# ---- design 1 ----
**Design 1: the metal 3 layer**

Drawn at 4 px/um.
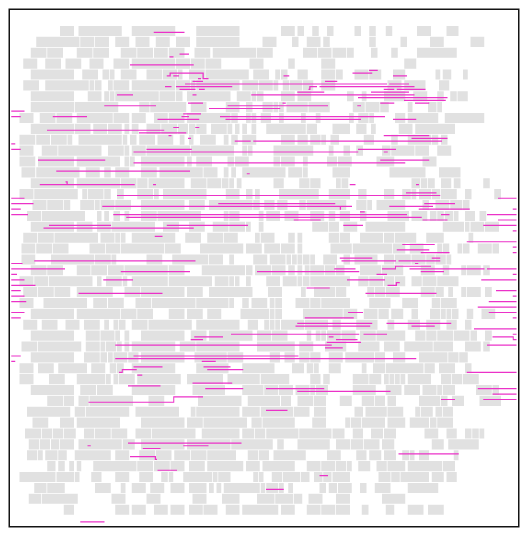

--- src/rtl/writeback_queue.sv ---
// writeback_queue: circular FIFO merging load and ALU results into one register-file write port,
// with combinational forwarding of the youngest pending write per lookup register.
module writeback_queue #(
   parameter int DEPTH = 4
) (
   input  logic                     clk,
   input  logic                     rst,
   input  logic                     mem_valid,
   output logic                     mem_ready,
   input  logic [3:0]               mem_reg,
   input  logic [15:0]              mem_data,
   input  logic                     alu_valid,
   output logic                     alu_ready,
   input  logic [3:0]               alu_reg,
   input  logic [15:0]              alu_data,
   output logic                     write_en,
   output logic [3:0]               write_reg,
   output logic [15:0]              write_data,
   input  logic [3:0]               lookup_reg1,
   input  logic [3:0]               lookup_reg2,
   output logic                     fwd_hit1,
   output logic                     fwd_hit2,
   output logic [15:0]              fwd_data1,
   output logic [15:0]              fwd_data2,
   output logic [$clog2(DEPTH):0]   count,
   output logic                     empty,
   output logic                     full
);
   localparam int AW = $clog2(DEPTH);
   logic [3:0]    q_reg  [DEPTH];
   logic [15:0]   q_data [DEPTH];
   logic [AW-1:0] head, tail, idx;
   logic [AW+1:0] space;
   logic          mem_push, alu_push, pop;
   assign empty = count == '0;
   assign full  = count == (AW+1)'(DEPTH);
   // The head always pops this cycle, so its slot counts as free.
   assign space     = (AW+2)'(DEPTH) - {1'b0, count} + (AW+2)'(!empty);
   assign mem_ready = |space;
   assign alu_ready = mem_valid ? |space[AW+1:1] : |space;
   assign mem_push  = mem_valid & mem_ready & (mem_reg[3:1] != 3'd0);
   assign alu_push  = alu_valid & alu_ready & (alu_reg[3:1] != 3'd0);
   assign pop        = !empty;
   assign write_en   = pop;
   assign write_reg  = empty ? 4'd0 : q_reg[head];
   assign write_data = empty ? 16'd0 : q_data[head];
   always_ff @(posedge clk or posedge rst) begin
      if (rst) begin
         head  <= '0;
         tail  <= '0;
         count <= '0;
      end else begin
         head  <= head + AW'(pop);
         tail  <= tail + AW'(mem_push) + AW'(alu_push);
         count <= count + (AW+1)'(mem_push) + (AW+1)'(alu_push) - (AW+1)'(pop);
      end
   end
   always_ff @(posedge clk) begin
      if (mem_push) begin
         q_reg[tail]  <= mem_reg;
         q_data[tail] <= mem_data;
      end
      if (alu_push) begin
         q_reg[tail + AW'(mem_push)]  <= alu_reg;
         q_data[tail + AW'(mem_push)] <= alu_data;
      end
   end
   // Scan oldest to youngest so the last match left standing is the youngest.
   always_comb begin
      fwd_hit1  = 1'b0;
      fwd_data1 = 16'd0;
      fwd_hit2  = 1'b0;
      fwd_data2 = 16'd0;
      idx       = head;
      for (int i = 0; i < DEPTH; i++) begin
         idx = head + AW'(i);
         if ((AW+1)'(i) < count) begin
            if (lookup_reg1[3:1] != 3'd0 && q_reg[idx] == lookup_reg1) begin
               fwd_hit1  = 1'b1;
               fwd_data1 = q_data[idx];
            end
            if (lookup_reg2[3:1] != 3'd0 && q_reg[idx] == lookup_reg2) begin
               fwd_hit2  = 1'b1;
               fwd_data2 = q_data[idx];
            end
         end
      end
   end
endmodule

--- config.mk ---
export PLATFORM = sky130hd
export DESIGN_NAME = writeback_queue
export DESIGN_NICKNAME = d
export VERILOG_FILES = /design/src/rtl/writeback_queue.sv
export SDC_FILE = /design/constraint.sdc
export NUM_CORES = 1
export LEC_CHECK = 0
export CORE_AREA = 2 2 125 127
export CTS_CLUSTER_DIAMETER = 150
export DETAILED_ROUTE_END_ITERATION = 10
export DIE_AREA = 0 0 127 129
export MAX_ROUTING_LAYER = met4
export PLACE_DENSITY = 0.77
export SLEW_MARGIN = 20
export SYNTH_ARGS = -nofsm -noshare
export SYNTH_HDL_FRONTEND = slang
export SYNTH_SLANG_ARGS = --single-unit
--- constraint.sdc ---
create_clock -name clk -period 4.6 [get_ports clk]
set_input_delay 1.38 -clock clk [delete_from_list [all_inputs] [get_ports clk]]
set_output_delay 1.38 -clock clk [all_outputs]
set_load 0.01 [all_outputs]
# ---- design 2 ----
**config.mk**
```make
export PLATFORM = sky130hd
export DESIGN_NAME = mul_div_unit_flat
export DESIGN_NICKNAME = d
export VERILOG_FILES = /design/src/rtl/mul_div_unit_if.sv /design/src/rtl/mul_div_unit.sv /design/src/flat_wrapper.sv
export SDC_FILE = /design/constraint.sdc
export NUM_CORES = 1
export LEC_CHECK = 0
export ABC_AREA = 1
export CAP_MARGIN = 40
export CORE_MARGIN = 3
export CORE_UTILIZATION = 23
export CTS_BUF_LIST = sky130_fd_sc_hd__clkbuf_2 sky130_fd_sc_hd__clkbuf_4 sky130_fd_sc_hd__clkbuf_8
export CTS_CLUSTER_DIAMETER = 150
export DETAILED_ROUTE_END_ITERATION = 16
export GPL_ROUTABILITY_DRIVEN = 0
export SLEW_MARGIN = 20
export SYNTH_ARGS = -nofsm -noshare
export SYNTH_HDL_FRONTEND = slang
export SYNTH_SLANG_ARGS = --single-unit
```
**constraint.sdc**
```tcl
create_clock -name clk -period 2.8 [get_ports clk]
set_input_delay 0.28 -clock clk [delete_from_list [all_inputs] [get_ports clk]]
set_output_delay 0.28 -clock clk [all_outputs]
set_load 0.01 [all_outputs]
```
**src/rtl/mul_div_unit_if.sv**
```systemverilog
// rtl/mul_div_unit_if.sv - request/result bundle between the EX stage and mul_div_unit
//
// Purpose: groups the MULT/DIV request and the HI/LO result signals.
// Signals:
//   start, op, dataA, dataB : request from the pipeline (master -> slave)
//   busy, done, hi, lo      : status and HI/LO result (slave -> master)
interface mul_div_unit_if #(parameter int WIDTH = 32);
  logic             start;
  logic [1:0]       op;
  logic [WIDTH-1:0] dataA;
  logic [WIDTH-1:0] dataB;
  logic             busy;
  logic             done;
  logic [WIDTH-1:0] hi;
  logic [WIDTH-1:0] lo;

  modport master (output start, op, dataA, dataB, input busy, done, hi, lo);
  modport slave  (input start, op, dataA, dataB, output busy, done, hi, lo);
endinterface

```
**src/rtl/mul_div_unit.sv**
```systemverilog
// rtl/mul_div_unit.sv - multi-cycle shift-add multiplier / restoring divider with HI/LO
//
// Purpose: EX-stage MULT/DIV unit. A start in IDLE latches the operands; one
//   preparation cycle loads the working accumulator, WIDTH iteration cycles
//   follow, and the FIN cycle pulses done while presenting the new HI/LO.
// Ports:
//   clk    : rising-edge clock
//   rst_n  : synchronous active-low reset
//   bus    : mul_div_unit_if.slave (start/op/dataA/dataB in, busy/done/hi/lo out)
// Configuration macro: SIGNED_MULDIV_EN (op[1] selects signed MULT/DIV when defined;
//   otherwise op[1] is ignored and only the unsigned core is built).
module mul_div_unit #(
  parameter int WIDTH = 32
) (
  input  logic           clk,
  input  logic           rst_n,
  mul_div_unit_if.slave  bus
);

  localparam int CW = $clog2(WIDTH + 1);

  typedef enum logic [1:0] {S_IDLE, S_MUL, S_DIV, S_FIN} state_t;

  state_t             state_q, state_d;
  logic [CW-1:0]      cnt_q, cnt_d;
  logic [WIDTH-1:0]   a_q, a_d, b_q, b_d;
  logic [WIDTH-1:0]   hi_q, hi_d, lo_q, lo_d;
  logic [2*WIDTH-1:0] acc_q, acc_d;
  logic               div_q, div_d;

  logic [WIDTH-1:0]   mag_a, mag_b;
  logic [WIDTH:0]     mul_sum, div_trial;
  logic [2*WIDTH-1:0] mul_step, div_step, res;

`ifdef SIGNED_MULDIV_EN
  logic neg_a_q, neg_a_d, neg_b_q, neg_b_d;

  assign mag_a = neg_a_q ? -a_q : a_q;
  assign mag_b = neg_b_q ? -b_q : b_q;

  // Sign fix-up of the unsigned core result, applied combinationally in FIN.
  // A zero divisor keeps the raw all-ones quotient.
  always_comb begin
    res = acc_q;
    if (div_q) begin
      if (neg_a_q) res[2*WIDTH-1:WIDTH] = -acc_q[2*WIDTH-1:WIDTH];
      if ((neg_a_q ^ neg_b_q) && (b_q != '0)) res[WIDTH-1:0] = -acc_q[WIDTH-1:0];
    end else if (neg_a_q ^ neg_b_q) begin
      res = -acc_q;
    end
  end
`else
  logic unused_op1;
  assign unused_op1 = bus.op[1];
  assign mag_a      = a_q;
  assign mag_b      = b_q;
  assign res        = acc_q;
`endif

  // Multiply: acc = {partial product, remaining multiplier bits}; add the
  // multiplicand into the upper half when the current multiplier bit is set,
  // then shift right (the carry lands in the top bit).
  assign mul_sum  = acc_q[0] ? ({1'b0, acc_q[2*WIDTH-1:WIDTH]} + {1'b0, a_q})
                             : {1'b0, acc_q[2*WIDTH-1:WIDTH]};
  assign mul_step = {mul_sum, acc_q[WIDTH-1:1]};

  // Divide: acc = {partial remainder, dividend bits / quotient bits}.
  // div_trial[WIDTH] set means the trial subtraction borrowed -> restore.
  assign div_trial = {acc_q[2*WIDTH-1:WIDTH], acc_q[WIDTH-1]} - {1'b0, b_q};
  assign div_step  = div_trial[WIDTH] ? {acc_q[2*WIDTH-2:0], 1'b0}
                                      : {div_trial[WIDTH-1:0], acc_q[WIDTH-2:0], 1'b1};

  always_comb begin
    state_d = state_q;
    cnt_d   = cnt_q;
    a_d     = a_q;
    b_d     = b_q;
    acc_d   = acc_q;
    div_d   = div_q;
    hi_d    = hi_q;
    lo_d    = lo_q;
`ifdef SIGNED_MULDIV_EN
    neg_a_d = neg_a_q;
    neg_b_d = neg_b_q;
`endif
    case (state_q)
      S_IDLE: begin
        if (bus.start) begin
          state_d = bus.op[0] ? S_DIV : S_MUL;
          div_d   = bus.op[0];
          a_d     = bus.dataA;
          b_d     = bus.dataB;
          cnt_d   = '0;
`ifdef SIGNED_MULDIV_EN
          neg_a_d = bus.op[1] & bus.dataA[WIDTH-1];
          neg_b_d = bus.op[1] & bus.dataB[WIDTH-1];
`endif
        end
      end
      S_MUL, S_DIV: begin
        cnt_d = cnt_q + 1'b1;
        if (cnt_q == '0) begin
          // Preparation cycle: operands become magnitudes, accumulator is seeded
          // with the multiplier (MUL) or the dividend (DIV).
          a_d   = mag_a;
          b_d   = mag_b;
          acc_d = {{WIDTH{1'b0}}, ((state_q == S_MUL) ? mag_b : mag_a)};
        end else begin
          acc_d = (state_q == S_MUL) ? mul_step : div_step;
          if (cnt_q == CW'(WIDTH)) state_d = S_FIN;
        end
      end
      S_FIN: begin
        hi_d    = res[2*WIDTH-1:WIDTH];
        lo_d    = res[WIDTH-1:0];
        cnt_d   = '0;
        state_d = S_IDLE;
      end
      default: state_d = S_IDLE;
    endcase
  end

  always_ff @(posedge clk) begin
    if (!rst_n) begin
      state_q <= S_IDLE;
      cnt_q   <= '0;
      a_q     <= '0;
      b_q     <= '0;
      acc_q   <= '0;
      div_q   <= 1'b0;
      hi_q    <= '0;
      lo_q    <= '0;
`ifdef SIGNED_MULDIV_EN
      neg_a_q <= 1'b0;
      neg_b_q <= 1'b0;
`endif
    end else begin
      state_q <= state_d;
      cnt_q   <= cnt_d;
      a_q     <= a_d;
      b_q     <= b_d;
      acc_q   <= acc_d;
      div_q   <= div_d;
      hi_q    <= hi_d;
      lo_q    <= lo_d;
`ifdef SIGNED_MULDIV_EN
      neg_a_q <= neg_a_d;
      neg_b_q <= neg_b_d;
`endif
    end
  end

  // HI/LO already show the new result during the done cycle.
  assign bus.busy = (state_q == S_MUL) || (state_q == S_DIV);
  assign bus.done = (state_q == S_FIN);
  assign bus.hi   = bus.done ? res[2*WIDTH-1:WIDTH] : hi_q;
  assign bus.lo   = bus.done ? res[WIDTH-1:0] : lo_q;

endmodule

```
**src/flat_wrapper.sv**
```systemverilog
// flat-port wrapper written by rule: the top's interface ports become plain ports
module mul_div_unit_flat 
#(
  parameter int WIDTH = 32
)
  (clk, rst_n, bus_start, bus_op, bus_dataA, bus_dataB, bus_busy, bus_done, bus_hi, bus_lo);
  mul_div_unit_if #(.WIDTH(WIDTH)) bus_i ();
  input  logic clk;
  input  logic rst_n;
  input wire logic [$bits(bus_i.start)-1:0] bus_start;
  input wire logic [$bits(bus_i.op)-1:0] bus_op;
  input wire logic [$bits(bus_i.dataA)-1:0] bus_dataA;
  input wire logic [$bits(bus_i.dataB)-1:0] bus_dataB;
  output wire logic [$bits(bus_i.busy)-1:0] bus_busy;
  output wire logic [$bits(bus_i.done)-1:0] bus_done;
  output wire logic [$bits(bus_i.hi)-1:0] bus_hi;
  output wire logic [$bits(bus_i.lo)-1:0] bus_lo;
  assign bus_i.start = bus_start;
  assign bus_i.op = bus_op;
  assign bus_i.dataA = bus_dataA;
  assign bus_i.dataB = bus_dataB;
  assign bus_busy = bus_i.busy;
  assign bus_done = bus_i.done;
  assign bus_hi = bus_i.hi;
  assign bus_lo = bus_i.lo;
  mul_div_unit #(.WIDTH(WIDTH)) u_core (.clk(clk), .rst_n(rst_n), .bus(bus_i));
endmodule
```
# ---- design 3 ----
--- src/rtl/pipelined_addsub.sv ---
// pipelined_addsub: segmented-carry pipelined adder/subtractor with valid/ready
// back-pressure and carry/overflow/zero flags. Defining ADDSUB_SATURATE_EN
// clamps signed-overflowing results to the signed extreme.
module pipelined_addsub #(
    parameter int WIDTH  = 32,
    parameter int STAGES = 2
) (
    input  logic             clk,
    input  logic             rst_n,
    input  logic             in_valid,
    output logic             in_ready,
    input  logic [WIDTH-1:0] in1,
    input  logic [WIDTH-1:0] in2,
    input  logic             sub,
    output logic             out_valid,
    input  logic             out_ready,
    output logic [WIDTH-1:0] out,
    output logic             carry,
    output logic             overflow,
    output logic             zero
);
    localparam int SEG = WIDTH / STAGES;
    localparam int L   = STAGES - 1;

    logic             adv, acc, ovf, ovf_q, zero_q;
    logic [WIDTH-1:0] raw, fin;
    logic [WIDTH-1:0] a_q [STAGES];
    logic [WIDTH-1:0] b_q [STAGES];
    logic [WIDTH-1:0] r_q [STAGES];
    logic [WIDTH-1:0] a_s [STAGES];
    logic [WIDTH-1:0] b_s [STAGES];
    logic [WIDTH-1:0] r_s [STAGES];
    logic [WIDTH-1:0] r_n [STAGES];
    logic             v_q [STAGES];
    logic             c_q [STAGES];
    logic             v_s [STAGES];
    logic             c_s [STAGES];
    logic             c_n [STAGES];

    // the whole pipe moves together, so one stalled output freezes every stage
    assign adv      = !v_q[L] || out_ready;
    assign in_ready = adv && rst_n;
    assign acc      = in_valid && in_ready;

    genvar k;
    generate
        for (k = 0; k < STAGES; k++) begin : g_stage
            logic [SEG:0]     sum;
            logic [WIDTH-1:0] r_tmp;
            if (k == 0) begin : g_head
                assign a_s[k] = in1;
                assign b_s[k] = sub ? ~in2 : in2;
                assign c_s[k] = sub;
                assign r_s[k] = '0;
                assign v_s[k] = acc;
            end else begin : g_body
                assign a_s[k] = a_q[k-1];
                assign b_s[k] = b_q[k-1];
                assign c_s[k] = c_q[k-1];
                assign r_s[k] = r_q[k-1];
                assign v_s[k] = v_q[k-1];
            end
            assign sum = {1'b0, a_s[k][k*SEG +: SEG]} + {1'b0, b_s[k][k*SEG +: SEG]}
                       + {{SEG{1'b0}}, c_s[k]};
            // splice this stage's segment into the partial result
            always_comb begin
                r_tmp                = r_s[k];
                r_tmp[k*SEG +: SEG] = sum[SEG-1:0];
            end
            assign r_n[k] = r_tmp;
            assign c_n[k] = sum[SEG];
        end
    endgenerate

    assign raw = r_n[L];
    assign ovf = (a_s[L][WIDTH-1] == b_s[L][WIDTH-1]) && (raw[WIDTH-1] != a_s[L][WIDTH-1]);
`ifdef ADDSUB_SATURATE_EN
    assign fin = ovf ? {a_s[L][WIDTH-1], {(WIDTH-1){!a_s[L][WIDTH-1]}}} : raw;
`else
    assign fin = raw;
`endif

    // shift every stage (bubbles included) on advance; last stage holds the output
    always_ff @(posedge clk) begin
        if (!rst_n) begin
            for (int i = 0; i < STAGES; i++) begin
                v_q[i] <= 1'b0;
                c_q[i] <= 1'b0;
                a_q[i] <= '0;
                b_q[i] <= '0;
                r_q[i] <= '0;
            end
            ovf_q  <= 1'b0;
            zero_q <= 1'b0;
        end else if (adv) begin
            for (int i = 0; i < STAGES; i++) begin
                v_q[i] <= v_s[i];
                c_q[i] <= c_n[i];
                a_q[i] <= a_s[i];
                b_q[i] <= b_s[i];
                r_q[i] <= (i == L) ? fin : r_n[i];
            end
            ovf_q  <= ovf;
            zero_q <= (fin == '0);
        end
    end

    assign out_valid = v_q[L];
    assign out       = r_q[L];
    assign carry     = c_q[L];
    assign overflow  = ovf_q;
    assign zero      = zero_q;
endmodule

--- config.mk ---
export PLATFORM = sky130hd
export DESIGN_NAME = pipelined_addsub
export DESIGN_NICKNAME = d
export VERILOG_FILES = /design/src/rtl/pipelined_addsub.sv
export SDC_FILE = /design/constraint.sdc
export NUM_CORES = 1
export LEC_CHECK = 0
export CAP_MARGIN = 10
export CORE_ASPECT_RATIO = 2
export CORE_MARGIN = 10
export CORE_UTILIZATION = 35
export CTS_BUF_LIST = sky130_fd_sc_hd__clkbuf_8
export DETAILED_ROUTE_END_ITERATION = 7
export PLACE_DENSITY = 0.55
export SYNTH_ARGS = -nofsm -noshare
export SYNTH_HDL_FRONTEND = slang
export SYNTH_SLANG_ARGS = --single-unit
--- constraint.sdc ---
create_clock -name clk -period 4.7 [get_ports clk]
set_clock_uncertainty 0.05 [all_clocks]
set_input_delay 1.41 -clock clk [delete_from_list [all_inputs] [get_ports clk]]
set_output_delay 1.41 -clock clk [all_outputs]
set_load 0.005 [all_outputs]

==> notes/layouts.md <==
Pictures saved along the way, in no particular order.

Pin placement.
shot_01.png
Drawn at 3 px/um. Pins as bars across the die edge, other pins in gray.
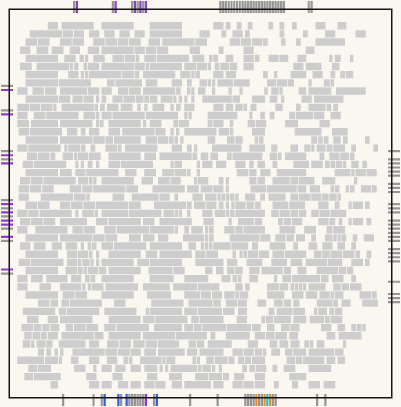
shot_02.png
Drawn at 2 px/um. Pins as bars across the die edge, other pins in gray.
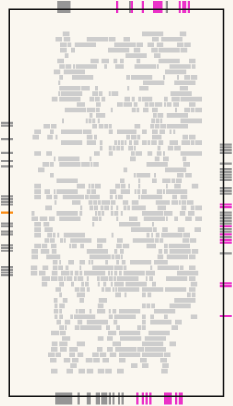
shot_03.png
Drawn at 1.5 px/um. Pins as bars across the die edge, other pins in gray.
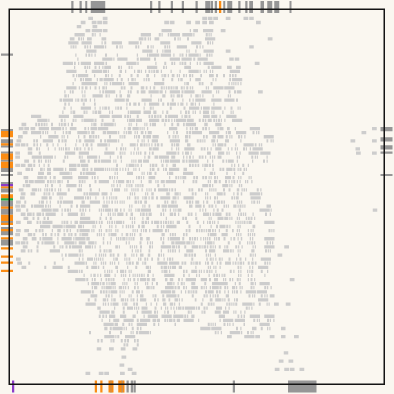
Of these, smallest die: shot_01.png
Of these, most pins: shot_03.png
Design 1 is shot_01.png.
Design 2 is shot_03.png.
Design 3 is shot_02.png.

Key to shot_02.png:
[magenta] out | pins: 32 | direction: output | edge: 12 top, 11 bottom, 9 right
[orange] sub | pins: 1 | direction: input | edge: left
all pins by edge: 32 bottom, 31 right, 22 left, 21 top

**Design 1: the metal 4 layer**

Drawn at 3 px/um. Supply wires on this layer in gray.
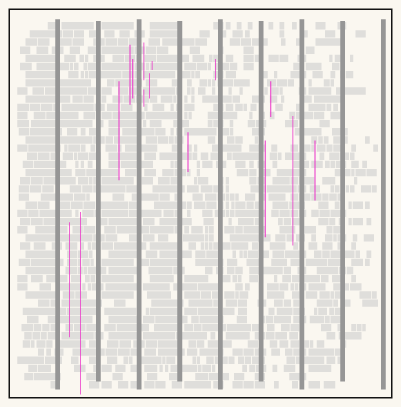
longest straight run: 60.5 um
nets with wire on the layer: 14
wire length on this layer: 318 um
main direction: vertical
share of all routed wire: 1.3%

## Picture notes: 'the metal 3 layer' of design 1
wire length on this layer: 2200 um
longest straight run: 80.5 um

==> results.ini, design 1 <==
[pwr]
internal_power_uw = 4734
clk-power_uw = 699

[setup_path]
crit_required_ps = 3220
cp.depth = 9
path_delay_family = buffers and inverters

[global_routing]
grt_max_degree = 65
grt_usage = 0.3175

[timing]
setup_violations = 3
period_used_share = 1.018
slew_viol_final = 0
timing.final.ws_setup_ps = -82.40

[run]
maxCapViolCount = 0

[die]
ios = 114
die_h_um = 129
coreArea_um2 = 14980

[worst_hold_path]
hold_path_class = flip-flop to flip-flop

[synthesis]
synth_nets = 783
syn-instance-count = 720
edf_count = 80
synth_top_area_share = 0.3235
ys_cells = 720

[layout]
buffer_area_frac = 0.2013
ff_latch_area_um2 = 2582

[outcome]
failed_checks = setup timing
outcome = finished with violations

[place]
placed_cells = 1049

## design 1: timing repair
action,CTS,global route
setup endpoints to repair,34,33
setup buffers,13,10
cloned,5,0
pin swaps,29,19
endpoints found under the hold margin,0,0
hold buffers,0,0
gates resized,259,39
## design 1: metal layers
metal | GRT usage | wire length (um) | vias to the layer above
li1 | - | - | 3088
met1 | 0.4368 | 11220 | 3384
met4 | 0.06206 | 318 | 0
met5 | - | 0 | -
met2 | 0.4855 | 11780 | 333
met3 | 0.07526 | 2195 | 32
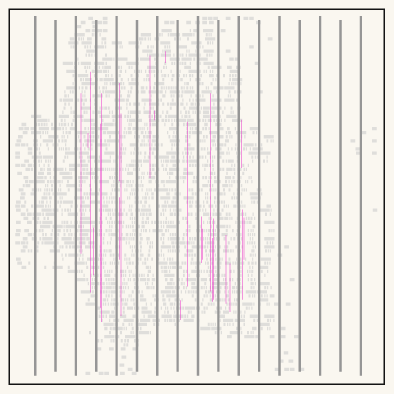
**Above:** design 2 (the metal 4 layer).
Drawn at 1.5 px/um. Supply wires on this layer in gray.
longest straight run: 152 um
share of all routed wire: 3.0%

==> results.ini, design 2 <==
[global_routing]
grt_pass1_vias = 13260
use_met2 = 0.2462

[synthesis]
topCellsByArea = dfxtp_1 29%, nand2_1 21%, a21oi_1 11%
ys_cells = 2233
synthesis.area_um2 = 13590

[setup_path]
crit_slowest_cell = clkdlybuf4s50_1
path_class = flip-flop to primary output
endpoint = bus_hi[0]

[place]
port_buffers = 133

[route]
drt_first_iter_violations = 969
wl_met1_mm = 23.31

[pwr]
power_leakage_uw = 0.007299
internal_power_uw = 7014

[timing]
timing.final.ws_setup_ps = 177.9
finalHoldViolCount = 0
period_minus_slack_ps = 2622

[outcome]
outcome = completed

[worst_hold_path]
hold_path_class = input pin to flip-flop

-- design 2: flip-flops by register name (all words and copies together), names as in the netlist --
register,flops
u_core.acc_q,64
u_core.b_q,32
u_core.cnt_q,6
u_core.a_q,32
u_core.state_q,2
u_core.hi_q,32
u_core.lo_q,32
-- design 2: final cells by class --
class | instances | area, um^2
Multi-Input combinational cell | 1704 | 8342
Fill cell | 6450 | 41530
Inverter | 231 | 885.9
Clock inverter | 13 | 181.4
Tap cell | 765 | 957.2
Sequential cell | 200 | 4005
Timing Repair Buffer | 197 | 1872
Clock buffer | 19 | 255.2
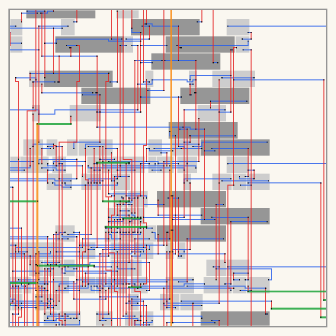
**Above:** design 3 (layout detail).
Region (55, 120) to (105, 170) um. Cells in gray, sequential cells in the stronger gray; small squares are vias.
[blue] metal 1
[green] metal 3
[orange] metal 4
[red] metal 2
netlist names of flops here include: r_q (5), a_q (4), b_q (4)
cells with their middle in the window: 93
most frequent: edfxtp_1 (13), nor2_1 (10), clkdlybuf4s50_1 (7)
sequential cells in the window: 13

==> results.ini, design 3 <==
[synthesis]
synth_nets = 574
synth_adder_area_share = 0.08333
topCombFamilyByArea = simple AND/OR/NAND/NOR gates
synthDistinctLibCells = 64
top_cells_by_count = 84 x edfxtp_1, 47 x nor2_1, 46 x and3_1
synth_warnings = 0
synth.cellmix.compoundShare = 0.1432

[setup_path]
cp_cell_sequence = clkdlybuf4s50_1 > nand2b_1 > nand2_1 > inv_1 > clkdlybuf4s50_1
cpMostUsedCell = clkdlybuf4s50_1
crit_slowest_cell = clkdlybuf4s50_1
startpoint_type = input pin

[clock_network]
numCtsBuffers = 9
insertion_delay_ps = 360

[pwr]
pwr_density_cell_nw_per_um2 = 312.8
power_switching_uw = 623.2
clkPwrFrac = 0.225

[timing]
slew_viol_final = 0

[route]
vias = 4040

[layout]
clock_buffers = 9
regMostFlops = r_q
buffer_area_frac = 0.1643
logic_gate_count = 356
ff_latch_area_um2 = 2562

[run]
warnings = 26

[outcome]
outcome = completed

[global_routing]
grt_pass1_wl_mm = 22.73
grt_max_degree = 85

[place]
gp_congestion = 0.8632

[die]
coreArea_um2 = 14740
rows = 63

design 3: path summary, 6_finish.rpt:
kind / end / slack [ps] / depth (start not counted)
worst max-delay path: in_ready / 500 / 5
worst min-delay path: zero / 400 / 2
worst max register to register: zero / 1510 / 9
worst min register to register: zero / 400 / 2
design 3: metal layers:
metal | up-vias | wire (um)
li1 | 1985 | -
met1 | 1921 | 5391
met2 | 120 | 8120
met3 | 14 | 686
met4 | 0 | 229
met5 | - | 0

# ---- design 4 ----
**Design 4: cells colored by class**

Drawn at 6 px/um.
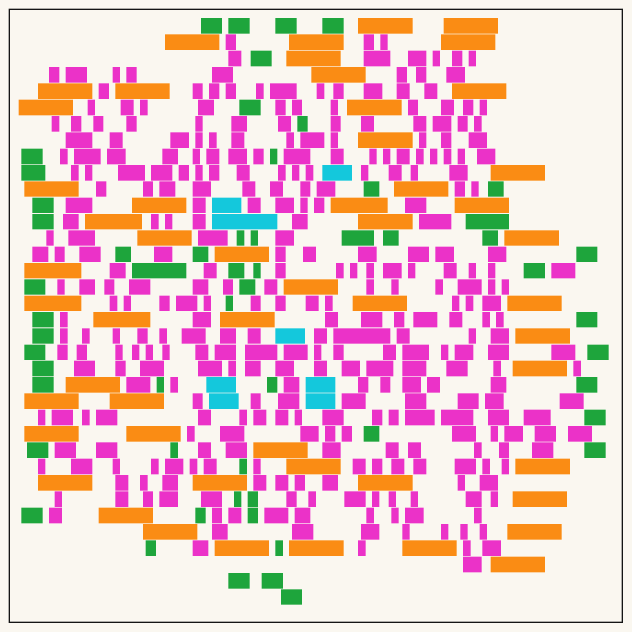

===== src/rtl/microwave_cook_sequencer.sv =====
// microwave_cook_sequencer: multi-stage keypad cook controller. Counts each stage down
// in BCD on an internal 1 s tick and duty-cycles the magnetron per stage power level.
module microwave_cook_sequencer #(
    parameter int STAGES   = 2,
    parameter int TICK_DIV = 1000,
    parameter int SW       = (STAGES > 1) ? $clog2(STAGES) : 1
) (
    input  logic          clock,
    input  logic          reset,
    input  logic          start,
    input  logic          stop,
    input  logic          clear,
    input  logic          door_closed,
    input  logic          key_valid,
    input  logic [3:0]    key_digit,
    input  logic          power_key,
    input  logic          stage_key,
    output logic          mag_on,
    output logic          running,
    output logic [SW-1:0] stage,
    output logic [3:0]    sec_ones,
    output logic [3:0]    sec_tens,
    output logic [3:0]    mins,
    output logic          done
);

    localparam int            TW         = (TICK_DIV > 1) ? $clog2(TICK_DIV) : 1;
    localparam logic [TW-1:0] TICK_LAST  = TW'(TICK_DIV - 1);
    localparam logic [SW-1:0] STAGE_LAST = SW'(STAGES - 1);

    typedef enum logic [1:0] {ST_IDLE, ST_COOK, ST_PAUSE, ST_DONE} state_t;

    typedef struct packed {
        logic [3:0] mins;
        logic [3:0] tens;
        logic [3:0] ones;
    } bcd_time_t;

    // One-second BCD decrement; only ever applied to a non-zero time.
    function automatic bcd_time_t bcd_dec(input bcd_time_t t);
        bcd_time_t r;
        r = t;
        if (t.ones != 4'd0) begin
            r.ones = t.ones - 4'd1;
        end else begin
            r.ones = 4'd9;
            if (t.tens != 4'd0) begin
                r.tens = t.tens - 4'd1;
            end else begin
                r.tens = 4'd5;
                r.mins = t.mins - 4'd1;
            end
        end
        return r;
    endfunction

    state_t        state, state_next;
    bcd_time_t     times [STAGES];
    logic [3:0]    power [STAGES];
    logic [SW-1:0] edit_stage, active_stage, stage_sel;
    logic [TW-1:0] tick_cnt;
    logic [3:0]    slot_cnt;
    logic          power_pending;
    logic          done_q;

    logic          any_nz, has_next;
    logic [SW-1:0] first_nz, next_nz;
    bcd_time_t     dec_time;
    logic          tick_wrap, key_ok;
    logic          do_clear, do_start, do_resume, do_count, do_edit;
    logic          do_advance, do_finish, do_exit;

    assign dec_time  = bcd_dec(times[active_stage]);
    assign tick_wrap = (tick_cnt == TICK_LAST);
    assign key_ok    = key_valid && (key_digit <= 4'd9);

    // Scanning downwards leaves the lowest qualifying index in each result.
    // NOTE: every signal written in an always_comb gets a default first, so no path infers a latch.
    always_comb begin
        any_nz   = 1'b0;
        has_next = 1'b0;
        first_nz = '0;
        next_nz  = '0;
        for (int i = STAGES - 1; i >= 0; i--) begin
            if (times[i] != '0) begin
                any_nz   = 1'b1;
                first_nz = SW'(i);
                if (i > int'(active_stage)) begin
                    has_next = 1'b1;
                    next_nz  = SW'(i);
                end
            end
        end
    end

    always_comb begin
        state_next = state;
        do_clear   = 1'b0;
        do_start   = 1'b0;
        do_resume  = 1'b0;
        do_count   = 1'b0;
        do_edit    = 1'b0;
        do_advance = 1'b0;
        do_finish  = 1'b0;
        do_exit    = 1'b0;
        if (clear) begin
            do_clear   = 1'b1;
            state_next = ST_IDLE;
        end else begin
            case (state)
                ST_IDLE: begin
                    // Stop and start both outrank keys, even when the start is refused.
                    do_edit = !stop && !start;
                    if (start && !stop && door_closed && any_nz) begin
                        do_start   = 1'b1;
                        state_next = ST_COOK;
                    end
                end
                ST_COOK: begin
                    if (!door_closed || stop) begin
                        state_next = ST_PAUSE;
                    end else begin
                        do_count = 1'b1;
                        if (tick_wrap && dec_time == '0) begin
                            if (has_next) begin
                                do_advance = 1'b1;
                            end else begin
                                do_finish  = 1'b1;
                                state_next = ST_DONE;
                            end
                        end
                    end
                end
                ST_PAUSE: begin
                    if (door_closed) begin
                        if (stop) begin
                            do_clear   = 1'b1;
                            state_next = ST_IDLE;
                        end else if (start) begin
                            do_resume  = 1'b1;
                            state_next = ST_COOK;
                        end
                    end
                end
                ST_DONE: begin
                    if (stop || start || key_valid || power_key || stage_key) begin
                        do_exit    = 1'b1;
                        state_next = ST_IDLE;
                    end
                end
                default: state_next = ST_IDLE;
            endcase
        end
    end

    // NOTE: sequential state uses non-blocking assignments so every flop samples pre-edge values.
    always_ff @(posedge clock or posedge reset) begin
        if (reset) state <= ST_IDLE;
        else       state <= state_next;
    end

    // NOTE: the stage tables are ordinary flops, reset here because reset must leave every
    // stage at 0:00 and power 10; they are not meant to map onto RAM.
    always_ff @(posedge clock or posedge reset) begin
        if (reset) begin
            for (int i = 0; i < STAGES; i++) begin
                times[i] <= '0;
                power[i] <= 4'd10;
            end
            edit_stage    <= '0;
            active_stage  <= '0;
            tick_cnt      <= '0;
            slot_cnt      <= '0;
            power_pending <= 1'b0;
            done_q        <= 1'b0;
        end else begin
            done_q <= do_finish;
            if (do_clear) begin
                for (int i = 0; i < STAGES; i++) begin
                    times[i] <= '0;
                    power[i] <= 4'd10;
                end
                edit_stage    <= '0;
                active_stage  <= '0;
                tick_cnt      <= '0;
                slot_cnt      <= '0;
                power_pending <= 1'b0;
            end else begin
                if (do_edit) begin
                    if (key_ok) begin
                        if (power_pending) begin
                            power[edit_stage] <= (key_digit == 4'd0) ? 4'd10 : key_digit;
                        end else if (times[edit_stage].ones <= 4'd5) begin
                            times[edit_stage] <= {times[edit_stage].tens, times[edit_stage].ones, key_digit};
                        end
                    end
                    if (power_key)   power_pending <= 1'b1;
                    else if (key_ok) power_pending <= 1'b0;
                    if (stage_key) edit_stage <= (edit_stage == STAGE_LAST) ? '0 : edit_stage + 1'b1;
                end
                if (do_start) begin
                    active_stage  <= first_nz;
                    tick_cnt      <= '0;
                    slot_cnt      <= '0;
                    power_pending <= 1'b0;
                end
                if (do_resume) tick_cnt <= '0;
                if (do_count) begin
                    if (tick_wrap) begin
                        times[active_stage] <= dec_time;
                        tick_cnt            <= '0;
                        slot_cnt            <= (slot_cnt == 4'd9) ? '0 : slot_cnt + 1'b1;
                    end else begin
                        tick_cnt <= tick_cnt + 1'b1;
                    end
                    if (do_advance) begin
                        active_stage <= next_nz;
                        slot_cnt     <= '0;
                    end
                end
                if (do_exit) begin
                    edit_stage    <= '0;
                    power_pending <= 1'b0;
                end
            end
        end
    end

    assign stage_sel                  = (state == ST_IDLE) ? edit_stage : active_stage;
    assign stage                      = stage_sel;
    assign {mins, sec_tens, sec_ones} = times[stage_sel];
    assign running                    = (state == ST_COOK);
    assign done                       = done_q;
    assign mag_on = (state == ST_COOK) && door_closed && (slot_cnt < power[active_stage]);

endmodule

===== config.mk =====
export PLATFORM = sky130hd
export DESIGN_NAME = microwave_cook_sequencer
export DESIGN_NICKNAME = d
export VERILOG_FILES = /design/src/rtl/microwave_cook_sequencer.sv
export SDC_FILE = /design/constraint.sdc
export NUM_CORES = 1
export LEC_CHECK = 0
export CAP_MARGIN = 20
export CELL_PAD_IN_SITES_DETAIL_PLACEMENT = 1
export CELL_PAD_IN_SITES_GLOBAL_PLACEMENT = 2
export CORE_UTILIZATION = 36
export CTS_CLUSTER_DIAMETER = 120
export DETAILED_ROUTE_END_ITERATION = 6
export GPL_TIMING_DRIVEN = 0
export PLACE_DENSITY = 0.9
export SLEW_MARGIN = 20
export SYNTH_ARGS = -nofsm -noshare
export SYNTH_HDL_FRONTEND = slang
export SYNTH_SLANG_ARGS = --single-unit

===== constraint.sdc =====
create_clock -name clock -period 3.2 [get_ports clock]
set_clock_uncertainty 0.15 [all_clocks]
set_input_delay 0.48 -clock clock [delete_from_list [all_inputs] [get_ports clock]]
set_output_delay 0.48 -clock clock [all_outputs]
set_load 0.01 [all_outputs]

# ---- design 5 ----
`src/rtl/gemm_host_ctrl.sv`:
```
// AXI4-Lite host initiator: programs the seven GEMM configuration registers, starts the
// accelerator, waits for completion and reads back the cycle counter.
module gemm_host_ctrl #(
  parameter int unsigned ADDR_WIDTH     = 32,
  parameter int unsigned TIMEOUT_CYCLES = 1000000
) (
  input  logic                  clk,
  input  logic                  rst,
  input  logic                  cmd_valid,
  output logic                  cmd_ready,
  input  logic [15:0]           cmd_m,
  input  logic [15:0]           cmd_n,
  input  logic [15:0]           cmd_k,
  input  logic [1:0]            cmd_format,
  input  logic                  cmd_accum,
  input  logic [ADDR_WIDTH-1:0] cmd_addr_a,
  input  logic [ADDR_WIDTH-1:0] cmd_addr_b,
  input  logic [ADDR_WIDTH-1:0] cmd_addr_c,
  output logic [ADDR_WIDTH-1:0] m_axi_awaddr,
  output logic                  m_axi_awvalid,
  input  logic                  m_axi_awready,
  output logic [31:0]           m_axi_wdata,
  output logic [3:0]            m_axi_wstrb,
  output logic                  m_axi_wvalid,
  input  logic                  m_axi_wready,
  input  logic [1:0]            m_axi_bresp,
  input  logic                  m_axi_bvalid,
  output logic                  m_axi_bready,
  output logic [ADDR_WIDTH-1:0] m_axi_araddr,
  output logic                  m_axi_arvalid,
  input  logic                  m_axi_arready,
  input  logic [31:0]           m_axi_rdata,
  input  logic [1:0]            m_axi_rresp,
  input  logic                  m_axi_rvalid,
  output logic                  m_axi_rready,
  output logic                  acc_start,
  input  logic                  acc_busy,
  output logic                  rsp_valid,
  output logic [31:0]           rsp_cycles,
  output logic                  rsp_error
);

  typedef enum logic [3:0] {
    StIdle, StWr, StBresp, StStart, StWaitBusy, StWaitIdle, StRd, StRdata, StRsp
  } state_t;

  state_t                state;
  logic [15:0]           m_r, n_r, k_r;
  logic [1:0]            fmt_r;
  logic                  accum_r;
  logic [ADDR_WIDTH-1:0] addr_a_r, addr_b_r, addr_c_r;
  logic [2:0]            widx;
  logic                  aw_done, w_done;
  logic                  err;
  logic [31:0]           tcnt;
  logic                  aw_fin, w_fin, timeout;

  function automatic logic [31:0] cfg_word(
    input logic [2:0]            idx,
    input logic [15:0]           m,
    input logic [15:0]           n,
    input logic [15:0]           k,
    input logic [1:0]            fmt,
    input logic                  accum,
    input logic [ADDR_WIDTH-1:0] a,
    input logic [ADDR_WIDTH-1:0] b,
    input logic [ADDR_WIDTH-1:0] c
  );
    logic [31:0] w;
    case (idx)
      3'd0:    w = {16'h0, m};
      3'd1:    w = {16'h0, n};
      3'd2:    w = {16'h0, k};
      3'd3:    w = {29'h0, accum, fmt};
      3'd4:    w = 32'(a);
      3'd5:    w = 32'(b);
      3'd6:    w = 32'(c);
      default: w = 32'h0;
    endcase
    return w;
  endfunction

  // Each write channel may complete in an earlier cycle than the other.
  assign aw_fin  = aw_done | (m_axi_awvalid & m_axi_awready);
  assign w_fin   = w_done  | (m_axi_wvalid  & m_axi_wready);
  assign timeout = (state != StIdle) && (state != StRsp) && (tcnt == 32'(TIMEOUT_CYCLES - 1));

  assign m_axi_wstrb  = 4'hF;
  assign m_axi_bready = 1'b1;
  assign m_axi_rready = 1'b1;

  always_ff @(posedge clk) begin
    if (rst) begin
      state         <= StIdle;
      cmd_ready     <= 1'b1;
      m_axi_awaddr  <= '0;
      m_axi_awvalid <= 1'b0;
      m_axi_wdata   <= '0;
      m_axi_wvalid  <= 1'b0;
      m_axi_araddr  <= '0;
      m_axi_arvalid <= 1'b0;
      acc_start     <= 1'b0;
      rsp_valid     <= 1'b0;
      rsp_cycles    <= '0;
      rsp_error     <= 1'b0;
      m_r           <= '0;
      n_r           <= '0;
      k_r           <= '0;
      fmt_r         <= '0;
      accum_r       <= 1'b0;
      addr_a_r      <= '0;
      addr_b_r      <= '0;
      addr_c_r      <= '0;
      widx          <= '0;
      aw_done       <= 1'b0;
      w_done        <= 1'b0;
      err           <= 1'b0;
      tcnt          <= '0;
    end else begin
      tcnt      <= tcnt + 32'd1;
      acc_start <= 1'b0;
      rsp_valid <= 1'b0;
      if (timeout) begin
        // Abort: release the bus and report the failure without a fresh cycle count.
        m_axi_awvalid <= 1'b0;
        m_axi_wvalid  <= 1'b0;
        m_axi_arvalid <= 1'b0;
        err           <= 1'b1;
        rsp_valid     <= 1'b1;
        rsp_error     <= 1'b1;
        tcnt          <= '0;
        state         <= StRsp;
      end else begin
        unique case (state)
          StIdle: begin
            tcnt <= '0;
            if (cmd_valid && cmd_ready) begin
              m_r           <= cmd_m;
              n_r           <= cmd_n;
              k_r           <= cmd_k;
              fmt_r         <= cmd_format;
              accum_r       <= cmd_accum;
              addr_a_r      <= cmd_addr_a;
              addr_b_r      <= cmd_addr_b;
              addr_c_r      <= cmd_addr_c;
              err           <= 1'b0;
              widx          <= '0;
              aw_done       <= 1'b0;
              w_done        <= 1'b0;
              m_axi_awaddr  <= '0;
              m_axi_wdata   <= cfg_word(3'd0, cmd_m, cmd_n, cmd_k, cmd_format, cmd_accum,
                                        cmd_addr_a, cmd_addr_b, cmd_addr_c);
              m_axi_awvalid <= 1'b1;
              m_axi_wvalid  <= 1'b1;
              cmd_ready     <= 1'b0;
              state         <= StWr;
            end
          end
          StWr: begin
            if (m_axi_awvalid && m_axi_awready) begin
              m_axi_awvalid <= 1'b0;
              aw_done       <= 1'b1;
            end
            if (m_axi_wvalid && m_axi_wready) begin
              m_axi_wvalid <= 1'b0;
              w_done       <= 1'b1;
            end
            if (aw_fin && w_fin) begin
              tcnt  <= '0;
              state <= StBresp;
            end
          end
          StBresp: begin
            if (m_axi_bvalid) begin
              tcnt <= '0;
              if (m_axi_bresp != 2'b00) err <= 1'b1;
              if (widx == 3'd6) begin
                acc_start <= 1'b1;
                state     <= StStart;
              end else begin
                widx          <= widx + 3'd1;
                aw_done       <= 1'b0;
                w_done        <= 1'b0;
                m_axi_awaddr  <= ADDR_WIDTH'({widx + 3'd1, 2'b00});
                m_axi_wdata   <= cfg_word(widx + 3'd1, m_r, n_r, k_r, fmt_r, accum_r,
                                          addr_a_r, addr_b_r, addr_c_r);
                m_axi_awvalid <= 1'b1;
                m_axi_wvalid  <= 1'b1;
                state         <= StWr;
              end
            end
          end
          StStart: begin
            tcnt  <= '0;
            state <= StWaitBusy;
          end
          StWaitBusy: begin
            if (acc_busy) begin
              tcnt  <= '0;
              state <= StWaitIdle;
            end
          end
          StWaitIdle: begin
            if (!acc_busy) begin
              tcnt          <= '0;
              m_axi_araddr  <= ADDR_WIDTH'(8'h20);
              m_axi_arvalid <= 1'b1;
              state         <= StRd;
            end
          end
          StRd: begin
            if (m_axi_arready) begin
              tcnt          <= '0;
              m_axi_arvalid <= 1'b0;
              state         <= StRdata;
            end
          end
          StRdata: begin
            if (m_axi_rvalid) begin
              tcnt       <= '0;
              rsp_cycles <= m_axi_rdata;
              rsp_valid  <= 1'b1;
              rsp_error  <= err | (m_axi_rresp != 2'b00);
              err        <= err | (m_axi_rresp != 2'b00);
              state      <= StRsp;
            end
          end
          StRsp: begin
            tcnt      <= '0;
            rsp_error <= 1'b0;
            cmd_ready <= 1'b1;
            state     <= StIdle;
          end
          default: state <= StIdle;
        endcase
      end
    end
  end

endmodule

```
`config.mk`:
```
export PLATFORM = sky130hd
export DESIGN_NAME = gemm_host_ctrl
export DESIGN_NICKNAME = d
export VERILOG_FILES = /design/src/rtl/gemm_host_ctrl.sv
export SDC_FILE = /design/constraint.sdc
export NUM_CORES = 1
export LEC_CHECK = 0
export ABC_CLOCK_PERIOD_IN_PS = 3980
export CORE_MARGIN = 3
export CORE_UTILIZATION = 45
export CTS_BUF_LIST = sky130_fd_sc_hd__clkbuf_16
export CTS_CLUSTER_SIZE = 14
export DETAILED_ROUTE_END_ITERATION = 10
export PLACE_DENSITY = 0.76
export SLEW_MARGIN = 20
export SYNTH_ARGS = -nofsm -noshare
export SYNTH_HDL_FRONTEND = slang
export SYNTH_SLANG_ARGS = --single-unit
```
`constraint.sdc`:
```
create_clock -name clk -period 3.98 [get_ports clk]
set_input_delay 0.796 -clock clk [delete_from_list [all_inputs] [get_ports clk]]
set_output_delay 0.796 -clock clk [all_outputs]
set_load 0.02 [all_outputs]
```
# ---- design 6 ----
[src/rtl/multicycle_cpu.sv]
// Multi-cycle MIPS-subset core: one shared memory port with wait states, six-state FSM,
// 32x32 register file, and retire/halt/debug observation ports.
module multicycle_cpu #(
    parameter int unsigned ADDR_W   = 32,
    parameter logic [31:0] RESET_PC = 32'h0
) (
    input  logic              clk_i,
    input  logic              rst_i,
    output logic              mem_req_o,
    output logic              mem_we_o,
    output logic [ADDR_W-1:0] mem_addr_o,
    output logic [31:0]       mem_wdata_o,
    input  logic [31:0]       mem_rdata_i,
    input  logic              mem_ready_i,
    output logic [31:0]       pc_o,
    output logic              retire_o,
    output logic              halted_o,
    output logic              illegal_o,
    input  logic [4:0]        dbg_raddr_i,
    output logic [31:0]       dbg_rdata_o
);

    localparam logic [5:0] OpRtype = 6'h00;
    localparam logic [5:0] OpJ     = 6'h02;
    localparam logic [5:0] OpBeq   = 6'h04;
    localparam logic [5:0] OpBne   = 6'h05;
    localparam logic [5:0] OpAddi  = 6'h08;
    localparam logic [5:0] OpSlti  = 6'h0A;
    localparam logic [5:0] OpLw    = 6'h23;
    localparam logic [5:0] OpSw    = 6'h2B;

    localparam logic [5:0] FnAdd = 6'h20;
    localparam logic [5:0] FnSub = 6'h22;
    localparam logic [5:0] FnAnd = 6'h24;
    localparam logic [5:0] FnOr  = 6'h25;
    localparam logic [5:0] FnSlt = 6'h2A;

    typedef enum logic [2:0] {
        StFetch,
        StDecode,
        StExec,
        StMem,
        StWb,
        StHalt
    } state_e;

    state_e      state_q, state_d;
    logic [31:0] pc_q, pc_d;
    logic [31:0] ir_q, ir_d;
    logic [31:0] a_q, a_d;
    logic [31:0] b_q, b_d;
    logic [31:0] alu_q, alu_d;
    logic [31:0] mdr_q, mdr_d;
    logic [31:0] rf_q [32];

    logic        rf_we;
    logic [4:0]  rf_waddr;
    logic [31:0] rf_wdata;
    logic        retire;
    logic        mem_req;
    logic        mem_we;
    logic [31:0] mem_addr;
    logic        legal;

    logic [5:0]  op;
    logic [5:0]  funct;
    logic [31:0] imm_sext;

    assign op       = ir_q[31:26];
    assign funct    = ir_q[5:0];
    assign imm_sext = {{16{ir_q[15]}}, ir_q[15:0]};

    always_comb begin
        legal = 1'b0;
        case (op)
            OpRtype: legal = (funct == FnAdd) || (funct == FnSub) || (funct == FnAnd) ||
                             (funct == FnOr)  || (funct == FnSlt);
            OpJ, OpBeq, OpBne, OpAddi, OpSlti, OpLw, OpSw: legal = 1'b1;
            default: legal = 1'b0;
        endcase
    end

    always_comb begin
        state_d  = state_q;
        pc_d     = pc_q;
        ir_d     = ir_q;
        a_d      = a_q;
        b_d      = b_q;
        alu_d    = alu_q;
        mdr_d    = mdr_q;
        rf_we    = 1'b0;
        rf_waddr = 5'd0;
        rf_wdata = 32'd0;
        retire   = 1'b0;
        mem_req  = 1'b0;
        mem_we   = 1'b0;
        mem_addr = pc_q;

        unique case (state_q)
            StFetch: begin
                mem_req = 1'b1;
                if (mem_ready_i) begin
                    ir_d    = mem_rdata_i;
                    pc_d    = pc_q + 32'd4;
                    state_d = StDecode;
                end
            end
            StDecode: begin
                a_d     = rf_q[ir_q[25:21]];
                b_d     = rf_q[ir_q[20:16]];
                state_d = legal ? StExec : StHalt;
            end
            StExec: begin
                state_d = StWb;
                case (op)
                    OpRtype: begin
                        case (funct)
                            FnSub:   alu_d = a_q - b_q;
                            FnAnd:   alu_d = a_q & b_q;
                            FnOr:    alu_d = a_q | b_q;
                            FnSlt:   alu_d = {31'd0, $signed(a_q) < $signed(b_q)};
                            default: alu_d = a_q + b_q;
                        endcase
                    end
                    OpSlti: alu_d = {31'd0, $signed(a_q) < $signed(imm_sext)};
                    OpLw, OpSw: begin
                        alu_d   = a_q + imm_sext;
                        state_d = StMem;
                    end
                    OpBeq, OpBne: begin
                        // pc_q already points past the branch
                        if ((a_q == b_q) == (op == OpBeq)) begin
                            pc_d = pc_q + {imm_sext[29:0], 2'b00};
                        end
                        retire  = 1'b1;
                        state_d = StFetch;
                    end
                    OpJ: begin
                        pc_d    = {pc_q[31:28], ir_q[25:0], 2'b00};
                        retire  = 1'b1;
                        state_d = StFetch;
                    end
                    default: alu_d = a_q + imm_sext;
                endcase
            end
            StMem: begin
                mem_req  = 1'b1;
                mem_we   = (op == OpSw);
                mem_addr = alu_q;
                if (mem_ready_i) begin
                    if (op == OpSw) begin
                        retire  = 1'b1;
                        state_d = StFetch;
                    end else begin
                        mdr_d   = mem_rdata_i;
                        state_d = StWb;
                    end
                end
            end
            StWb: begin
                rf_we    = 1'b1;
                rf_waddr = (op == OpRtype) ? ir_q[15:11] : ir_q[20:16];
                rf_wdata = (op == OpLw) ? mdr_q : alu_q;
                retire   = 1'b1;
                state_d  = StFetch;
            end
            StHalt: state_d = StHalt;
            default: state_d = StHalt;
        endcase
    end

    always_ff @(posedge clk_i or negedge rst_i) begin
        if (!rst_i) begin
            state_q <= StFetch;
            pc_q    <= RESET_PC;
            ir_q    <= '0;
            a_q     <= '0;
            b_q     <= '0;
            alu_q   <= '0;
            mdr_q   <= '0;
            for (int i = 0; i < 32; i++) begin
                rf_q[i] <= '0;
            end
        end else begin
            state_q <= state_d;
            pc_q    <= pc_d;
            ir_q    <= ir_d;
            a_q     <= a_d;
            b_q     <= b_d;
            alu_q   <= alu_d;
            mdr_q   <= mdr_d;
            if (rf_we && (rf_waddr != 5'd0)) begin
                rf_q[rf_waddr] <= rf_wdata;
            end
        end
    end

    // Gating with rst_i drops the request asynchronously when reset hits mid-access.
    assign mem_req_o   = rst_i & mem_req;
    assign mem_we_o    = mem_req_o & mem_we;
    assign mem_addr_o  = mem_req_o ? ADDR_W'(mem_addr & 32'hFFFF_FFFC) : '0;
    assign mem_wdata_o = mem_we_o ? b_q : '0;
    assign retire_o    = rst_i & retire;
    assign pc_o        = pc_q;
    assign halted_o    = (state_q == StHalt);
    // An illegal encoding is the only way into HALT.
    assign illegal_o   = (state_q == StHalt);
    assign dbg_rdata_o = rf_q[dbg_raddr_i];

endmodule
[config.mk]
export PLATFORM = sky130hd
export DESIGN_NAME = multicycle_cpu
export DESIGN_NICKNAME = d
export VERILOG_FILES = /design/src/rtl/multicycle_cpu.sv
export SDC_FILE = /design/constraint.sdc
export NUM_CORES = 2
export LEC_CHECK = 0
export ABC_CLOCK_PERIOD_IN_PS = 9150
export CAP_MARGIN = 20
export CORE_ASPECT_RATIO = 2
export CORE_MARGIN = 2
export CORE_UTILIZATION = 55
export DETAILED_ROUTE_END_ITERATION = 10
export PLACE_DENSITY = 0.72
export SETUP_SLACK_MARGIN = 0.4
export SKIP_CTS_REPAIR_TIMING = 1
export SLEW_MARGIN = 20
export SYNTH_ARGS = -nofsm -noshare
export SYNTH_HDL_FRONTEND = slang
export SYNTH_SLANG_ARGS = --single-unit
export TNS_END_PERCENT = 50
[constraint.sdc]
create_clock -name clk_i -period 9.15 [get_ports clk_i]
set_clock_uncertainty 0.15 [all_clocks]
set_input_delay 1.83 -clock clk_i [delete_from_list [all_inputs] [get_ports clk_i]]
set_output_delay 1.83 -clock clk_i [all_outputs]
set_load 0.05 [all_outputs]
# ---- design 7 ----
$ cat src/rtl/mem_dump_if.sv
// Host/SRAM/serial-line bundle for the memory readout engine.
// The engine connects through the slave modport; the host side uses master.
interface mem_dump_if #(
  parameter int ADDR_W = 8,
  parameter int DATA_W = 16
);
  logic              start;
  logic [ADDR_W-1:0] start_addr;
  logic [ADDR_W-1:0] end_addr;
  logic              abort;
  logic              mem_rd_en;
  logic [ADDR_W-1:0] mem_addr;
  logic [DATA_W-1:0] mem_rdata;
  logic              tx_out;
  logic              busy;
  logic              done;

  modport master (
    output start, start_addr, end_addr, abort, mem_rdata,
    input  mem_rd_en, mem_addr, tx_out, busy, done
  );

  modport slave (
    input  start, start_addr, end_addr, abort, mem_rdata,
    output mem_rd_en, mem_addr, tx_out, busy, done
  );
endinterface

$ cat src/rtl/mem_dump_tx.sv
// Reads an inclusive, wrapping SRAM address range and sends each word LSB byte first as 8N1 frames.
// Define MEM_DUMP_CHECKSUM_EN to append a two's-complement checksum frame after the last word.
module mem_dump_tx #(
  parameter int CLKS_PER_BIT = 16,
  parameter int ADDR_W       = 8,
  parameter int DATA_W       = 16
) (
  input  logic       i_clk,
  input  logic       i_reset,
  mem_dump_if.slave  bus
);

  localparam int                CNT_W    = $clog2(CLKS_PER_BIT);
  localparam logic [CNT_W-1:0]  CNT_LAST = CNT_W'(CLKS_PER_BIT - 1);

`ifdef MEM_DUMP_CHECKSUM_EN
  typedef enum logic [2:0] {
    S_IDLE, S_FETCH, S_WAIT, S_LOAD, S_SEND_LO, S_SEND_HI, S_CSUM, S_FIN
  } state_t;
`else
  typedef enum logic [2:0] {
    S_IDLE, S_FETCH, S_WAIT, S_LOAD, S_SEND_LO, S_SEND_HI, S_FIN
  } state_t;
`endif

  state_t            r_state;
  logic              r_busy;
  logic              r_done;
  logic              r_rd_en;
  logic              r_tx;
  logic              r_abort;
  logic [ADDR_W-1:0] r_addr;
  logic [ADDR_W-1:0] r_remain;
  logic [7:0]        r_hi;
  logic [7:0]        r_shift;
  logic [3:0]        r_bit;
  logic [CNT_W-1:0]  r_cnt;
`ifdef MEM_DUMP_CHECKSUM_EN
  logic [7:0]        r_sum;
`endif

  logic w_abort;
  logic w_bit_end;
  logic w_sending;

  // A live abort counts in the same cycle it is first seen, not just once latched.
  assign w_abort   = r_abort | bus.abort;
  assign w_bit_end = (r_cnt == CNT_LAST);
`ifdef MEM_DUMP_CHECKSUM_EN
  assign w_sending = (r_state == S_SEND_LO) || (r_state == S_SEND_HI) || (r_state == S_CSUM);
`else
  assign w_sending = (r_state == S_SEND_LO) || (r_state == S_SEND_HI);
`endif

  assign bus.mem_rd_en = r_rd_en;
  assign bus.mem_addr  = r_addr;
  assign bus.tx_out    = r_tx;
  assign bus.busy      = r_busy;
  assign bus.done      = r_done;

  always_ff @(posedge i_clk or negedge i_reset) begin
    if (!i_reset) begin
      r_state  <= S_IDLE;
      r_busy   <= 1'b0;
      r_done   <= 1'b0;
      r_rd_en  <= 1'b0;
      r_tx     <= 1'b1;
      r_abort  <= 1'b0;
      r_addr   <= '0;
      r_remain <= '0;
      r_hi     <= '0;
      r_shift  <= '0;
      r_bit    <= '0;
      r_cnt    <= '0;
`ifdef MEM_DUMP_CHECKSUM_EN
      r_sum    <= '0;
`endif
    end else begin
      r_done  <= 1'b0;
      r_rd_en <= 1'b0;
      if (r_busy && bus.abort) r_abort <= 1'b1;

      case (r_state)
        S_IDLE: begin
          r_abort <= 1'b0;
          if (bus.start) begin
            r_busy   <= 1'b1;
            r_rd_en  <= 1'b1;
            r_addr   <= bus.start_addr;
            r_remain <= bus.end_addr - bus.start_addr;
`ifdef MEM_DUMP_CHECKSUM_EN
            r_sum    <= '0;
`endif
            r_state  <= S_FETCH;
          end
        end

        S_FETCH, S_WAIT: begin
          if (w_abort) begin
            r_state <= S_IDLE;
            r_busy  <= 1'b0;
            r_abort <= 1'b0;
          end else begin
            r_state <= (r_state == S_FETCH) ? S_WAIT : S_LOAD;
          end
        end

        // SRAM data has been valid since WAIT; capture it and drop the start bit together.
        S_LOAD: begin
          if (w_abort) begin
            r_state <= S_IDLE;
            r_busy  <= 1'b0;
            r_abort <= 1'b0;
          end else begin
            r_hi    <= bus.mem_rdata[DATA_W-1:8];
            r_shift <= bus.mem_rdata[7:0];
            r_tx    <= 1'b0;
            r_bit   <= '0;
            r_cnt   <= '0;
`ifdef MEM_DUMP_CHECKSUM_EN
            r_sum   <= r_sum + bus.mem_rdata[7:0];
`endif
            r_state <= S_SEND_LO;
          end
        end

        S_FIN: begin
          r_busy  <= 1'b0;
          r_state <= S_IDLE;
        end

        default: begin
          if (!w_sending) begin
            r_state <= S_IDLE;
            r_busy  <= 1'b0;
            r_tx    <= 1'b1;
          end else if (!w_bit_end) begin
            r_cnt <= r_cnt + CNT_W'(1);
          end else if (r_bit != 4'd9) begin
            r_cnt <= '0;
            r_bit <= r_bit + 4'd1;
            if (r_bit == 4'd8) begin
              r_tx <= 1'b1;
            end else begin
              r_tx    <= r_shift[0];
              r_shift <= {1'b0, r_shift[7:1]};
            end
          end else begin
            // End of stop bit: frame boundary, the only place an abort is honoured mid-word.
            r_cnt <= '0;
            if (w_abort) begin
              r_state <= S_IDLE;
              r_busy  <= 1'b0;
              r_abort <= 1'b0;
            end else if (r_state == S_SEND_LO) begin
              r_shift <= r_hi;
              r_tx    <= 1'b0;
              r_bit   <= '0;
`ifdef MEM_DUMP_CHECKSUM_EN
              r_sum   <= r_sum + r_hi;
`endif
              r_state <= S_SEND_HI;
            end else if (r_state == S_SEND_HI && r_remain != '0) begin
              r_addr   <= r_addr + ADDR_W'(1);
              r_remain <= r_remain - ADDR_W'(1);
              r_rd_en  <= 1'b1;
              r_state  <= S_FETCH;
`ifdef MEM_DUMP_CHECKSUM_EN
            end else if (r_state == S_SEND_HI) begin
              r_shift <= ~r_sum + 8'd1;
              r_tx    <= 1'b0;
              r_bit   <= '0;
              r_state <= S_CSUM;
`endif
            end else begin
              r_done  <= 1'b1;
              r_state <= S_FIN;
            end
          end
        end
      endcase
    end
  end

endmodule

$ cat src/flat_wrapper.sv
// flat-port wrapper written by rule: the top's interface ports become plain ports
module mem_dump_tx_flat 
#(
  parameter int CLKS_PER_BIT = 16,
  parameter int ADDR_W       = 8,
  parameter int DATA_W       = 16
)
  (i_clk, i_reset, bus_start, bus_start_addr, bus_end_addr, bus_abort, bus_mem_rdata, bus_mem_rd_en, bus_mem_addr, bus_tx_out, bus_busy, bus_done);
  mem_dump_if #(.ADDR_W(ADDR_W), .DATA_W(DATA_W)) bus_i ();
  input  logic i_clk;
  input  logic i_reset;
  input wire logic [$bits(bus_i.start)-1:0] bus_start;
  input wire logic [$bits(bus_i.start_addr)-1:0] bus_start_addr;
  input wire logic [$bits(bus_i.end_addr)-1:0] bus_end_addr;
  input wire logic [$bits(bus_i.abort)-1:0] bus_abort;
  input wire logic [$bits(bus_i.mem_rdata)-1:0] bus_mem_rdata;
  output wire logic [$bits(bus_i.mem_rd_en)-1:0] bus_mem_rd_en;
  output wire logic [$bits(bus_i.mem_addr)-1:0] bus_mem_addr;
  output wire logic [$bits(bus_i.tx_out)-1:0] bus_tx_out;
  output wire logic [$bits(bus_i.busy)-1:0] bus_busy;
  output wire logic [$bits(bus_i.done)-1:0] bus_done;
  assign bus_i.start = bus_start;
  assign bus_i.start_addr = bus_start_addr;
  assign bus_i.end_addr = bus_end_addr;
  assign bus_i.abort = bus_abort;
  assign bus_i.mem_rdata = bus_mem_rdata;
  assign bus_mem_rd_en = bus_i.mem_rd_en;
  assign bus_mem_addr = bus_i.mem_addr;
  assign bus_tx_out = bus_i.tx_out;
  assign bus_busy = bus_i.busy;
  assign bus_done = bus_i.done;
  mem_dump_tx #(.CLKS_PER_BIT(CLKS_PER_BIT), .ADDR_W(ADDR_W), .DATA_W(DATA_W)) u_core (.i_clk(i_clk), .i_reset(i_reset), .bus(bus_i));
endmodule
$ cat config.mk
export PLATFORM = sky130hd
export DESIGN_NAME = mem_dump_tx_flat
export DESIGN_NICKNAME = d
export VERILOG_FILES = /design/src/rtl/mem_dump_if.sv /design/src/rtl/mem_dump_tx.sv /design/src/flat_wrapper.sv
export SDC_FILE = /design/constraint.sdc
export NUM_CORES = 1
export LEC_CHECK = 0
export CORE_MARGIN = 1
export CORE_UTILIZATION = 50
export DETAILED_ROUTE_END_ITERATION = 8
export GPL_TIMING_DRIVEN = 0
export PLACE_DENSITY = 0.75
export SLEW_MARGIN = 10
export SYNTH_ARGS = -nofsm -noshare
export SYNTH_HDL_FRONTEND = slang
export SYNTH_SLANG_ARGS = --single-unit
$ cat constraint.sdc
create_clock -name i_clk -period 4.98 [get_ports i_clk]
set_input_delay 0.996 -clock i_clk [delete_from_list [all_inputs] [get_ports i_clk]]
set_output_delay 0.996 -clock i_clk [all_outputs]
set_load 0.05 [all_outputs]
**Design 5: layout detail**

Region (101, 101) to (151, 151) um. Cells in gray, sequential cells in the stronger gray; small squares are vias.
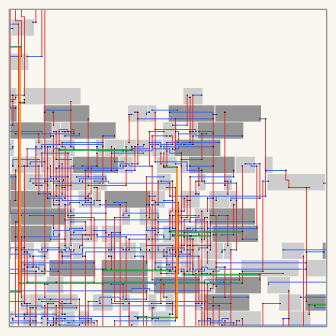
[blue] metal 1
[orange] metal 4
[red] metal 2
[green] metal 3
most frequent: nor2_1 (22), dfxtp_1 (21), xor2_1 (16)
cells with their middle in the window: 123
sequential cells in the window: 21
netlist names of flops here include: tcnt (21)

==> results.ini, design 5 <==
[setup_path]
max_stage_delay_ps = 990
path_delay_family = simple AND/OR/NAND/NOR gates
rr_endpoint = m_axi_wdata[25]
cpMostUsedCell = nand3_1

[synthesis]
ys_sh_mux = 0.04497
syn-instance-count = 1466
xor_share = 0.02376
synth_warnings = 0
synthesis.area_um2 = 11800
edf_count = 0
synth_top_area_share = 0.4429
synthDistinctLibCells = 56
topCombFamilyByArea = simple AND/OR/NAND/NOR gates

[die]
ios = 333

[pwr]
internal_power_uw = 4959
power.total_uw = 7350
ir_drop_mv = 0.3531

[layout]
final_cell_mix = 314 x nand2_1, 265 x clkdlybuf4s50_1, 261 x dfxtp_1, 199 x a21oi_1, 95 x nand3_1
nets = 1862

[timing]
fin_setup_tns_ps = 0
period_used_share = 0.7650

[route]
wl_met1_mm = 14.34
avgRoutedWirePerCell_um = 16.83
top_layer = met4
antenna_left = 0
dr_wl_met3_mm = 2.904

[run]
maxCapViolCount = 0

[outcome]
outcome = completed

[global_routing]
met1_usage = 0.3182

==> design 5: cells in the mapped netlist, types with 9 or more instances <==
cell      count
a211oi_1     17
a21oi_1     199
a221oi_1     23
a22oi_1      11
a31oi_1      16
buf_2        10
buf_4        70
clkbuf_1     92
dfxtp_1     261
mux2i_1      53
nand2_1     315
nand2b_1     68
nand3_1      95
nand4_1      16
nor2_1       45
nor3_1       17
nor4_1        9
o21ai_0      20
o22ai_1      13
xor2_1       24
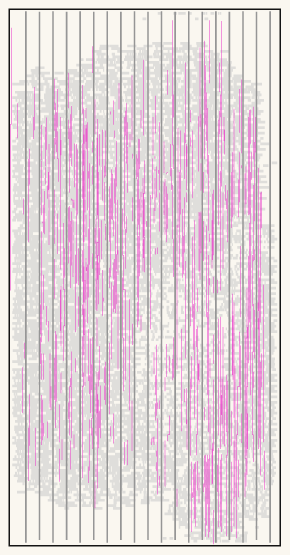
**Above:** design 6 (the metal 4 layer).
Drawn at 1 px/um. Supply wires on this layer in gray.
longest straight run: 223 um
nets with wire on the layer: 211
main direction: vertical

==> results.ini, design 6 <==
[setup_path]
cp_cell_sequence = buf_8 > buf_4 > mux4_2 > mux4_2 > mux2_2 > clkdlybuf4s50_1
crit_slowest_cell = clkdlybuf4s50_1
cpMostUsedCell = mux4_2
ff2ff_setup_slack_ps = 4260
end_kind = primary output

[die]
initCoreUtil = 0.5520
coreArea_um2 = 140500

[global_routing]
grt.busiest_layer = met2
grt_pass1_vias = 60390
met1_usage = 0.4781
grtUsageMet3 = 0.08300

[route]
vias_per_cell = 7.037
drt_first_iter_violations = 8054
antenna_left = 0
wl_mm = 264.7

[synthesis]
ys_cells = 7063
flop_cell = dfrtp_1
top_cells_by_count = 1318 x nand2_1, 1217 x dfrtp_1, 1146 x o21ai_0
xor_share = 0.006887

[layout]
fill_cells = 11230
nets = 7006

[pwr]
p_seq_uw = 7060
pwr-share-comb = 0.459

[worst_hold_path]
hold_depth = 0

[clock_network]
clk_pin_slew_ps = 70
cts_max_path_buffers = 3

[place]
placed_cells = 8532

[outcome]
outcome = completed

-- design 6: worst max path at each step --
stage / startpoint / to / slack, ps / depth (start not counted)
floorplan: dbg_raddr_i[0] / dbg_rdata_o[0] / 2800 / 6
global placement: dbg_raddr_i[0] / dbg_rdata_o[25] / 1980 / 6
detailed placement: dbg_raddr_i[0] / dbg_rdata_o[25] / 1960 / 6
CTS: dbg_raddr_i[0] / dbg_rdata_o[25] / 1950 / 6
global route: dbg_raddr_i[0] / dbg_rdata_o[25] / 1810 / 6
finish: dbg_raddr_i[0] / dbg_rdata_o[25] / 2000 / 6
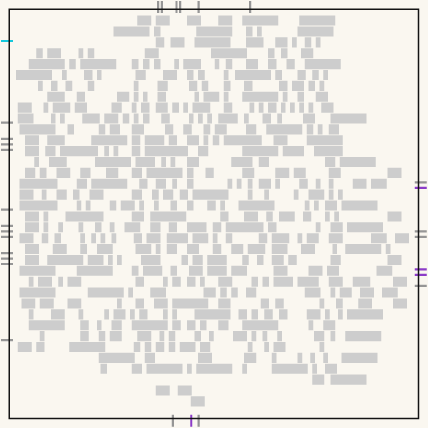
**Above:** design 4 (pin placement).
Drawn at 4 px/um. Pins as bars across the die edge, other pins in gray.
[cyan] clock | pins: 1 | direction: input | edge: left
[purple] mins | pins: 4 | direction: output | edge: 3 right, 1 bottom
all pins by edge: 13 left, 7 right, 6 top, 3 bottom

Notes on 'cells colored by class' of design 4 above:
[green] other buffers and delay cells | cells: 56
[orange] flops | cells: 52
[cyan] clock drivers and dummy loads | cells: 8
[magenta] combinational and other logic | cells: 335

==> results.ini, design 4 <==
[route]
top_layer = met4
wl_met1_mm = 5.300
avgRoutedWirePerCell_um = 19.11
wl_met2_mm = 5.400

[setup_path]
cpMostUsedCell = o21a_1
max_stage_delay_ps = 430
cp.depth = 10
r2r_cells = 9

[global_routing]
grt_usage = 0.2295
overflow = 0
grt_pass1_vias = 3490

[timing]
max_freq_mhz = 324.7

[run]
warnings = 27

[outcome]
outcome = completed

[synthesis]
synthDistinctLibCells = 62
top_area_cell = dfrtp_1

[die]
die_h_um = 101.9
rows = 36
ios = 29

[clock_network]
cts_root_buf = clkbuf_8
cts_hold_buf = 0

[layout]
largestRegisters = times (24), tick_cnt (10), power (8)

design 4: cell usage in the layout (no fill, tap or decap), types with 7 or more instances in the layout:
master and count:
inv_1 10, nand3_1 14, ha_1 8, and3_1 7, buf_4 8, clkbuf_8 7
nor3_1 13, dfrtp_1 47, nand2_1 53, clkdlybuf4s50_1 27, mux2i_1 24, mux2_2 14
a211oi_1 7, a311oi_1 12, o21ai_0 17, clkbuf_1 10, a21oi_1 11, nor2_1 43
nor4_1 9, xor2_1 7
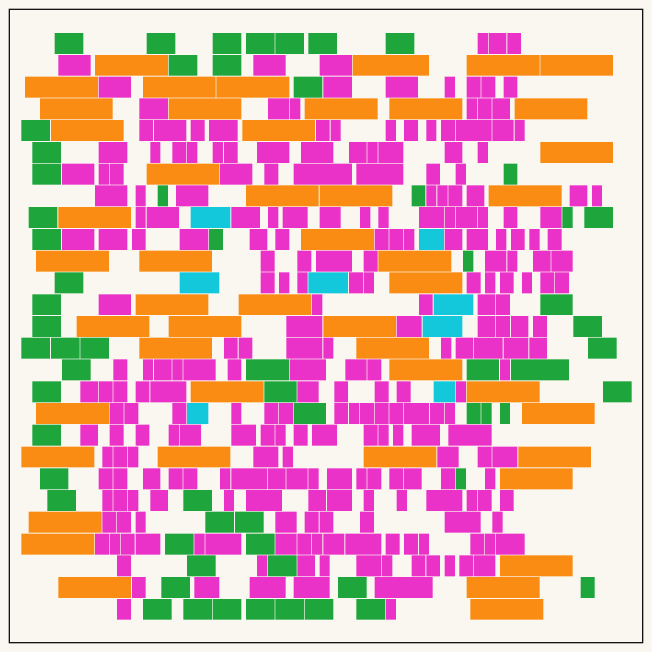
**Above:** design 7 (cells colored by class).
Drawn at 8 px/um.
[orange] flops | cells: 48
[magenta] combinational and other logic | cells: 263
[green] other buffers and delay cells | cells: 63
[cyan] clock drivers and dummy loads | cells: 8

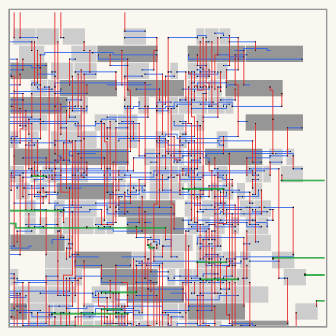
**Above:** design 7 (layout detail).
Region (29, 29) to (79, 79) um. Cells in gray, sequential cells in the stronger gray; small squares are vias.
[red] metal 2
[blue] metal 1
[green] metal 3
most frequent: dfrtp_1 (19), nor2_1 (15)
sequential cells in the window: 20
netlist names of flops here include: u_core.r_bit (4), u_core.r_cnt (4), u_core.r_remain (3)
cells with their middle in the window: 155

==> results.ini, design 7 <==
[outcome]
outcome = completed

[pwr]
power_switching_uw = 843.9
clk-power_uw = 235

[layout]
ff_count = 48
antenna_cells = 0
combAreaFraction = 0.4392
inv_count = 17
area_growth_syn_to_layout_pct = 22.54

[setup_path]
crit_path_max_fanout = 2
startpoint_type = input pin
max_stage_delay_ps = 510
cpMostUsedCell = a21oi_1

[route]
vias_per_cell = 5.747
dr_wl_met3_um = 275
wl_met2_mm = 3.281

[worst_hold_path]
hp-start = u_core.r_hi[3]

[synthesis]
synth.avg_cell_area_um2 = 9.092
topCellsByArea = dfrtp_1 40%, a21oi_1 6.4%, mux2_2 6.1%
synthDistinctLibCells = 47

[global_routing]
met1_usage = 0.3180

[timing]
skew_ps = 9.447
tightest_slew_ps = 506.2

[clock_network]
numClockSinks = 48
cts_hold_buf = 0

[die]
die_h_um = 79.00

[design 7: placed cells by master, fill, tap and decap left out, drive strengths merged, types with 7 or more instances in the layout]
cell type       n
o21ai          32
nor2           31
dfrtp          47
clkdlybuf4s50  46
a21oi          38
ha             14
nand3          18
inv            17
buf            11
nand2          28
mux2           16
mux2i           7
clkbuf         11
[design 7: registers in the layout, summed over array words and instances, names as in the netlist, 3 cells and up]
| register | count |
|---|---|
| u_core.bus.mem_addr | 8 |
| u_core.r_bit | 4 |
| u_core.r_cnt | 4 |
| u_core.r_hi | 8 |
| u_core.r_remain | 8 |
| u_core.r_shift | 8 |
| u_core.r_state | 3 |

==> gallery <==
The metal 3 layer.
picture 1
Drawn at 3 px/um.
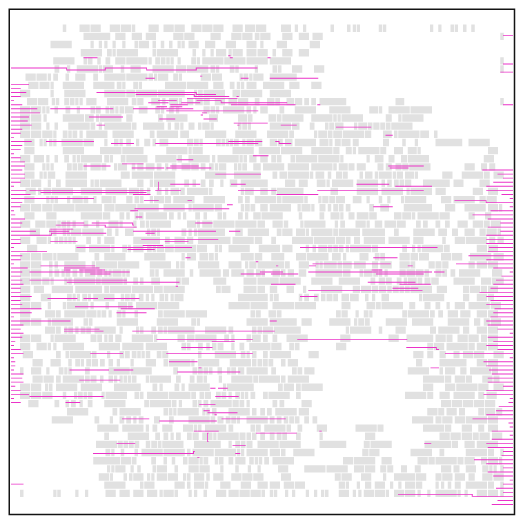
picture 2
Drawn at 1 px/um.
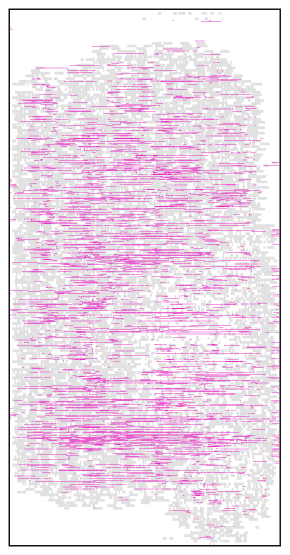
picture 3
Drawn at 6 px/um.
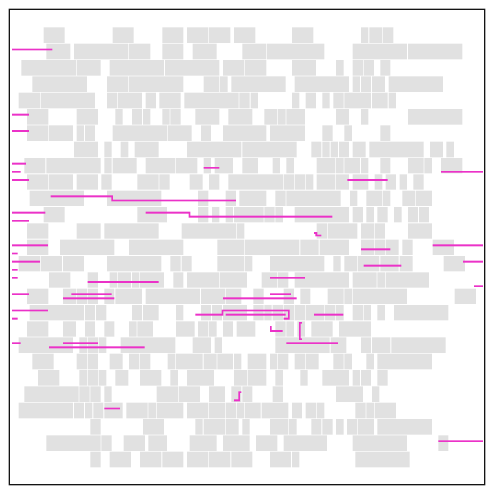
picture 4
Drawn at 4 px/um.
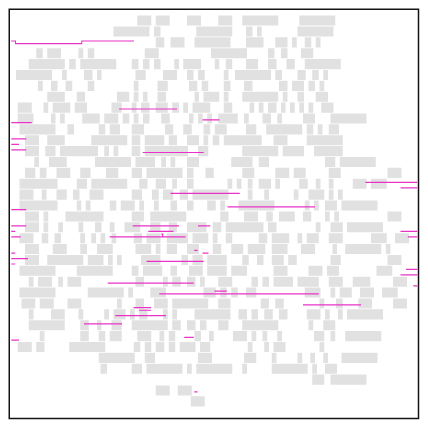
- design 6 = picture 2
- design 4 = picture 4
- design 5 = picture 1
- design 7 = picture 3



==> screenshots <==
Pin placement.
image #1
Drawn at 1 px/um. Pins as bars across the die edge, other pins in gray.
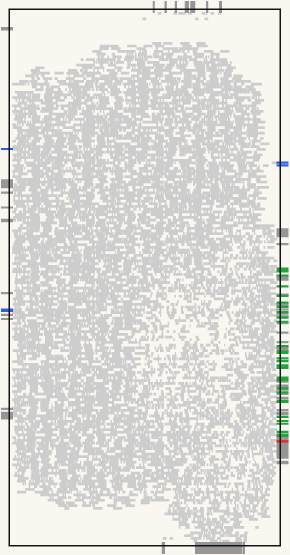
image #2
Drawn at 2 px/um. Pins as bars across the die edge, other pins in gray.
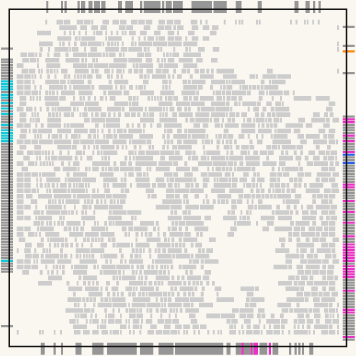
image #3
Drawn at 4 px/um. Pins as bars across the die edge, other pins in gray.
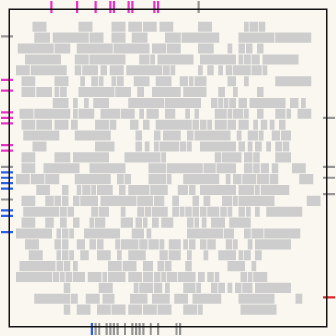
image #1 -> design 6
image #3 -> design 7
image #2 -> design 5
- most pins: image #2
- largest die: image #1

Key to image #2:
[cyan] cmd_n | pins: 16 | direction: input | edge: left
[magenta] rsp_cycles | pins: 32 | direction: output | edge: 27 right, 5 bottom
[orange] m_axi_bready | pins: 1 | direction: output | edge: right
[blue] m_axi_rresp | pins: 2 | direction: input | edge: right


==> layout pictures side by side <==
The clock network.
Plate I
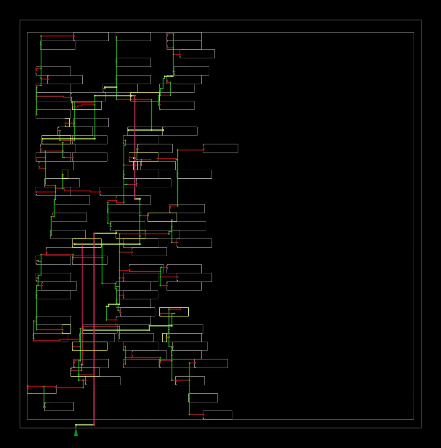
Plate II
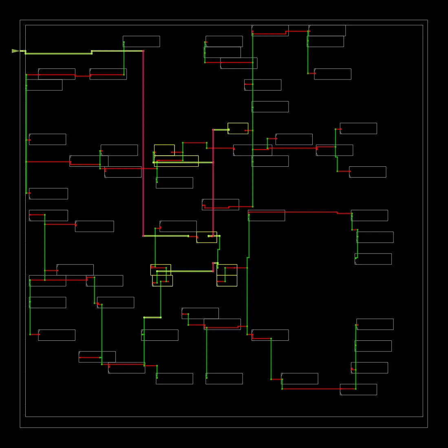
Plate III
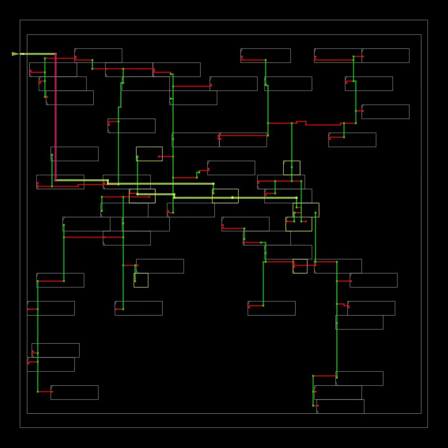
Plate IV
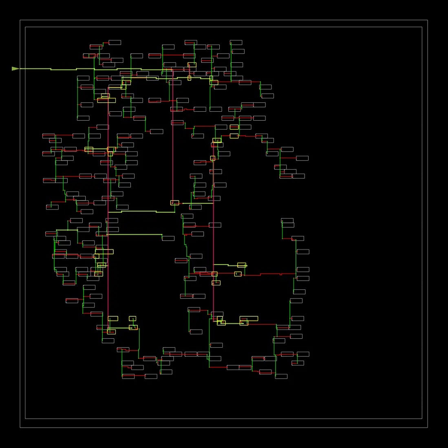
Plate V
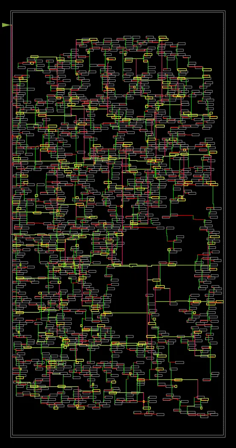
Plate VI
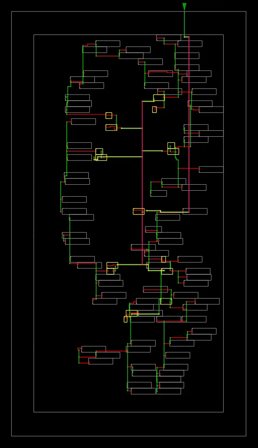
Of these, most sequential cells: Plate V
Of these, most clock buffers: Plate V
| from | picture |
|---|---|
| design 6 | Plate V |
| design 3 | Plate VI |
| design 4 | Plate II |
| design 1 | Plate I |
| design 2 | Plate IV |
| design 7 | Plate III |

Power and IR drop assume default switching activity.
